# design 1

**Design 1: clock distribution**

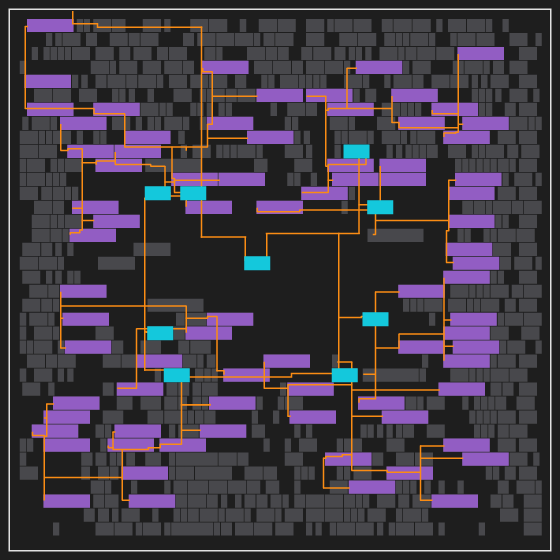

===== config.mk =====
export PLATFORM = sky130hd
export DESIGN_NAME = exception_ctrl
export DESIGN_NICKNAME = d
export VERILOG_FILES = /design/src/rtl/exc_pkg.sv /design/src/rtl/sync2.sv /design/src/rtl/exception_ctrl.sv
export SDC_FILE = /design/constraint.sdc
export NUM_CORES = 1
export LEC_CHECK = 0
export CAP_MARGIN = 30
export CORE_MARGIN = 1.5
export CORE_UTILIZATION = 40
export CTS_CLUSTER_SIZE = 24
export DETAILED_ROUTE_END_ITERATION = 8
export PLACE_DENSITY = 0.88
export SETUP_SLACK_MARGIN = 0.15
export SLEW_MARGIN = 20
export SYNTH_ARGS = -nofsm -noshare
export SYNTH_HDL_FRONTEND = slang
export SYNTH_SLANG_ARGS = --single-unit

===== constraint.sdc =====
create_clock -name clk -period 3.75 [get_ports clk]
set_input_delay 0.75 -clock clk [delete_from_list [all_inputs] [get_ports clk]]
set_output_delay 0.75 -clock clk [all_outputs]
set_load 0.01 [all_outputs]

===== src/rtl/exc_pkg.sv =====
// Shared types and constants for the exception sequencer.
// Latency: n/a (types and constants only).
// Backpressure: n/a.
package exc_pkg;

  typedef enum logic [1:0] {
    RUN     = 2'd0,
    HANDLER = 2'd1,
    FAULT   = 2'd2
  } exc_state_t;

  // Exception syndrome codes held in ESR
  localparam logic [3:0] ESR_NONE  = 4'd0;
  localparam logic [3:0] ESR_UNDEF = 4'd1;
  localparam logic [3:0] ESR_IRQ   = 4'd2;
  localparam logic [3:0] ESR_ERET  = 4'd3;

  // MRS system-register selects
  localparam logic [1:0] SREG_ELR    = 2'd0;
  localparam logic [1:0] SREG_ESR    = 2'd1;
  localparam logic [1:0] SREG_STATUS = 2'd2;
  localparam logic [1:0] SREG_COUNT  = 2'd3;

endpackage


===== src/rtl/sync2.sv =====
// Two-flop synchronizer bringing an asynchronous level into the clk domain.
// Latency: 2-3 clk from d to q depending on arrival phase.
// Backpressure: none; q follows d continuously.
// Ports: clk, reset (async active-low, clears to 0), d (async level in), q (synchronized out).
module sync2 (
  input  logic clk,
  input  logic reset,
  input  logic d,
  output logic q
);

  logic meta;

  always_ff @(posedge clk or negedge reset) begin
    if (!reset) begin
      meta <= 1'b0;
      q    <= 1'b0;
    end else begin
      meta <= d;
      q    <= meta;
    end
  end

endmodule


===== src/rtl/exception_ctrl.sv =====
// Exception entry/return sequencer for the single-cycle LEGv8 core.
// Latency: exc_taken/exc_kill combinational in the faulting cycle; ELR/ESR/state update on next edge.
// Backpressure: none; the core must honour exc_taken (redirect) and halted (stop fetching).
// Ports: clk, reset (async active-low); pc, not_an_instr, eret from the decoder; ext_irq (async level);
//        sreg_sel picks MRS data; exc_taken/exc_kill/exc_vector drive fetch and write suppression;
//        elr is the ERET target; sreg_rdata is MRS read data; in_handler/halted report mode.
module exception_ctrl
  import exc_pkg::*;
#(
  parameter logic [63:0] VECTOR_ADDR = 64'h0000_0000_0000_00D8,
  parameter int          CNT_W       = 8
) (
  input  logic        clk,
  input  logic        reset,
  input  logic [63:0] pc,
  input  logic        not_an_instr,
  input  logic        eret,
  input  logic        ext_irq,
  input  logic [1:0]  sreg_sel,
  output logic        exc_taken,
  output logic        exc_kill,
  output logic [63:0] exc_vector,
  output logic [63:0] elr,
  output logic [63:0] sreg_rdata,
  output logic        in_handler,
  output logic        halted
);

  exc_state_t       state, state_n;
  logic [3:0]       esr, esr_n;
  logic [63:0]      elr_n;
  logic [CNT_W-1:0] count, count_n;
  logic             irq_s;

  sync2 u_irq_sync (
    .clk   (clk),
    .reset (reset),
    .d     (ext_irq),
    .q     (irq_s)
  );

  assign exc_vector = VECTOR_ADDR;

  always_ff @(posedge clk or negedge reset) begin
    if (!reset) begin
      state <= RUN;
      elr   <= '0;
      esr   <= ESR_NONE;
      count <= '0;
    end else begin
      state <= state_n;
      elr   <= elr_n;
      esr   <= esr_n;
      count <= count_n;
    end
  end

  always_comb begin
    state_n    = state;
    elr_n      = elr;
    esr_n      = esr;
    exc_taken  = 1'b0;
    exc_kill   = 1'b0;
    in_handler = 1'b0;
    halted     = 1'b0;
    sreg_rdata = '0;

    unique case (state)
      RUN: begin
        // Only the highest-priority cause is recorded; a still-held IRQ is retaken later.
        if (not_an_instr) begin
          exc_taken = 1'b1;
          exc_kill  = 1'b1;
          elr_n     = pc;
          esr_n     = ESR_UNDEF;
          state_n   = HANDLER;
        end else if (eret) begin
          exc_taken = 1'b1;
          exc_kill  = 1'b1;
          elr_n     = pc;
          esr_n     = ESR_ERET;
          state_n   = HANDLER;
        end else if (irq_s) begin
          // elr points at the interrupted instruction so it re-executes after return.
          exc_taken = 1'b1;
          exc_kill  = 1'b1;
          elr_n     = pc;
          esr_n     = ESR_IRQ;
          state_n   = HANDLER;
        end
      end
      HANDLER: begin
        // IRQ is masked here; it becomes eligible again on the first RUN cycle.
        in_handler = 1'b1;
        if (not_an_instr) begin
          exc_kill = 1'b1;
          state_n  = FAULT;
        end else if (eret) begin
          state_n = RUN;
        end
      end
      FAULT: begin
        halted   = 1'b1;
        exc_kill = 1'b1;
      end
      default: state_n = RUN;
    endcase

    count_n = count;
    if (exc_taken && (count != {CNT_W{1'b1}})) begin
      count_n = count + CNT_W'(1);
    end

    unique case (sreg_sel)
      SREG_ELR:    sreg_rdata = elr;
      SREG_ESR:    sreg_rdata = {60'b0, esr};
      SREG_STATUS: sreg_rdata = {62'b0, halted, in_handler};
      default:     sreg_rdata[CNT_W-1:0] = count;
    endcase

    // Decoder flags must not leak out while the block is held in reset.
    if (!reset) begin
      exc_taken  = 1'b0;
      exc_kill   = 1'b0;
      in_handler = 1'b0;
      halted     = 1'b0;
      sreg_rdata = '0;
    end
  end

endmodule


# design 2

==> src/rtl/imem_loader.sv <==
// imem_loader: receives a framed program image over a byte stream and writes
// it into instruction memory. The processor core is held in reset until the
// frame has loaded and its checksum matches.
//
// Frame: SYNC_BYTE, LEN (word count N), 4*N payload bytes (little-endian per
// word), CHK (XOR of all payload bytes).
//
// Ports:
//   clk        in   single clock, rising edge
//   reset      in   asynchronous active-low reset
//   rx_valid   in   rx_data holds a valid byte
//   rx_data    in   byte stream
//   rx_ready   out  byte accepted when rx_valid && rx_ready at a clk edge
//   imem_we    out  one-cycle instruction-memory write strobe
//   imem_addr  out  word address of the write
//   imem_wdata out  assembled instruction word
//   core_reset out  holds the core in reset; low only once a load is done
//   done       out  program loaded and checksum good
//   error      out  frame rejected
module imem_loader #(
  parameter logic [7:0]  SYNC_BYTE = 8'hA5,
  parameter int unsigned MAX_WORDS = 64
) (
  input  logic        clk,
  input  logic        reset,
  input  logic        rx_valid,
  input  logic [7:0]  rx_data,
  output logic        rx_ready,
  output logic        imem_we,
  output logic [5:0]  imem_addr,
  output logic [31:0] imem_wdata,
  output logic        core_reset,
  output logic        done,
  output logic        error
);

  typedef enum logic [2:0] {
    StIdle,
    StLen,
    StData,
    StWrite,
    StChk,
    StDone,
    StErr
  } state_e;

  state_e      state_q, state_d;
  logic [7:0]  len_q, len_d;
  logic [6:0]  word_cnt_q, word_cnt_d;
  logic [1:0]  byte_cnt_q, byte_cnt_d;
  logic [31:0] word_q, word_d;
  logic [7:0]  chk_q, chk_d;
  // Last written address/data, so the memory bus holds its value between writes.
  logic [5:0]  addr_q, addr_d;
  logic [31:0] wdata_q, wdata_d;

  logic accept;
  logic len_ok;

  assign accept = rx_valid && rx_ready;
  assign len_ok = (rx_data != 8'd0) && (32'(rx_data) <= MAX_WORDS);

  always_ff @(posedge clk or negedge reset) begin
    if (!reset) begin
      state_q    <= StIdle;
      len_q      <= 8'd0;
      word_cnt_q <= 7'd0;
      byte_cnt_q <= 2'd0;
      word_q     <= 32'd0;
      chk_q      <= 8'd0;
      addr_q     <= 6'd0;
      wdata_q    <= 32'd0;
    end else begin
      state_q    <= state_d;
      len_q      <= len_d;
      word_cnt_q <= word_cnt_d;
      byte_cnt_q <= byte_cnt_d;
      word_q     <= word_d;
      chk_q      <= chk_d;
      addr_q     <= addr_d;
      wdata_q    <= wdata_d;
    end
  end

  always_comb begin
    state_d    = state_q;
    len_d      = len_q;
    word_cnt_d = word_cnt_q;
    byte_cnt_d = byte_cnt_q;
    word_d     = word_q;
    chk_d      = chk_q;
    addr_d     = addr_q;
    wdata_d    = wdata_q;
    rx_ready   = (state_q != StWrite);
    imem_we    = 1'b0;
    core_reset = 1'b1;
    done       = 1'b0;
    error      = 1'b0;

    case (state_q)
      StIdle: begin
        if (accept && rx_data == SYNC_BYTE) state_d = StLen;
      end
      StLen: begin
        if (accept) begin
          if (len_ok) begin
            len_d      = rx_data;
            word_cnt_d = 7'd0;
            byte_cnt_d = 2'd0;
            chk_d      = 8'd0;
            state_d    = StData;
          end else begin
            state_d = StErr;
          end
        end
      end
      StData: begin
        if (accept) begin
          word_d[{byte_cnt_q, 3'b000} +: 8] = rx_data;
          chk_d      = chk_q ^ rx_data;
          // Wraps to 0 after the 4th byte, ready for the next word.
          byte_cnt_d = byte_cnt_q + 2'd1;
          if (byte_cnt_q == 2'd3) state_d = StWrite;
        end
      end
      StWrite: begin
        imem_we    = 1'b1;
        addr_d     = word_cnt_q[5:0];
        wdata_d    = word_q;
        word_cnt_d = word_cnt_q + 7'd1;
        state_d    = ({1'b0, word_cnt_d} == len_q) ? StChk : StData;
      end
      StChk: begin
        if (accept) state_d = (rx_data == chk_q) ? StDone : StErr;
      end
      StDone: begin
        done       = 1'b1;
        core_reset = 1'b0;
        if (accept && rx_data == SYNC_BYTE) state_d = StLen;
      end
      StErr: begin
        error = 1'b1;
        if (accept && rx_data == SYNC_BYTE) state_d = StLen;
      end
      default: state_d = StIdle;
    endcase
  end

  // During WRITE the bus shows the live word; otherwise the last written one.
  assign imem_addr  = (state_q == StWrite) ? word_cnt_q[5:0] : addr_q;
  assign imem_wdata = (state_q == StWrite) ? word_q : wdata_q;

endmodule
==> config.mk <==
export PLATFORM = sky130hd
export DESIGN_NAME = imem_loader
export DESIGN_NICKNAME = d
export VERILOG_FILES = /design/src/rtl/imem_loader.sv
export SDC_FILE = /design/constraint.sdc
export NUM_CORES = 1
export LEC_CHECK = 0
export ABC_AREA = 0
export CAP_MARGIN = 15
export CORE_ASPECT_RATIO = 1.75
export CORE_MARGIN = 2
export CORE_UTILIZATION = 50
export DETAILED_ROUTE_END_ITERATION = 16
export PLACE_DENSITY_LB_ADDON = 0.1
export SLEW_MARGIN = 15
export SYNTH_ARGS = -nofsm -noshare
export SYNTH_HDL_FRONTEND = slang
export SYNTH_SLANG_ARGS = --single-unit
==> constraint.sdc <==
create_clock -name clk -period 2.9 [get_ports clk]
set_input_delay 0.58 -clock clk [delete_from_list [all_inputs] [get_ports clk]]
set_output_delay 0.58 -clock clk [all_outputs]
set_load 0.01 [all_outputs]
# design 3

File: src/rtl/bg_line_fetcher.sv
// Background scanline fetcher: walks the BG tile map for one line,
// reads tile rows from VRAM and streams 160 palette-mapped shades.
module bg_line_fetcher #(
    parameter int LINE_WIDTH = 160,
    parameter int VRAM_AW    = 13
) (
    input  logic               clk,
    input  logic               rst_n,
    input  logic               start,
    input  logic [7:0]         ly,
    input  logic [7:0]         scx,
    input  logic [7:0]         scy,
    input  logic [7:0]         lcdc,
    input  logic [7:0]         bgp,
    output logic               vram_req,
    output logic [VRAM_AW-1:0] vram_addr,
    input  logic               vram_ack,
    input  logic [7:0]         vram_data,
    output logic               pix_valid,
    input  logic               pix_ready,
    output logic [1:0]         pix_data,
    output logic [7:0]         pix_x,
    output logic               busy,
    output logic               line_done
);

    typedef enum logic [2:0] {
        S_IDLE,
        S_MAP,
        S_LO,
        S_HI,
        S_PUSH,
        S_DONE
    } state_t;

    state_t     state_q, state_d;
    logic [7:0] y_q, y_d;
    logic [7:0] scx_q, scx_d;
    logic [7:0] bgp_q, bgp_d;
    logic       bg_en_q, bg_en_d;
    logic       map_hi_q, map_hi_d;
    logic       data_u_q, data_u_d;
    logic [7:0] tnum_q, tnum_d;
    logic [7:0] lo_q, lo_d;
    logic [7:0] hi_q, hi_d;
    logic [7:0] x_q, x_d;
    logic [4:0] n_q, n_d;
    logic [2:0] pi_q, pi_d;
    logic       gap_q, gap_d;

    logic               unused_lcdc;
    logic [4:0]         col;
    logic [VRAM_AW-1:0] map_addr;
    logic [VRAM_AW-1:0] tile_base;
    logic [VRAM_AW-1:0] row_addr;
    logic [2:0]         bitpos;
    logic [1:0]         idx;
    logic [1:0]         shade;
    logic               last_px;

    assign unused_lcdc = ^{lcdc[7:5], lcdc[2:1]};

    // Tile-map column wraps within the 32-entry map row.
    assign col      = scx_q[7:3] + n_q;
    assign map_addr = (map_hi_q ? VRAM_AW'(16'h1C00) : VRAM_AW'(16'h1800))
                    + VRAM_AW'({y_q[7:3], col});

    // Unsigned tiles from 0x0000, signed tiles centred on 0x1000.
    assign tile_base = data_u_q
                     ? VRAM_AW'({4'h0, tnum_q, 4'h0})
                     : VRAM_AW'(16'h1000 + {{4{tnum_q[7]}}, tnum_q, 4'h0});
    assign row_addr  = tile_base + VRAM_AW'({y_q[2:0], 1'b0});

    // Pixel 0 is the MSB of both bitplanes.
    assign bitpos  = ~pi_q;
    assign idx     = {hi_q[bitpos], lo_q[bitpos]};
    assign shade   = bg_en_q ? bgp_q[{idx, 1'b0} +: 2] : bgp_q[1:0];
    assign last_px = (x_q == 8'(LINE_WIDTH - 1));

    assign pix_x = x_q;

    // Next-state, VRAM request and pixel stream control.
    always_comb begin
        state_d   = state_q;
        y_d       = y_q;
        scx_d     = scx_q;
        bgp_d     = bgp_q;
        bg_en_d   = bg_en_q;
        map_hi_d  = map_hi_q;
        data_u_d  = data_u_q;
        tnum_d    = tnum_q;
        lo_d      = lo_q;
        hi_d      = hi_q;
        x_d       = x_q;
        n_d       = n_q;
        pi_d      = pi_q;
        gap_d     = gap_q;
        vram_req  = 1'b0;
        vram_addr = '0;
        pix_valid = 1'b0;
        pix_data  = 2'b00;
        busy      = 1'b0;
        line_done = 1'b0;
        unique case (state_q)
            S_IDLE: begin
                if (start) begin
                    y_d      = ly + scy;
                    scx_d    = scx;
                    bgp_d    = bgp;
                    bg_en_d  = lcdc[0];
                    map_hi_d = lcdc[3];
                    data_u_d = lcdc[4];
                    x_d      = 8'd0;
                    n_d      = 5'd0;
                    pi_d     = 3'd0;
                    gap_d    = 1'b0;
                    state_d  = lcdc[0] ? S_MAP : S_PUSH;
                end
            end
            S_MAP: begin
                busy      = 1'b1;
                vram_req  = ~gap_q;
                vram_addr = map_addr;
                if (gap_q) begin
                    gap_d = 1'b0;
                end else if (vram_ack) begin
                    tnum_d  = vram_data;
                    gap_d   = 1'b1;
                    state_d = S_LO;
                end
            end
            S_LO: begin
                busy      = 1'b1;
                vram_req  = ~gap_q;
                vram_addr = row_addr;
                if (gap_q) begin
                    gap_d = 1'b0;
                end else if (vram_ack) begin
                    lo_d    = vram_data;
                    gap_d   = 1'b1;
                    state_d = S_HI;
                end
            end
            S_HI: begin
                busy      = 1'b1;
                vram_req  = ~gap_q;
                vram_addr = row_addr + VRAM_AW'(1);
                if (gap_q) begin
                    gap_d = 1'b0;
                end else if (vram_ack) begin
                    hi_d    = vram_data;
                    gap_d   = 1'b0;
                    pi_d    = (n_q == 5'd0) ? scx_q[2:0] : 3'd0;
                    state_d = S_PUSH;
                end
            end
            S_PUSH: begin
                busy      = 1'b1;
                pix_valid = 1'b1;
                pix_data  = shade;
                if (pix_ready) begin
                    if (last_px) begin
                        x_d     = 8'd0;
                        state_d = S_DONE;
                    end else begin
                        x_d = x_q + 8'd1;
                        if (bg_en_q) begin
                            pi_d = pi_q + 3'd1;
                            if (pi_q == 3'd7) begin
                                n_d     = n_q + 5'd1;
                                state_d = S_MAP;
                            end
                        end
                    end
                end
            end
            S_DONE: begin
                line_done = 1'b1;
                state_d   = S_IDLE;
            end
            default: state_d = S_IDLE;
        endcase
    end

    // State and datapath registers with synchronous reset.
    always_ff @(posedge clk) begin
        if (!rst_n) begin
            state_q  <= S_IDLE;
            y_q      <= 8'd0;
            scx_q    <= 8'd0;
            bgp_q    <= 8'd0;
            bg_en_q  <= 1'b0;
            map_hi_q <= 1'b0;
            data_u_q <= 1'b0;
            tnum_q   <= 8'd0;
            lo_q     <= 8'd0;
            hi_q     <= 8'd0;
            x_q      <= 8'd0;
            n_q      <= 5'd0;
            pi_q     <= 3'd0;
            gap_q    <= 1'b0;
        end else begin
            state_q  <= state_d;
            y_q      <= y_d;
            scx_q    <= scx_d;
            bgp_q    <= bgp_d;
            bg_en_q  <= bg_en_d;
            map_hi_q <= map_hi_d;
            data_u_q <= data_u_d;
            tnum_q   <= tnum_d;
            lo_q     <= lo_d;
            hi_q     <= hi_d;
            x_q      <= x_d;
            n_q      <= n_d;
            pi_q     <= pi_d;
            gap_q    <= gap_d;
        end
    end

endmodule

File: config.mk
export PLATFORM = sky130hd
export DESIGN_NAME = bg_line_fetcher
export DESIGN_NICKNAME = d
export VERILOG_FILES = /design/src/rtl/bg_line_fetcher.sv
export SDC_FILE = /design/constraint.sdc
export NUM_CORES = 1
export LEC_CHECK = 0
export ABC_CLOCK_PERIOD_IN_PS = 2650
export CAP_MARGIN = 20
export CORE_ASPECT_RATIO = 0.9
export CORE_MARGIN = 8
export CORE_UTILIZATION = 51
export DETAILED_ROUTE_END_ITERATION = 6
export GPL_TIMING_DRIVEN = 1
export PLACE_DENSITY = 0.82
export SYNTH_ARGS = -nofsm -noshare
export SYNTH_HDL_FRONTEND = slang
export SYNTH_SLANG_ARGS = --single-unit
File: constraint.sdc
create_clock -name clk -period 2.65 [get_ports clk]
set_clock_uncertainty 0.15 [all_clocks]
set_input_delay 0.53 -clock clk [delete_from_list [all_inputs] [get_ports clk]]
set_output_delay 0.53 -clock clk [all_outputs]
set_load 0.01 [all_outputs]
**Design 1: register map, names as in the netlist**

Other sequential cells in the stronger grey, the rest of the logic in the fainter grey.
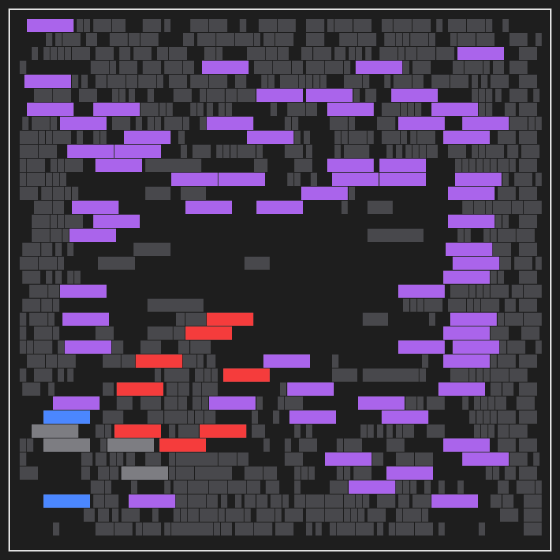
name in the netlist	colour	flops
`elr`	purple	64
`state`	blue	2
`count`	red	8
power in sequential cells: 1.62 mW
post-layout util: 61.2%
total area of sequential cells: 0.00195 sq mm
sequential share of cell area: 31.2%

## Picture notes: 'clock distribution' of design 1
[clock wires] orange | length: 986 um
[flip-flops] purple | count: 78
[clock-net drivers] cyan | count: 9
routed clock nets	10
flops lie	all over the die
power drawn by the clock network: 0.795 mW
clock latency on the worst-skew pair: 0.34 ns
fraction of power consumed by the clock network: 17.7%

==> results.txt, design 1 <==
Implementation results. Post-layout net count landed at 749. Number of violations reported at the end of detailed-routing iteration 0 landed at approximately 240. Of the combinational cells, the family taking the most area is simple AND/OR/NAND/NOR gates. By instance count, the leading cell after synthesis is nand2_1. Number of cells traversed by the worst register-to-register path landed at 4. In this run the critical register-to-register path is launched from state[1]. Prior to clock tree synthesis, the placed netlist has a worst setup slack of 0.416 ns.

The final timing report lists a hold violation count of 0. All-layer global routing usage landed at 20.3%. Worst slew margin relative to its limit landed at about 54%. The worst setup path is launched from an input port.

OpenROAD warning count landed at 26. Counting every instance in the synthesized netlist gives slightly below 500. Area growth from synthesis to final layout landed at 50.4%. Area taken by multi-input logic gates landed at 0.00178 sq mm. Setup repair after global routing left no endpoint under its margin. Once placement finished, the instance area stood at 0.00601 sq mm. After synthesis the cells add up to 0.00416 sq mm. Power density of the placed cells landed at 718 mW/mm^2.

Cell row count landed at 37. Leftover overflow at the end of global routing landed at 0. Once layout is done, the placed cells without fillers occupy 0.00626 sq mm. The first global-routing pass estimated 18,100 um of wire. Across all hold checks on the routed design, the worst slack comes to 0.271 ns. Among all flip-flop cells after synthesis, the most frequent one is dfrtp_1. Required time of the critical path landed at approximately 3.0 ns. The timing report notes that buffer and inverter cells on the critical path total 2.

The DRC violation total left in the routed layout is recorded as 0. For reference, the critical path is captured by sreg_rdata[2]. The global routing report lists met3 layer usage as 3.81%. The flow ran to the end, and the final reports show no timing, DRC or antenna violations.

The register with the most flip-flops in the layout has between 60 and 70 of them. After layout, the design draws a total of around 4.5 mW. Number of flip-flops and latches in the synthesized netlist landed at 78. For reference, the most critical setup path is categorized as in2out. From the final report, the count of setup violators was given as 0. For this run, the register share of the synthesized area comes to 46.9%. Wires add up to 11,300 um.
design 1: placed cells by master (no fill, tap or decap), types with 4 or more instances in the layout:
master,synthesis,routed
and2_1,5,5
bufinv_16,0,4
nor2b_1,8,8
nand2_1,200,200
a22oi_1,6,6
dfrtp_1,78,78
nor3_1,5,5
clkbuf_8,0,9
and3_1,57,57
clkdlybuf4s50_1,0,201
mux2_2,5,5
conb_1,2,64
design 1: final cells by class:
type                       instances  area share (%)
clock inverter                     4            1.92
tap                              136            2.72
clock buffer                      11            2.10
timing repair buffer             207            33.5
multi-input combinational        378            28.4
sequential                        78            31.2
inverter                           3           0.180
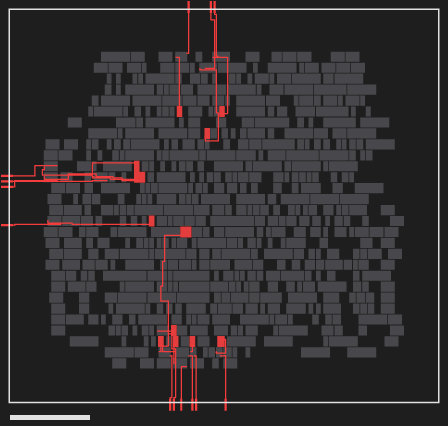
**Above:** design 3 (wires at chosen ports, followed through buffers).
Bar = 20 um.
port	colour	bits	direction	edge	end cells	buffers	wire
`vram_addr`	red	13	output	6 bottom, 4 left, 3 top	13	13	397 um
PortBufs: 74
top-level port count: 80

==> results.txt, design 3 <==
Implementation results. TritonCTS built the clock tree. The switching component of the power was reported as between 1.5 and 2 mW. STA classifies the critical path endpoint as an output port. Largest vdd supply drop landed at 0.000432 V. The checks that failed: negative setup slack. Fraction of power spent switching nets landed at 37.9%.

From left edge to right edge, the die measures 106 um. In the post-route analysis, the smallest setup slack over all paths is -0.198 ns. Cell row count landed at 29. The tree is rooted in a clkbuf_8. Tap insertion was completed with ~93 tapcells. The run finished, with violations left. The total overflow left after global routing is 0. The final design was reported to hold multi-input combinational gates totalling 356. Per the post-run analysis, buffers plus inverters along the critical path come to 1. Per the post-synthesis report, the nets total 536. Number of setup violations in the final report landed at 3. Routed length per placed instance landed at between 15 and 20 um.
-- design 3: routing by layer --
| metal | up-vias | track usage [%] | part of all wire, % |
|---|---|---|---|
| li1 | 1806 | - | - |
| met1 | 1747 | 23.3 | 42 |
| met2 | 141 | 33.8 | 48 |
| met3 | 36 | 5.70 | 7.5 |
| met4 | 0 | 9.62 | 2.8 |
| met5 | - | 0 | 0 |
-- design 3: timing repair --
| item | CTS | global route |
|---|---|---|
| buffers inserted | 2 | 2 |
| endpoints found under the setup margin | 10 | 11 |
| hold buffers | 0 | 0 |
| pin swaps | 10 | 8 |
| gates resized | 35 | 7 |
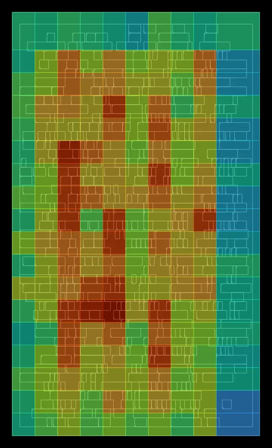
**Above:** design 2 (track usage over the die).
met1 Use GR: 29.6%
gr busiest metal: met2
All-Layer GR Usage: 23.3%

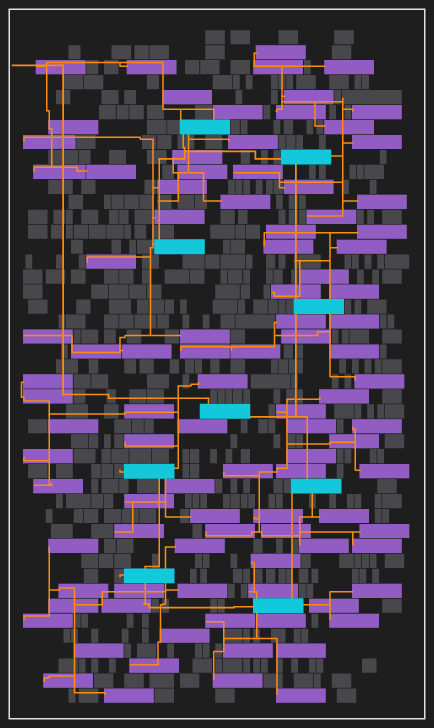
**Above:** design 2 (clock distribution).
[clock wires] orange | length: 1,190 um
[flip-flops] purple | count: 98
[clock-net drivers] cyan | count: 9
routed clock nets	10
flops lie	all over the die
fraction of power consumed by the clock network: 22.1%
clock latency on the worst-skew pair: 0.34 ns
power drawn by the clock network: 1.21 mW
Max Clock Skew: 0.00639 ns

==> results.txt, design 2 <==
Implementation results. Yosys reports the multiplexer fraction of the synthesized area as approximately 2.3%. After detailed routing, the average wire length per cell comes to 15.5 um. Arrival time of the worst setup path landed at 2.24 ns. Routed wire length landed at slightly above 10,000 um. In this run the static leakage power is 2.64 nW. Post-synth tally of flip-flops with integrated enable landed at 0.

Before any placement, the netlist area is recorded as 0.00444 sq mm. In this design, the largest share of critical-path delay is due to buffers and inverters. Fraction of final layout cells sized beyond drive strength 1 landed at 10.7%. Post-synthesis chip area from yosys landed at 0.00444 sq mm.

The run finished with clean final reports. Counting only logic cells after layout, the most numerous master is nand2_1. Final clock period utilization by the worst path landed at 97.2%. Sequential elements use 55.2% of the synthesized area. Total met3 wirelength after detailed routing landed at 344 um. Fraction of the mapped netlist area in simple logic gates landed at 24.2%. The worst setup path is launched from a register.

Flip-flop and latch share of the layout cell area landed at 44.6%. Utilization after layout landed at a little under two thirds. Per the run report, area growth between synthesis and finish was 23.9%. First-pass GRT wire length landed at 17,000 um. The worst register-to-register path ends at word_q[27]. The power report attributes to the sequential group a share of 39.5%. Hold-check failures listed in the final report amount to 0.

Following the worst setup path forward leads to its endpoint at imem_wdata[26]. Global routing usage on met2 landed at 38.4%. Number of hold buffers added after CTS landed at 0. Number of cells traversed by the worst register-to-register path landed at 5. Total of clock buffers placed in the layout landed at 10. Summed over its instances, the top area cell type makes up about 55% of the synthesized netlist area.

Summed over all instances, the cell type with the most area after synthesis is dfrtp_1. Looking at the area split, the leading class of cells is registers. Setup slack on the worst flop-to-flop path landed at between 0.7 and 0.8 ns.

CTS H-tree depth landed at 3. The number of multi-input combinational cells in the layout is 342. Post-synth the commonest register cell is dfrtp_1.
design 2: worst reg2reg max path, stage by stage, from the launching register on:
cell     delay [ns]
dfrtp_1        0.46
inv_1          0.14
ha_1           0.37
nor3_1         0.80
nand2_1        0.12
o21ai_0        0.20
design 2: power by group through the flow:
| stage | Sequential, mW | Combinational (mW) | Clock (mW) |
|---|---|---|---|
| after detailed placement | 2.19 | 2.08 | 0 |
| final | 2.16 | 2.10 | 1.21 |
| after global placement | 2.16 | 2.02 | 0 |
| after floorplan | 2.07 | 1.29 | 0 |
| after global routing | 2.22 | 2.36 | 1.30 |
| after CTS | 2.16 | 2.12 | 1.23 |

==> layout pictures side by side <==
Metal 1.
panel A
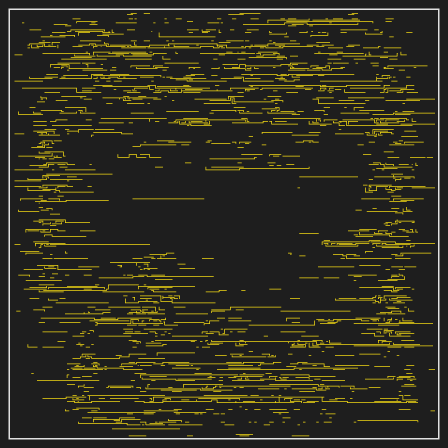
panel B
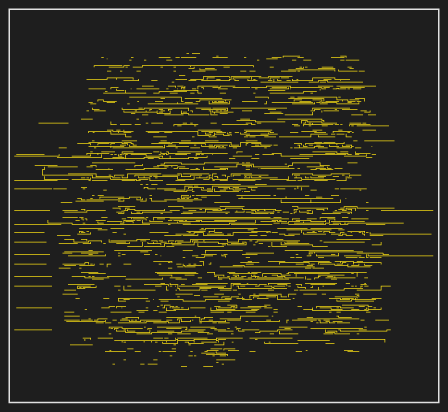
panel C
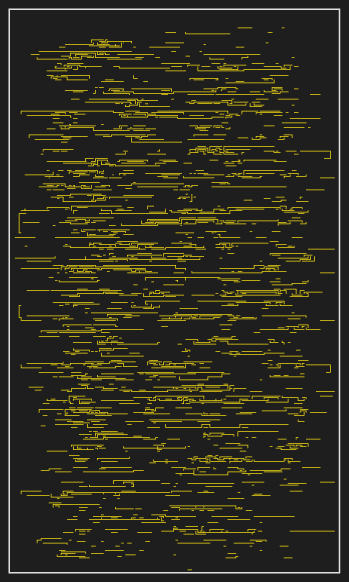
Design 2 is panel C.
Design 1 is panel A.
Design 3 is panel B.


# design 4

--- config.mk ---
export PLATFORM = sky130hd
export DESIGN_NAME = mult_div_unit_flat
export DESIGN_NICKNAME = d
export VERILOG_FILES = /design/src/rtl/mult_div_unit_if.sv /design/src/rtl/mult_div_unit.sv /design/src/flat_wrapper.sv
export SDC_FILE = /design/constraint.sdc
export NUM_CORES = 1
export LEC_CHECK = 0
export CAP_MARGIN = 20
export CORE_MARGIN = 1
export CORE_UTILIZATION = 35
export CTS_BUF_LIST = sky130_fd_sc_hd__clkbuf_8 sky130_fd_sc_hd__clkbuf_16
export CTS_CLUSTER_DIAMETER = 120
export DETAILED_ROUTE_END_ITERATION = 8
export HOLD_SLACK_MARGIN = 0.15
export PLACE_DENSITY_LB_ADDON = 0.25
export SLEW_MARGIN = 20
export SYNTH_ARGS = -nofsm -noshare
export SYNTH_HDL_FRONTEND = slang
export SYNTH_SLANG_ARGS = --single-unit
--- constraint.sdc ---
create_clock -name clk -period 6.8 [get_ports clk]
set_input_delay 1.36 -clock clk [delete_from_list [all_inputs] [get_ports clk]]
set_output_delay 1.36 -clock clk [all_outputs]
set_load 0.1 [all_outputs]
--- src/rtl/mult_div_unit_if.sv ---
// Start/operand/result bundle between the control unit and the
// multicycle multiply/divide unit.
interface mult_div_unit_if;
  logic        start_mult;
  logic        start_div;
  logic [31:0] A;
  logic [31:0] B;
  logic [31:0] Hi;
  logic [31:0] Lo;
  logic        busy;
  logic        done;
  logic        div_zero;

  modport master (output start_mult, start_div, A, B,
                  input  Hi, Lo, busy, done, div_zero);
  modport slave  (input  start_mult, start_div, A, B,
                  output Hi, Lo, busy, done, div_zero);
endinterface

--- src/rtl/mult_div_unit.sv ---
// Multicycle signed multiply (radix-2 Booth) and restoring divide with
// architectural Hi/Lo registers; 32 iterations per operation.
module mult_div_unit (
  input  logic            clk,
  input  logic            reset,
  mult_div_unit_if.slave  bus
);
  typedef enum logic [1:0] {IDLE, MULT, DIV, DONE} state_t;

  state_t      state, state_n;
  logic [4:0]  cnt;
  logic [32:0] acc;      // Booth accumulator / partial remainder
  logic [31:0] mq;       // multiplier / dividend-then-quotient
  logic [31:0] mcand;    // multiplicand / divisor magnitude
  logic        qm1, neg_q, neg_r;
  logic [31:0] hi, lo;
  logic        busy, done, div_zero;

  assign bus.Hi       = hi;
  assign bus.Lo       = lo;
  assign bus.busy     = busy;
  assign bus.done     = done;
  assign bus.div_zero = div_zero;

  wire [31:0] abs_a = bus.A[31] ? -bus.A : bus.A;
  wire [31:0] abs_b = bus.B[31] ? -bus.B : bus.B;

  // Accumulator carries one guard bit so that subtracting 0x80000000 does
  // not overflow before the shift.
  logic [32:0] m_ext, acc_add;
  logic [65:0] booth_sh;
  always_comb begin
    m_ext = {mcand[31], mcand};
    case ({mq[0], qm1})
      2'b01:   acc_add = acc + m_ext;
      2'b10:   acc_add = acc - m_ext;
      default: acc_add = acc;
    endcase
    booth_sh = $signed({acc_add, mq, qm1}) >>> 1;
  end

  logic [32:0] rem_sh, rem_n;
  logic [33:0] diff;
  logic [31:0] quo_n;
  always_comb begin
    rem_sh = {acc[31:0], mq[31]};
    diff   = {1'b0, rem_sh} - {2'b00, mcand};
    rem_n  = diff[33] ? rem_sh : diff[32:0];
    quo_n  = {mq[30:0], ~diff[33]};
  end

  always_ff @(posedge clk) begin
    if (!reset) state <= IDLE;
    else        state <= state_n;
  end

  always_comb begin
    state_n = state;
    case (state)
      IDLE: begin
        if (bus.start_mult)     state_n = MULT;
        else if (bus.start_div) state_n = (bus.B != 32'd0) ? DIV : DONE;
      end
      MULT, DIV: if (cnt == 5'd31) state_n = DONE;
      DONE:      state_n = IDLE;
      default:   state_n = IDLE;
    endcase
  end

  always_ff @(posedge clk) begin
    if (!reset) begin
      cnt <= '0; acc <= '0; mq <= '0; mcand <= '0;
      qm1 <= 1'b0; neg_q <= 1'b0; neg_r <= 1'b0;
      hi <= '0; lo <= '0;
      busy <= 1'b0; done <= 1'b0; div_zero <= 1'b0;
    end else begin
      busy <= (state_n != IDLE);
      done <= (state_n == DONE);
      case (state)
        IDLE: begin
          cnt <= '0;
          if (bus.start_mult) begin
            acc <= '0; mq <= bus.B; qm1 <= 1'b0; mcand <= bus.A;
            div_zero <= 1'b0;
          end else if (bus.start_div) begin
            if (bus.B == 32'd0) div_zero <= 1'b1;
            else begin
              div_zero <= 1'b0;
              acc <= '0; mq <= abs_a; mcand <= abs_b;
              neg_q <= bus.A[31] ^ bus.B[31];
              neg_r <= bus.A[31];
            end
          end
        end
        MULT: begin
          acc <= booth_sh[65:33];
          mq  <= booth_sh[32:1];
          qm1 <= booth_sh[0];
          cnt <= cnt + 5'd1;
          if (cnt == 5'd31) {hi, lo} <= booth_sh[64:1];
        end
        DIV: begin
          acc <= rem_n;
          mq  <= quo_n;
          cnt <= cnt + 5'd1;
          if (cnt == 5'd31) begin
            hi <= neg_r ? -rem_n[31:0] : rem_n[31:0];
            lo <= neg_q ? -quo_n : quo_n;
          end
        end
        default: ;
      endcase
    end
  end
endmodule

--- src/flat_wrapper.sv ---
// flat-port wrapper written by rule: the top's interface ports become plain ports
module mult_div_unit_flat 
  (clk, reset, bus_start_mult, bus_start_div, bus_A, bus_B, bus_Hi, bus_Lo, bus_busy, bus_done, bus_div_zero);
  mult_div_unit_if bus_i ();
  input  logic clk;
  input  logic reset;
  input wire logic [$bits(bus_i.start_mult)-1:0] bus_start_mult;
  input wire logic [$bits(bus_i.start_div)-1:0] bus_start_div;
  input wire logic [$bits(bus_i.A)-1:0] bus_A;
  input wire logic [$bits(bus_i.B)-1:0] bus_B;
  output wire logic [$bits(bus_i.Hi)-1:0] bus_Hi;
  output wire logic [$bits(bus_i.Lo)-1:0] bus_Lo;
  output wire logic [$bits(bus_i.busy)-1:0] bus_busy;
  output wire logic [$bits(bus_i.done)-1:0] bus_done;
  output wire logic [$bits(bus_i.div_zero)-1:0] bus_div_zero;
  assign bus_i.start_mult = bus_start_mult;
  assign bus_i.start_div = bus_start_div;
  assign bus_i.A = bus_A;
  assign bus_i.B = bus_B;
  assign bus_Hi = bus_i.Hi;
  assign bus_Lo = bus_i.Lo;
  assign bus_busy = bus_i.busy;
  assign bus_done = bus_i.done;
  assign bus_div_zero = bus_i.div_zero;
  mult_div_unit u_core (.clk(clk), .reset(reset), .bus(bus_i));
endmodule
# design 5

File: src/rtl/mul_pkg.sv
// Shared multiply-unit encodings: op select (also decoded by the control unit),
// FSM states, latched operation context and the default digit width.
package mul_pkg;

  localparam int unsigned MUL_BPC_DEFAULT = 2;
  localparam int unsigned MUL_OP_W        = 3;
  localparam int unsigned MUL_WORD_W      = 32;
  localparam int unsigned MUL_RES_W       = 64;

  localparam logic [MUL_OP_W-1:0] MUL_OP_MUL   = 3'd0;
  localparam logic [MUL_OP_W-1:0] MUL_OP_MLA   = 3'd1;
  localparam logic [MUL_OP_W-1:0] MUL_OP_UMULL = 3'd2;
  localparam logic [MUL_OP_W-1:0] MUL_OP_SMULL = 3'd3;
  localparam logic [MUL_OP_W-1:0] MUL_OP_UMLAL = 3'd4;
  localparam logic [MUL_OP_W-1:0] MUL_OP_SMLAL = 3'd5;

  typedef enum logic [1:0] {
    MS_IDLE = 2'd0,
    MS_RUN  = 2'd1,
    MS_FIX  = 2'd2,
    MS_DONE = 2'd3
  } mul_state_e;

  // Operation context captured at accept and consumed in FIX.
  typedef struct packed {
    logic [MUL_OP_W-1:0]  op;
    logic                 neg;
    logic [MUL_RES_W-1:0] acc;
  } mul_ctx_t;

  // Reserved encodings behave as MUL.
  function automatic logic [MUL_OP_W-1:0] mul_op_norm(input logic [MUL_OP_W-1:0] op);
    return (op > MUL_OP_SMLAL) ? MUL_OP_MUL : op;
  endfunction

  function automatic logic mul_op_signed(input logic [MUL_OP_W-1:0] op);
    return (op == MUL_OP_SMULL) || (op == MUL_OP_SMLAL);
  endfunction

  function automatic logic mul_op_short(input logic [MUL_OP_W-1:0] op);
    return (op == MUL_OP_MUL) || (op == MUL_OP_MLA);
  endfunction

endpackage

File: src/rtl/mul_iter_unit_if.sv
// Execute-stage request/response bundle between the pipeline (master) and the multiplier (slave).
interface mul_iter_unit_if;
  import mul_pkg::*;

  logic                  start;
  logic                  kill;
  logic [MUL_OP_W-1:0]   op;
  logic [MUL_WORD_W-1:0] srca;
  logic [MUL_WORD_W-1:0] srcb;
  logic [MUL_WORD_W-1:0] srcc;
  logic [MUL_WORD_W-1:0] srcd;
  logic                  busy;
  logic                  done;
  logic [MUL_RES_W-1:0]  result;

  modport master (
    output start, kill, op, srca, srcb, srcc, srcd,
    input  busy, done, result
  );

  modport slave (
    input  start, kill, op, srca, srcb, srcc, srcd,
    output busy, done, result
  );

endinterface

File: src/rtl/mul_step.sv
// One iteration of shift-add multiply: sum_in + ((mcand * digit) << shift), modulo 2^64.
module mul_step
  import mul_pkg::*;
#(
  parameter int unsigned BITS_PER_CYCLE = MUL_BPC_DEFAULT
) (
  input  logic [MUL_WORD_W-1:0]     mcand,
  input  logic [BITS_PER_CYCLE-1:0] digit,
  input  logic [5:0]                shift,
  input  logic [MUL_RES_W-1:0]      sum_in,
  output logic [MUL_RES_W-1:0]      sum_next_c
);

  logic [MUL_RES_W-1:0] pp_c;

  always_comb begin
    pp_c       = (MUL_RES_W'(mcand) * MUL_RES_W'(digit)) << shift;
    sum_next_c = sum_in + pp_c;
  end

endmodule

File: src/rtl/mul_iter_unit.sv
// Iterative multiply / multiply-accumulate unit for the Execute stage.
// Optional MUL_EARLY_TERM_EN: leave RUN as soon as the remaining multiplier is zero.
module mul_iter_unit
  import mul_pkg::*;
#(
  parameter int unsigned BITS_PER_CYCLE = MUL_BPC_DEFAULT
) (
  input  logic            clk,
  input  logic            reset,
  mul_iter_unit_if.slave  bus
);

  localparam int unsigned ITER    = 32 / BITS_PER_CYCLE;
  localparam int unsigned CNT_W   = (ITER > 1) ? $clog2(ITER) : 1;
  localparam int unsigned SHIFT_W = 6;

  mul_state_e            state_q,  state_d;
  mul_ctx_t              ctx_q,    ctx_d;
  logic [MUL_WORD_W-1:0] mcand_q,  mcand_d;
  logic [MUL_WORD_W-1:0] mplier_q, mplier_d;
  logic [MUL_RES_W-1:0]  sum_q,    sum_d;
  logic [CNT_W-1:0]      cnt_q,    cnt_d;
  logic [SHIFT_W-1:0]    shift_q,  shift_d;
  logic                  busy_q,   busy_d;
  logic                  done_q,   done_d;
  logic [MUL_RES_W-1:0]  result_q, result_d;

  logic                  accept_c;
  logic [MUL_OP_W-1:0]   op_in_c;
  logic                  sgn_in_c;
  logic [MUL_WORD_W-1:0] a_abs_c;
  logic [MUL_WORD_W-1:0] b_abs_c;
  logic [MUL_RES_W-1:0]  acc_in_c;
  logic [MUL_RES_W-1:0]  step_sum_c;
  logic [MUL_WORD_W-1:0] mplier_nxt_c;
  logic                  run_last_c;
  logic [MUL_RES_W-1:0]  sum_fix_c;
  logic [MUL_RES_W-1:0]  res_fix_c;

  mul_step #(
    .BITS_PER_CYCLE (BITS_PER_CYCLE)
  ) u_step (
    .mcand      (mcand_q),
    .digit      (mplier_q[BITS_PER_CYCLE-1:0]),
    .shift      (shift_q),
    .sum_in     (sum_q),
    .sum_next_c (step_sum_c)
  );

  // Operand conditioning for the accept cycle: signed ops run on magnitudes.
  always_comb begin
    accept_c = ((state_q == MS_IDLE) || (state_q == MS_DONE)) && bus.start && !bus.kill;
    op_in_c  = mul_op_norm(bus.op);
    sgn_in_c = mul_op_signed(op_in_c);
    a_abs_c  = (sgn_in_c && bus.srca[MUL_WORD_W-1]) ? -bus.srca : bus.srca;
    b_abs_c  = (sgn_in_c && bus.srcb[MUL_WORD_W-1]) ? -bus.srcb : bus.srcb;
    unique case (op_in_c)
      MUL_OP_MLA:                 acc_in_c = {{MUL_WORD_W{1'b0}}, bus.srcc};
      MUL_OP_UMLAL, MUL_OP_SMLAL: acc_in_c = {bus.srcd, bus.srcc};
      default:                    acc_in_c = '0;
    endcase
  end

  // Iteration end and the FIX-stage sign/accumulate correction.
  always_comb begin
    mplier_nxt_c = mplier_q >> BITS_PER_CYCLE;
`ifdef MUL_EARLY_TERM_EN
    run_last_c   = (cnt_q == '0) || (mplier_nxt_c == '0);
`else
    run_last_c   = (cnt_q == '0);
`endif
    sum_fix_c    = ctx_q.neg ? -sum_q : sum_q;
    res_fix_c    = sum_fix_c + ctx_q.acc;
    if (mul_op_short(ctx_q.op)) begin
      res_fix_c[MUL_RES_W-1:MUL_WORD_W] = '0;
    end
  end

  // Next-state and registered-output logic.
  always_comb begin
    state_d  = state_q;
    ctx_d    = ctx_q;
    mcand_d  = mcand_q;
    mplier_d = mplier_q;
    sum_d    = sum_q;
    cnt_d    = cnt_q;
    shift_d  = shift_q;
    result_d = result_q;

    unique case (state_q)
      MS_IDLE, MS_DONE: begin
        state_d = MS_IDLE;
        if (accept_c) begin
          state_d   = MS_RUN;
          ctx_d.op  = op_in_c;
          ctx_d.neg = sgn_in_c && (bus.srca[MUL_WORD_W-1] ^ bus.srcb[MUL_WORD_W-1]);
          ctx_d.acc = acc_in_c;
          mcand_d   = a_abs_c;
          mplier_d  = b_abs_c;
          sum_d     = '0;
          cnt_d     = CNT_W'(ITER - 1);
          shift_d   = '0;
        end
      end
      MS_RUN: begin
        if (bus.kill) begin
          state_d = MS_IDLE;
        end else begin
          sum_d    = step_sum_c;
          mplier_d = mplier_nxt_c;
          shift_d  = shift_q + SHIFT_W'(BITS_PER_CYCLE);
          cnt_d    = (cnt_q == '0) ? cnt_q : cnt_q - CNT_W'(1);
          if (run_last_c) begin
            state_d = MS_FIX;
          end
        end
      end
      MS_FIX: begin
        if (bus.kill) begin
          state_d = MS_IDLE;
        end else begin
          result_d = res_fix_c;
          state_d  = MS_DONE;
        end
      end
      default: state_d = MS_IDLE;
    endcase

    busy_d = (state_d == MS_RUN) || (state_d == MS_FIX);
    done_d = (state_d == MS_DONE);
  end

  always_ff @(posedge clk) begin
    if (!reset) begin
      state_q  <= MS_IDLE;
      ctx_q    <= '0;
      mcand_q  <= '0;
      mplier_q <= '0;
      sum_q    <= '0;
      cnt_q    <= '0;
      shift_q  <= '0;
      busy_q   <= 1'b0;
      done_q   <= 1'b0;
      result_q <= '0;
    end else begin
      state_q  <= state_d;
      ctx_q    <= ctx_d;
      mcand_q  <= mcand_d;
      mplier_q <= mplier_d;
      sum_q    <= sum_d;
      cnt_q    <= cnt_d;
      shift_q  <= shift_d;
      busy_q   <= busy_d;
      done_q   <= done_d;
      result_q <= result_d;
    end
  end

  assign bus.busy   = busy_q;
  assign bus.done   = done_q;
  assign bus.result = result_q;

endmodule

File: src/flat_wrapper.sv
// flat-port wrapper written by rule: the top's interface ports become plain ports
module mul_iter_unit_flat import mul_pkg::*;
#(
  parameter int unsigned BITS_PER_CYCLE = MUL_BPC_DEFAULT
)
  (clk, reset, bus_start, bus_kill, bus_op, bus_srca, bus_srcb, bus_srcc, bus_srcd, bus_busy, bus_done, bus_result);
  mul_iter_unit_if bus_i ();
  input  logic clk;
  input  logic reset;
  input wire logic [$bits(bus_i.start)-1:0] bus_start;
  input wire logic [$bits(bus_i.kill)-1:0] bus_kill;
  input wire logic [$bits(bus_i.op)-1:0] bus_op;
  input wire logic [$bits(bus_i.srca)-1:0] bus_srca;
  input wire logic [$bits(bus_i.srcb)-1:0] bus_srcb;
  input wire logic [$bits(bus_i.srcc)-1:0] bus_srcc;
  input wire logic [$bits(bus_i.srcd)-1:0] bus_srcd;
  output wire logic [$bits(bus_i.busy)-1:0] bus_busy;
  output wire logic [$bits(bus_i.done)-1:0] bus_done;
  output wire logic [$bits(bus_i.result)-1:0] bus_result;
  assign bus_i.start = bus_start;
  assign bus_i.kill = bus_kill;
  assign bus_i.op = bus_op;
  assign bus_i.srca = bus_srca;
  assign bus_i.srcb = bus_srcb;
  assign bus_i.srcc = bus_srcc;
  assign bus_i.srcd = bus_srcd;
  assign bus_busy = bus_i.busy;
  assign bus_done = bus_i.done;
  assign bus_result = bus_i.result;
  mul_iter_unit #(.BITS_PER_CYCLE(BITS_PER_CYCLE)) u_core (.clk(clk), .reset(reset), .bus(bus_i));
endmodule
File: config.mk
export PLATFORM = sky130hd
export DESIGN_NAME = mul_iter_unit_flat
export DESIGN_NICKNAME = d
export VERILOG_FILES = /design/src/rtl/mul_pkg.sv /design/src/rtl/mul_iter_unit_if.sv /design/src/rtl/mul_step.sv /design/src/rtl/mul_iter_unit.sv /design/src/flat_wrapper.sv
export SDC_FILE = /design/constraint.sdc
export NUM_CORES = 1
export LEC_CHECK = 0
export ABC_AREA = 1
export CAP_MARGIN = 20
export CORE_AREA = 2 2 294 296
export CTS_BUF_LIST = sky130_fd_sc_hd__clkbuf_8
export DETAILED_ROUTE_END_ITERATION = 12
export DIE_AREA = 0 0 296 298
export HOLD_SLACK_MARGIN = 0.15
export SYNTH_ARGS = -nofsm -noshare
export SYNTH_HDL_FRONTEND = slang
export SYNTH_HIERARCHICAL = 1
export SYNTH_SLANG_ARGS = --single-unit
File: constraint.sdc
create_clock -name clk -period 4.5 [get_ports clk]
set_input_delay 0.9 -clock clk [delete_from_list [all_inputs] [get_ports clk]]
set_output_delay 0.9 -clock clk [all_outputs]
set_load 0.1 [all_outputs]
# design 6

File: config.mk
export PLATFORM = sky130hd
export DESIGN_NAME = silife_max7219_rx
export DESIGN_NICKNAME = d
export VERILOG_FILES = /design/src/rtl/silife_max7219_rx.sv
export SDC_FILE = /design/constraint.sdc
export NUM_CORES = 2
export LEC_CHECK = 0
export ABC_AREA = 1
export CELL_PAD_IN_SITES_DETAIL_PLACEMENT = 0
export CELL_PAD_IN_SITES_GLOBAL_PLACEMENT = 1
export CORE_MARGIN = 2
export CORE_UTILIZATION = 37
export DETAILED_ROUTE_END_ITERATION = 16
export PLACE_DENSITY_LB_ADDON = 0.15
export SETUP_SLACK_MARGIN = 0.3
export SYNTH_ARGS = -nofsm -noshare
export SYNTH_HDL_FRONTEND = slang
export SYNTH_SLANG_ARGS = --single-unit
File: constraint.sdc
create_clock -name clk -period 4.8 [get_ports clk]
set_clock_uncertainty 0.15 [all_clocks]
set_input_delay 0.72 -clock clk [delete_from_list [all_inputs] [get_ports clk]]
set_output_delay 0.72 -clock clk [all_outputs]
set_load 0.1 [all_outputs]
File: src/rtl/silife_max7219_rx.sv
// silife_max7219_rx: SPI receiver that models a daisy chain of MAX7219 LED
// drivers (the far end of the silife MAX7219 output). Each load transaction
// of NUM_DEVICES*16 bits is decoded into per-device digit rows and control
// registers. The results are exposed through a registered random-access read port.
//
// Ports:
//   clk, reset          system clock, synchronous active-high reset
//   i_cs, i_sck, i_mosi asynchronous SPI inputs (CS active low, SCK rising)
//   i_rd_device/digit   read address; o_rd_* valid one cycle later
//   o_rd_data           digit byte; o_rd_intensity/scan_limit/decode/
//                       shutdown_n/test: control registers of i_rd_device
//   o_frame_strobe      one-cycle pulse per committed transaction
//   o_frame_count       committed transactions (wrapping)
//   o_err_count         rejected transactions (saturating)
//   o_busy              transaction in progress
module silife_max7219_rx #(
  parameter int unsigned NUM_DEVICES = 16,
  parameter int unsigned SYNC_STAGES = 2
) (
  input  logic                           clk,
  input  logic                           reset,
  input  logic                           i_cs,
  input  logic                           i_sck,
  input  logic                           i_mosi,
  input  logic [$clog2(NUM_DEVICES)-1:0] i_rd_device,
  input  logic [2:0]                     i_rd_digit,
  output logic [7:0]                     o_rd_data,
  output logic [3:0]                     o_rd_intensity,
  output logic [2:0]                     o_rd_scan_limit,
  output logic [7:0]                     o_rd_decode,
  output logic                           o_rd_shutdown_n,
  output logic                           o_rd_test,
  output logic                           o_frame_strobe,
  output logic [15:0]                    o_frame_count,
  output logic [7:0]                     o_err_count,
  output logic                           o_busy
);

  localparam int unsigned DEV_W = $clog2(NUM_DEVICES);
  localparam int unsigned SR_W  = NUM_DEVICES * 16;
  // The top 4 bits of the first word are don't-care and simply fall off the end.
  localparam int unsigned SH_W  = SR_W - 4;
  localparam int unsigned CNT_W = $clog2(SR_W + 2);
  localparam logic [CNT_W-1:0] CNT_FULL = CNT_W'(SR_W);
  localparam logic [CNT_W-1:0] CNT_SAT  = CNT_W'(SR_W + 1);

  typedef enum logic [1:0] {S_IDLE, S_SHIFT, S_LATCH} state_t;

  state_t                 state_q, state_d;
  logic [SYNC_STAGES-1:0] cs_sync_q, cs_sync_d;
  logic [SYNC_STAGES-1:0] sck_sync_q, sck_sync_d;
  logic [SYNC_STAGES-1:0] mosi_sync_q, mosi_sync_d;
  logic                   sck_prev_q, sck_prev_d;
  logic                   armed_q, armed_d;
  logic [SH_W-1:0]        shift_q, shift_d;
  logic [CNT_W-1:0]       cnt_q, cnt_d;
  logic                   busy_q, busy_d;
  logic                   strobe_q, strobe_d;
  logic [15:0]            frame_q, frame_d;
  logic [7:0]             err_q, err_d;

  logic [7:0] digit_q [NUM_DEVICES][8];
  logic [7:0] digit_d [NUM_DEVICES][8];
  logic [7:0] decode_q [NUM_DEVICES];
  logic [7:0] decode_d [NUM_DEVICES];
  logic [3:0] inten_q [NUM_DEVICES];
  logic [3:0] inten_d [NUM_DEVICES];
  logic [2:0] scan_q [NUM_DEVICES];
  logic [2:0] scan_d [NUM_DEVICES];
  logic       shdn_q [NUM_DEVICES];
  logic       shdn_d [NUM_DEVICES];
  logic       test_q [NUM_DEVICES];
  logic       test_d [NUM_DEVICES];

  logic [7:0] rd_data_q, rd_data_d, rd_decode_q, rd_decode_d;
  logic [3:0] rd_inten_q, rd_inten_d;
  logic [2:0] rd_scan_q, rd_scan_d;
  logic       rd_shdn_q, rd_shdn_d, rd_test_q, rd_test_d;

  logic cs_s, sck_s, mosi_s, sck_rise, commit, rd_valid;
  logic [3:0] addr;
  logic [7:0] data;

  generate
    if (NUM_DEVICES == (1 << DEV_W)) begin : g_rd_full
      assign rd_valid = 1'b1;
    end else begin : g_rd_part
      assign rd_valid = (32'(i_rd_device) < NUM_DEVICES);
    end
  endgenerate

  always_comb begin
    cs_sync_d   = {cs_sync_q[SYNC_STAGES-2:0], i_cs};
    sck_sync_d  = {sck_sync_q[SYNC_STAGES-2:0], i_sck};
    mosi_sync_d = {mosi_sync_q[SYNC_STAGES-2:0], i_mosi};
    cs_s        = cs_sync_q[SYNC_STAGES-1];
    sck_s       = sck_sync_q[SYNC_STAGES-1];
    mosi_s      = mosi_sync_q[SYNC_STAGES-1];
    sck_prev_d  = sck_s;
    sck_rise    = sck_s & ~sck_prev_q;

    state_d  = state_q;
    shift_d  = shift_q;
    cnt_d    = cnt_q;
    busy_d   = busy_q;
    strobe_d = 1'b0;
    frame_d  = frame_q;
    err_d    = err_q;
    commit   = 1'b0;
    // A new transaction may only start after CS has been seen high, so a
    // transaction already in flight when reset is released is skipped.
    armed_d  = armed_q | cs_s;

    case (state_q)
      S_IDLE: begin
        // Level test on an armed flag: a CS fall during LATCH is still taken here.
        if (!cs_s && armed_q) begin
          state_d = S_SHIFT;
          cnt_d   = '0;
          busy_d  = 1'b1;
          armed_d = 1'b0;
        end
      end
      S_SHIFT: begin
        // CS release has priority; a coincident SCK edge is dropped.
        if (cs_s) begin
          state_d = S_LATCH;
          busy_d  = 1'b0;
        end else if (sck_rise) begin
          shift_d = {shift_q[SH_W-2:0], mosi_s};
          if (cnt_q != CNT_SAT) cnt_d = cnt_q + CNT_W'(1);
        end
      end
      S_LATCH: begin
        state_d = S_IDLE;
        if (cnt_q == CNT_FULL) begin
          commit   = 1'b1;
          strobe_d = 1'b1;
          frame_d  = frame_q + 16'd1;
        end else if (cnt_q != '0) begin
          if (err_q != '1) err_d = err_q + 8'd1;
        end
      end
      default: state_d = S_IDLE;
    endcase

    digit_d  = digit_q;
    decode_d = decode_q;
    inten_d  = inten_q;
    scan_d   = scan_q;
    shdn_d   = shdn_q;
    test_d   = test_q;
    addr     = '0;
    data     = '0;
    if (commit) begin
      // Device d holds the word that was shifted in (NUM_DEVICES-1-d) words
      // ago, i.e. bits [d*16 +: 16] of the shift register.
      for (int unsigned d = 0; d < NUM_DEVICES; d++) begin
        addr = shift_q[d*16+8 +: 4];
        data = shift_q[d*16 +: 8];
        case (addr)
          4'h1, 4'h2, 4'h3, 4'h4,
          4'h5, 4'h6, 4'h7, 4'h8: digit_d[d][addr[2:0] - 3'd1] = data;
          4'h9: decode_d[d] = data;
          4'hA: inten_d[d]  = data[3:0];
          4'hB: scan_d[d]   = data[2:0];
          4'hC: shdn_d[d]   = data[0];
          4'hF: test_d[d]   = data[0];
          default: ;
        endcase
      end
    end

    // Read from next-state values so a commit is visible on the next cycle.
    rd_data_d   = '0;
    rd_decode_d = '0;
    rd_inten_d  = '0;
    rd_scan_d   = '0;
    rd_shdn_d   = 1'b0;
    rd_test_d   = 1'b0;
    if (rd_valid) begin
      rd_data_d   = digit_d[i_rd_device][i_rd_digit];
      rd_decode_d = decode_d[i_rd_device];
      rd_inten_d  = inten_d[i_rd_device];
      rd_scan_d   = scan_d[i_rd_device];
      rd_shdn_d   = shdn_d[i_rd_device];
      rd_test_d   = test_d[i_rd_device];
    end
  end

  always_ff @(posedge clk) begin
    if (reset) begin
      state_q     <= S_IDLE;
      cs_sync_q   <= '0;
      sck_sync_q  <= '0;
      mosi_sync_q <= '0;
      sck_prev_q  <= 1'b0;
      armed_q     <= 1'b0;
      shift_q     <= '0;
      cnt_q       <= '0;
      busy_q      <= 1'b0;
      strobe_q    <= 1'b0;
      frame_q     <= '0;
      err_q       <= '0;
      for (int unsigned d = 0; d < NUM_DEVICES; d++) begin
        for (int unsigned r = 0; r < 8; r++) digit_q[d][r] <= '0;
        decode_q[d] <= '0;
        inten_q[d]  <= '0;
        scan_q[d]   <= '0;
        shdn_q[d]   <= 1'b0;
        test_q[d]   <= 1'b0;
      end
      rd_data_q   <= '0;
      rd_decode_q <= '0;
      rd_inten_q  <= '0;
      rd_scan_q   <= '0;
      rd_shdn_q   <= 1'b0;
      rd_test_q   <= 1'b0;
    end else begin
      state_q     <= state_d;
      cs_sync_q   <= cs_sync_d;
      sck_sync_q  <= sck_sync_d;
      mosi_sync_q <= mosi_sync_d;
      sck_prev_q  <= sck_prev_d;
      armed_q     <= armed_d;
      shift_q     <= shift_d;
      cnt_q       <= cnt_d;
      busy_q      <= busy_d;
      strobe_q    <= strobe_d;
      frame_q     <= frame_d;
      err_q       <= err_d;
      digit_q     <= digit_d;
      decode_q    <= decode_d;
      inten_q     <= inten_d;
      scan_q      <= scan_d;
      shdn_q      <= shdn_d;
      test_q      <= test_d;
      rd_data_q   <= rd_data_d;
      rd_decode_q <= rd_decode_d;
      rd_inten_q  <= rd_inten_d;
      rd_scan_q   <= rd_scan_d;
      rd_shdn_q   <= rd_shdn_d;
      rd_test_q   <= rd_test_d;
    end
  end

  assign o_rd_data       = rd_data_q;
  assign o_rd_intensity  = rd_inten_q;
  assign o_rd_scan_limit = rd_scan_q;
  assign o_rd_decode     = rd_decode_q;
  assign o_rd_shutdown_n = rd_shdn_q;
  assign o_rd_test       = rd_test_q;
  assign o_frame_strobe  = strobe_q;
  assign o_frame_count   = frame_q;
  assign o_err_count     = err_q;
  assign o_busy          = busy_q;

endmodule

# design 7

--- src/rtl/fp_mat_loader.sv ---
// Custom-instruction loader for a 5x5 matrix of 32-bit floats.
// Instructions run IDLE->EXEC->RESP under clk_en; the matrix port runs every clk edge.
module fp_mat_loader (
  input  logic        clk,
  input  logic        reset,
  input  logic        clk_en,
  input  logic        start,
  input  logic [31:0] dataa,
  input  logic [31:0] datab,
  input  logic [4:0]  n,
  output logic        done,
  output logic [31:0] result,
  output logic        mat_valid,
  input  logic        mat_ack,
  input  logic [2:0]  mat_rd_row,
  input  logic [2:0]  mat_rd_col,
  output logic [31:0] mat_rd_data,
  output logic [2:0]  mat_dim
);

  localparam logic [4:0] OP_SETDIM   = 5'd0;
  localparam logic [4:0] OP_WRITE    = 5'd1;
  localparam logic [4:0] OP_COMMIT   = 5'd2;
  localparam logic [4:0] OP_READBACK = 5'd3;
  localparam logic [4:0] OP_STATUS   = 5'd4;

  localparam logic [2:0] ST_OK         = 3'd0;
  localparam logic [2:0] ST_BAD_INDEX  = 3'd1;
  localparam logic [2:0] ST_LOCKED     = 3'd2;
  localparam logic [2:0] ST_INCOMPLETE = 3'd3;
  localparam logic [2:0] ST_BAD_OP     = 3'd4;
  localparam logic [2:0] ST_BAD_DIM    = 3'd5;

  typedef enum logic [1:0] {IDLE, EXEC, RESP} state_t;

  state_t      state, state_nxt;
  logic [31:0] a_q;
  logic [5:0]  b_q;
  logic [4:0]  op_q;
  logic [31:0] mem [25];
  logic [24:0] bitmap;
  logic [4:0]  count;
  logic [2:0]  dim;

  logic [2:0]  row, col, new_dim;
  logic [4:0]  elem_idx, full_count, rd_idx;
  logic        in_range, dim_ok, rd_in_range, exec_fire;
  logic        do_setdim, do_write, do_commit;
  logic [31:0] exec_result;

  // Only the row/col fields of operand B carry meaning.
  logic unused_datab;
  assign unused_datab = ^datab[31:6];

  assign row         = b_q[5:3];
  assign col         = b_q[2:0];
  assign new_dim     = a_q[2:0];
  assign in_range    = (row < dim) && (col < dim);
  assign dim_ok      = (new_dim >= 3'd1) && (new_dim <= 3'd5);
  assign elem_idx    = 5'(row) * 5'd5 + 5'(col);
  assign full_count  = 5'(dim) * 5'(dim);
  assign rd_in_range = (mat_rd_row <= 3'd4) && (mat_rd_col <= 3'd4);
  assign rd_idx      = 5'(mat_rd_row) * 5'd5 + 5'(mat_rd_col);
  assign exec_fire   = clk_en && (state == EXEC);

  always_ff @(posedge clk) begin
    if (!reset) state <= IDLE;
    else        state <= state_nxt;
  end

  always_comb begin
    state_nxt = state;
    if (clk_en) begin
      case (state)
        IDLE:    if (start) state_nxt = EXEC;
        EXEC:    state_nxt = RESP;
        RESP:    state_nxt = IDLE;
        default: state_nxt = IDLE;
      endcase
    end
  end

  // NOTE: every output of this block gets a default first so no path infers a latch.
  always_comb begin
    exec_result = 32'(ST_OK);
    do_setdim   = 1'b0;
    do_write    = 1'b0;
    do_commit   = 1'b0;
    case (op_q)
      OP_SETDIM: begin
        if (mat_valid)    exec_result = 32'(ST_LOCKED);
        else if (!dim_ok) exec_result = 32'(ST_BAD_DIM);
        else              do_setdim   = 1'b1;
      end
      OP_WRITE: begin
        if (mat_valid)     exec_result = 32'(ST_LOCKED);
        else if (!in_range) exec_result = 32'(ST_BAD_INDEX);
        else               do_write    = 1'b1;
      end
      OP_COMMIT: begin
        if (mat_valid)                exec_result = 32'(ST_LOCKED);
        else if (count != full_count) exec_result = 32'(ST_INCOMPLETE);
        else                          do_commit   = 1'b1;
      end
      OP_READBACK: begin
        if (in_range) exec_result = mem[elem_idx];
        else          exec_result = 32'(ST_BAD_INDEX);
      end
      OP_STATUS: exec_result = {23'b0, mat_valid, dim, count};
      default:   exec_result = 32'(ST_BAD_OP);
    endcase
  end

  // NOTE: state is updated with non-blocking assignments so every flop sees pre-edge values;
  // this is also what lets a same-edge mat_ack leave EXEC's LOCKED decision intact.
  always_ff @(posedge clk) begin
    if (!reset) begin
      done        <= 1'b0;
      result      <= '0;
      mat_valid   <= 1'b0;
      mat_dim     <= 3'd5;
      dim         <= 3'd5;
      count       <= '0;
      bitmap      <= '0;
      mat_rd_data <= '0;
    end else begin
      if (clk_en) begin
        if (state == EXEC) begin
          result <= exec_result;
          done   <= 1'b1;
        end else if (state == RESP) begin
          done   <= 1'b0;
        end
      end
      // Locked opcodes are no-ops, so an ack and an executing instruction never collide.
      if (mat_valid && mat_ack) begin
        mat_valid <= 1'b0;
        bitmap    <= '0;
        count     <= '0;
      end else if (exec_fire) begin
        if (do_setdim) begin
          dim    <= new_dim;
          bitmap <= '0;
          count  <= '0;
        end
        if (do_write) begin
          bitmap[elem_idx] <= 1'b1;
          if (!bitmap[elem_idx]) count <= count + 5'd1;
        end
        if (do_commit) begin
          mat_valid <= 1'b1;
          mat_dim   <= dim;
        end
      end
      mat_rd_data <= rd_in_range ? mem[rd_idx] : '0;
    end
  end

  // NOTE: the matrix array and operand latches have no reset; only the write is gated by it.
  always_ff @(posedge clk) begin
    if (clk_en && (state == IDLE) && start) begin
      a_q  <= dataa;
      b_q  <= datab[5:0];
      op_q <= n;
    end
    if (reset && exec_fire && do_write) mem[elem_idx] <= a_q;
  end

endmodule
--- config.mk ---
export PLATFORM = sky130hd
export DESIGN_NAME = fp_mat_loader
export DESIGN_NICKNAME = d
export VERILOG_FILES = /design/src/rtl/fp_mat_loader.sv
export SDC_FILE = /design/constraint.sdc
export NUM_CORES = 1
export LEC_CHECK = 0
export CAP_MARGIN = 20
export CORE_UTILIZATION = 45
export DETAILED_ROUTE_END_ITERATION = 8
export SYNTH_ARGS = -nofsm -noshare
export SYNTH_HDL_FRONTEND = slang
export SYNTH_SLANG_ARGS = --single-unit
--- constraint.sdc ---
create_clock -name clk -period 6.4 [get_ports clk]
set_input_delay 0.96 -clock clk [delete_from_list [all_inputs] [get_ports clk]]
set_output_delay 0.96 -clock clk [all_outputs]
set_load 0.01 [all_outputs]

==> screenshots <==
Register map, names as in the netlist.
Other sequential cells in the stronger grey, the rest of the logic in the fainter grey.
(a)
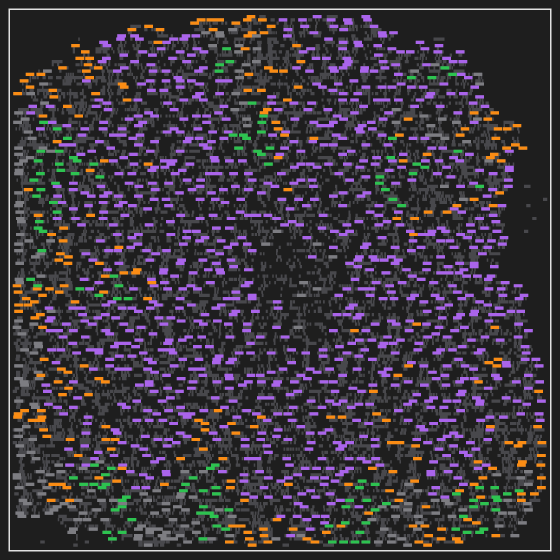
(b)
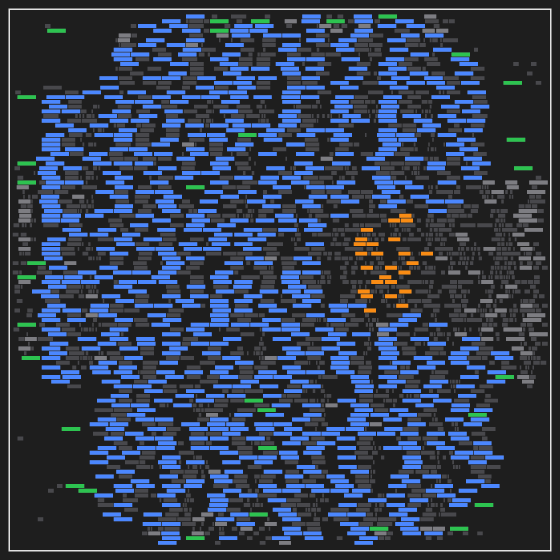
(c)
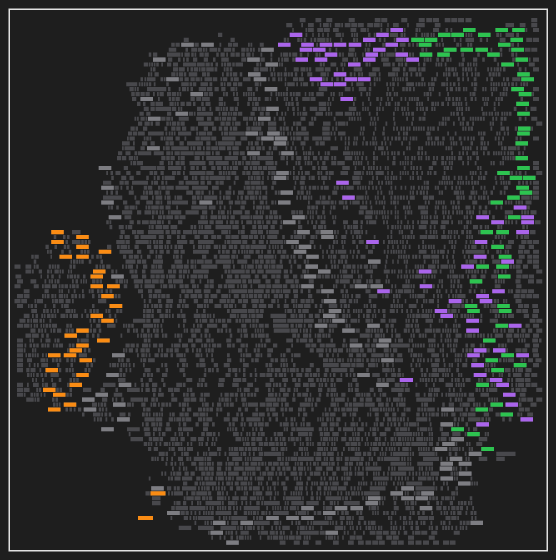
(d)
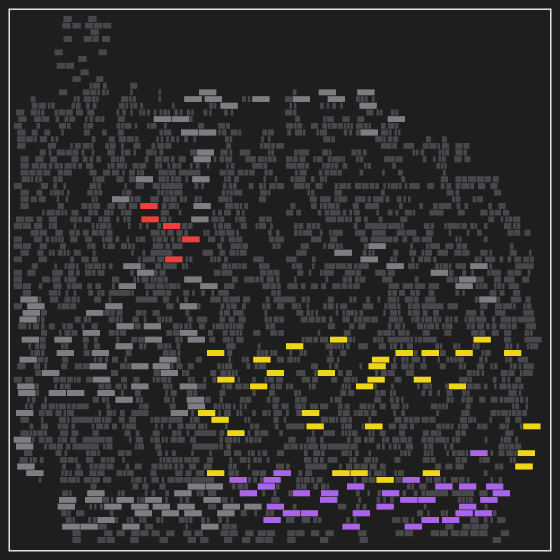
- fewest sequential cells: (d)
- fewest cells: (d)
Design 6 is (a).
Design 5 is (c).
Design 4 is (d).
Design 7 is (b).

**Design 6: track usage over the die**

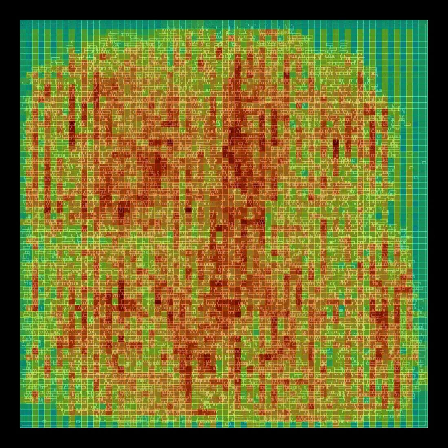
met1 Use GR: 45.3%
per-cell routed wire length: 24.1 um
met3 Use GR: 3.76%
gr busiest metal: met2

==> results.txt, design 6 <==
Implementation results. Fraction of the mapped netlist area in simple logic gates landed at 34.8%. According to the hold report, the worst path is of the in2reg type. Final critical-path setup slack landed at roughly 0.60 ns. Share of total power in combinational logic landed at 7.2%.

The layout report lists the clock-cell share of area as about 7.6%. The OpenROAD report gives the critical path a data arrival time of ~4.8 ns. Shortest period the worst path allows landed at 4.20 ns. The flow ran to the end, and the final reports show no timing, DRC or antenna violations. CTS placed an instance of clkbuf_16 at the clock tree root. Number of standard cells in the layout, taps in and fillers out landed at 14,100.

Per the CTS log, the buffer count on the longest clock path is 3. The first global-routing pass estimated ~490,000 um of wire. Sequential cell count of the final layout landed at 1,618. Count of multi-input combinational gates landed at 8,049.

Clock input transition at the sequential cells of the worst setup and hold paths landed at 0.06 ns. The synthesized netlist was found by Yosys to have approximately 12,000 cells. Number of cells produced by synthesis landed at approximately 12,000.

Sequential power for this build is 13.5 mW. Total of warnings raised by yosys landed at 0. Clock network power for this build is 15.3 mW. The net switching power in the latest report is between 8 and 9 mW. Routability congestion estimate landed at 0.931. At the floorplan stage, the core utilization is reported as 37.3%. Total of clock buffers placed in the layout landed at roughly 290. The register with the most flip-flops in the layout has 1,024 of them. Design area landed at 0.0859 sq mm. Looking at the clock tree report, the H-tree level count equals 4.
==> design 6: path summary, 6_finish.rpt <==
path	from	end	slack [ns]	cells after the start
max	shift_q[24]	o_rd_data[6]	0.60	17
min	reset	digit_q[743]	0.15	2
max reg2reg	shift_q[24]	o_rd_data[6]	0.60	17
min reg2reg	sck_sync_q[0]	sck_sync_q[1]	0.26	2
==> design 6: metal layers <==
metal  share of wire (%)  wire length [um]  vias up  GRT usage, %
li1                    -                 -    36900             -
met1                  46            154000    36800          45.3
met2                  42            143000     3216          46.3
met3                 7.5             25200      529          3.76
met4                 4.5             15400        2          12.6
met5              0.0038                13        -             0
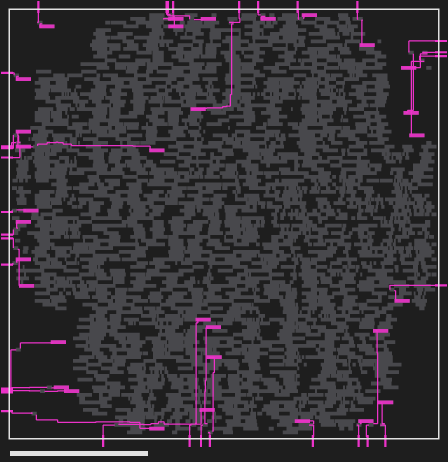
**Above:** design 7 (wires at chosen ports, followed through buffers).
Bar = 100 um.
port	colour	bits	direction	edge	end cells	buffers	wire
`dataa`	magenta	32	input	12 left, 8 bottom, 8 top, 4 right	32	32	1,420 um
PortBufs: 122
top-level port count: 149

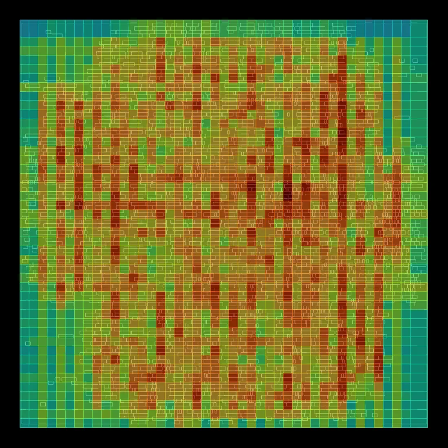
**Above:** design 7 (track usage over the die).
met3 Use GR: 4.04%
global-route met2 utilization: 41.4%

==> results.txt, design 7 <==
Implementation results. The run finished with clean final reports. The power report puts the leakage power at about 16 nW. The worst setup path is captured at a register. Number of cells traversed by the worst register-to-register path landed at 10.

Post-cts sizing count landed at 0. The routed design uses roughly 9400 um of met3 wire. Logged for this run, the post-placement worst setup slack is 1.52 ns. Of the total synthesized cell area, the portion taken by XOR and XNOR cells is less than 1%. Counting flops with a built-in enable in the synthesized netlist gives between 800 and 900. The first global-routing pass estimated around 180,000 um of wire. The finished layout holds 3,812 standard cells, fillers aside. For the worst setup path, the data arrival time is 5.35 ns. Number of sinks driven by the clock tree landed at 947. Per the cell usage report, the commonest logic cell in the layout is edfxtp_1. Pins over their slew limit in the final report were tallied at 0. Combinational logic is responsible for 16.0% of the overall power. For reference, full adder, half adder and majority cells occupy 0.828% of the area reported after synthesis. Per the run summary, max-cap violations total 0.

Looking at the post-CTS report, the setup buffer insertion count equals 0. OpenROAD warning count landed at 58. Die boundary height landed at a little over 300 um. Dividing the synthesized area by the synthesized cell count gives 18.3 sq um.

According to the dpl log, the detail-placed design has an HPWL of 68,400 um. The clock network power reported by the tool is 6.22 mW. The startpoint identified for the worst register-to-register timing path is b_q[3]. Fraction of the mapped netlist area in simple logic gates landed at 4.27%.

Per the timing report, the achievable frequency comes out to 211 MHz. TritonCTS built the clock tree. The count of nets left with antenna violations once routing finished came out at 0. Per the post-CTS timing run, clock transition at the registers of the reported paths is 0.06 ns.
[design 7: cell type report]
| cell class | count | area [sq um] |
|---|---|---|
| multi-input cells | 1198 | 14700 |
| inverters | 15 | 56.3 |
| repair buffers | 204 | 2060 |
| well taps | 1254 | 1570 |
| diodes | 2 | 5.00 |
| clock buffers | 133 | 2820 |
| fillers | 7525 | 44300 |
| clock inverters | 59 | 726 |
| flip-flops and latches | 947 | 27400 |
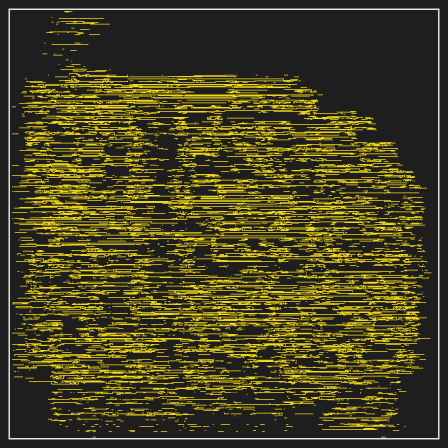
**Above:** design 4 (metal 1).
longest straight run	66.2 um
share of all routed wire	42%
main direction	horizontal
nets with wire on the layer	2,325
wire length on this layer	26.3 mm
WL final: 62,300 um
DR vias: 17,400

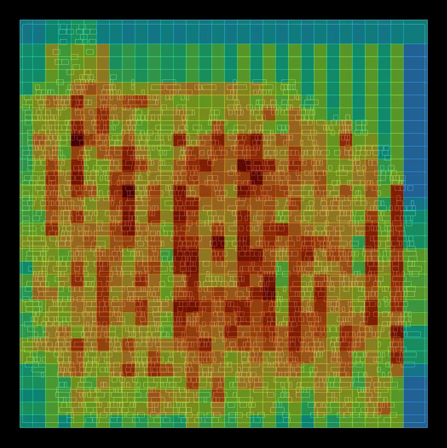
**Above:** design 4 (track usage over the die).
met3 Use GR: 3.13%
All-Layer GR Usage: 25.4%

==> results.txt, design 4 <==
Implementation results. Counting every sink on the clock net gives 174. STA puts the critical path data arrival time at 5.97 ns. Number of primary I/O pins landed at about 140. The worst setup path is of the reg2reg kind. The flow ran to the end, and the final reports show no timing, DRC or antenna violations. Detailed-route iteration 0 reported a violation count of roughly 1,400.

The critical path starts at u_core.acc[12]. Cell-internal power landed at 2.83 mW. STA classifies the critical path endpoint as a register. Setup slack on the worst flop-to-flop path landed at 1.20 ns. The mapped netlist covers 0.0166 sq mm. Fraction of the mapped netlist area in adder cells landed at between 5 and 6%.

The timing report shows that the slowest cell on the worst path is or4b_4. Clock input transition at the sequential cells of the worst setup and hold paths landed at 0.08 ns. Setup repair after global routing left no endpoint under its margin.

The report counts max-capacitance violations totalling 0. Number of CTS-inserted buffers landed at 17. In the per-layer summary, the met1 wirelength comes to 26,300 um. The cell sitting at the root of the clock tree is a clkbuf_16. OpenROAD warning count landed at 31. Summing the areas of all xor and xnor instances in the mapped netlist gives 9.70% of the synthesized area. In the final layout, the fill cell count is 4,900.

Share of total power in combinational logic landed at 58.6%.
==> design 4: final cells by class <==
| cell class | instances | area (sq um) | area share (%) |
|---|---|---|---|
| tap | 607 | 759 | 4.05 |
| inverter | 75 | 287 | 1.53 |
| clock buffer | 18 | 439 | 2.34 |
| multi-input combinational | 1915 | 12100 | 64.3 |
| clock inverter | 14 | 195 | 1.04 |
| sequential | 174 | 3480 | 18.6 |
| timing repair buffer | 160 | 1550 | 8.24 |
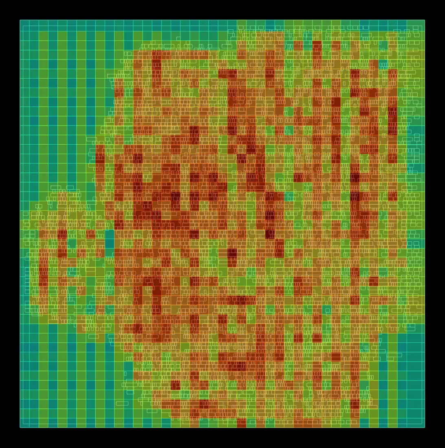
**Above:** design 5 (track usage over the die).
post-layout util: 48.8%
per-cell routed wire length: 17.4 um
global-route met2 utilization: 41.0%
met1 Use GR: 38.1%
All-Layer GR Usage: 26.5%

==> results.txt, design 5 <==
Implementation results. The flow ran to the end, but the final reports show violations. The checks that failed: negative setup slack. For reference, the critical path is launched at u_core/mplier_q[1]. Setup repair after global routing could not meet its margin everywhere. Number of cells traversed by the worst register-to-register path landed at 39. Number of setup violations in the final report landed at 48. Grouping stages by cell kind, the critical path spends the most delay in simple AND/OR/NAND/NOR gates. In this run the critical register-to-register path is launched from u_core/mplier_q[1]. The highest layer touched by signal routing is met4. Final critical-path setup slack landed at -0.500 ns. For this run, the script counts the antenna cells in the layout as 2.

Timing-limited maximum frequency landed at around 200 MHz. The cell sitting at the root of the clock tree is a clkbuf_8. Clock latency on the worst-skew pair landed at 0.68 ns. For reference, the post-synthesis area per instance comes to 5.64 sq um. Counting flops per register, the top entry is u_core/ctx_q. Summing the areas of all fa, ha and maj instances in the mapped netlist gives around 7.7% of the synthesized area. The number of cells on the worst hold path is listed as 1. Setup slack on the worst flop-to-flop path landed at -0.50 ns.
## design 5: metrics by stage
stage	cells	worst slack, ns	util (%)	hold slack (ns)	power (mW)
detailed placement	6868	-0.937	42.2	0.454	4.94
global placement	6868	-1.03	42.2	0.442	4.94
finish	7039	-0.500	48.8	0.461	8.39
floorplan	5235	0.00168	-	0.422	3.97
CTS	6990	-0.482	46.1	0.464	8.16
global route	7038	-0.859	48.8	0.474	8.80


==> screenshots <==
Clock distribution.
shot_01.png
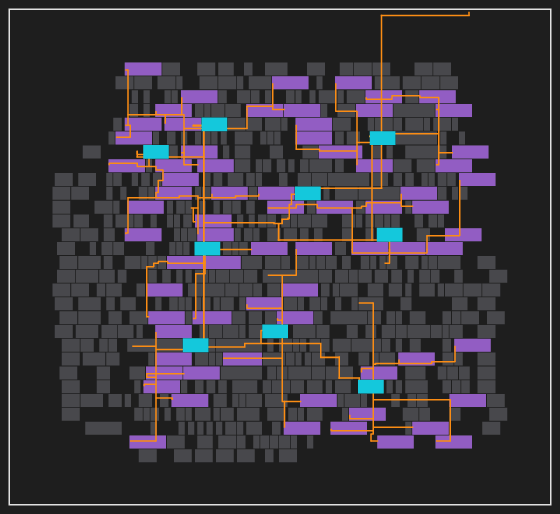
shot_02.png
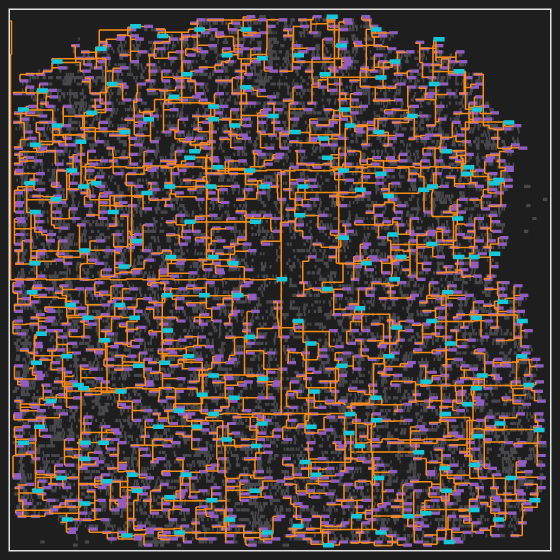
shot_03.png
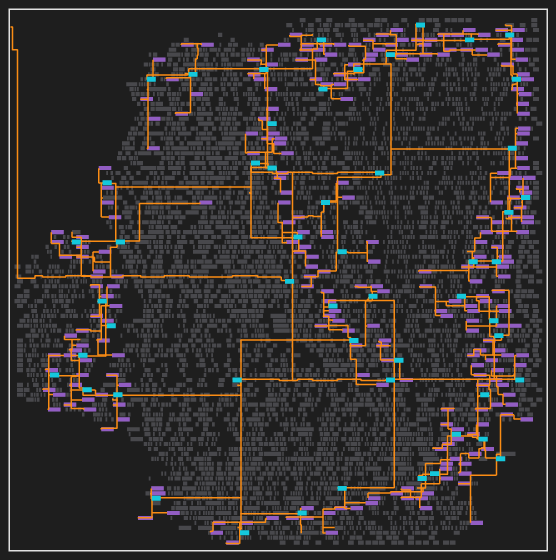
shot_04.png
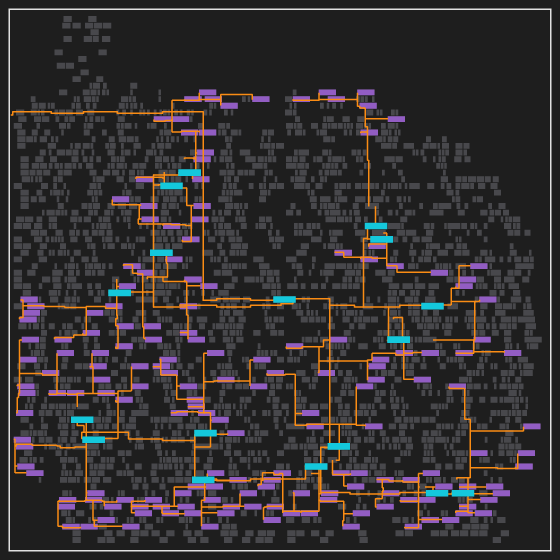
shot_05.png
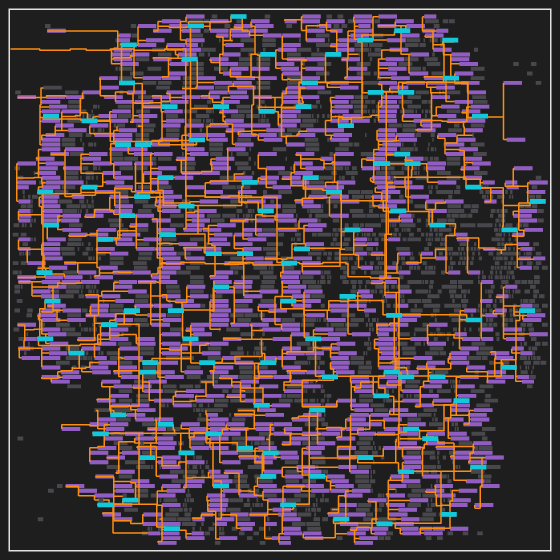
shot_03.png comes from design 5.
shot_02.png comes from design 6.
shot_01.png comes from design 3.
shot_04.png comes from design 4.
shot_05.png comes from design 7.

Key to shot_03.png:
[clock wires] orange | length: 5,130 um
[flip-flops] purple | count: 272
[clock-net drivers] cyan | count: 53
flops lie	all over the die
routed clock nets	54


==> screenshots <==
Wires at chosen ports, followed through buffers.
image #1
Bar = 20 um.
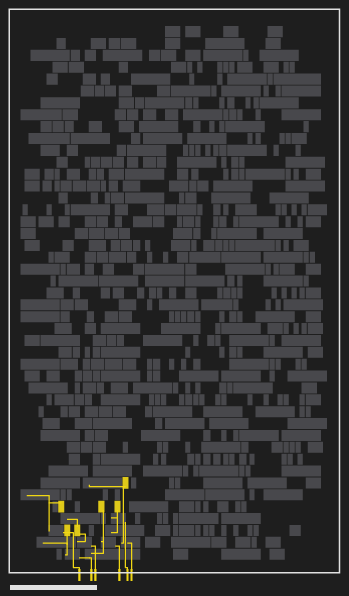
image #2
Bar = 50 um.
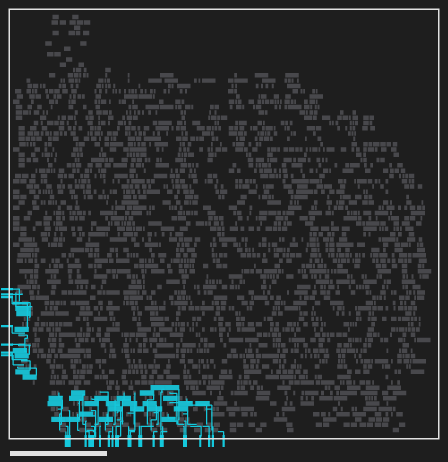
image #3
Bar = 100 um.
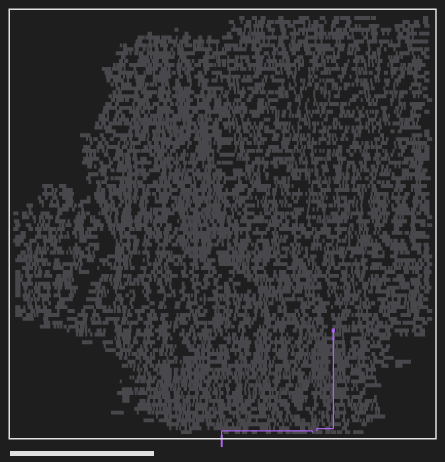
image #4
Bar = 100 um.
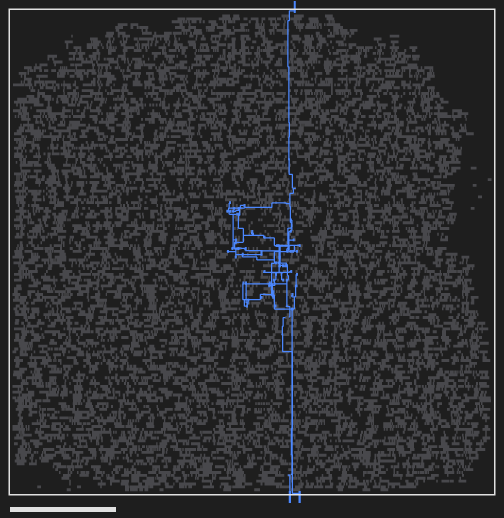
image #5
Bar = 20 um.
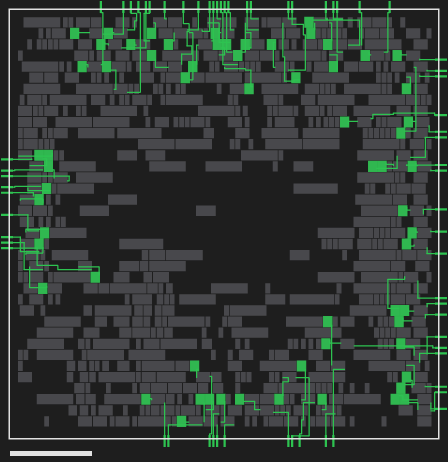
Image #5 comes from design 1.
Image #1 comes from design 2.
Image #4 comes from design 6.
Image #3 comes from design 5.
Image #2 comes from design 4.
The one with the fewest cells is image #1.

Power figures rest on the tool's default switching activity, not on a simulated workload.
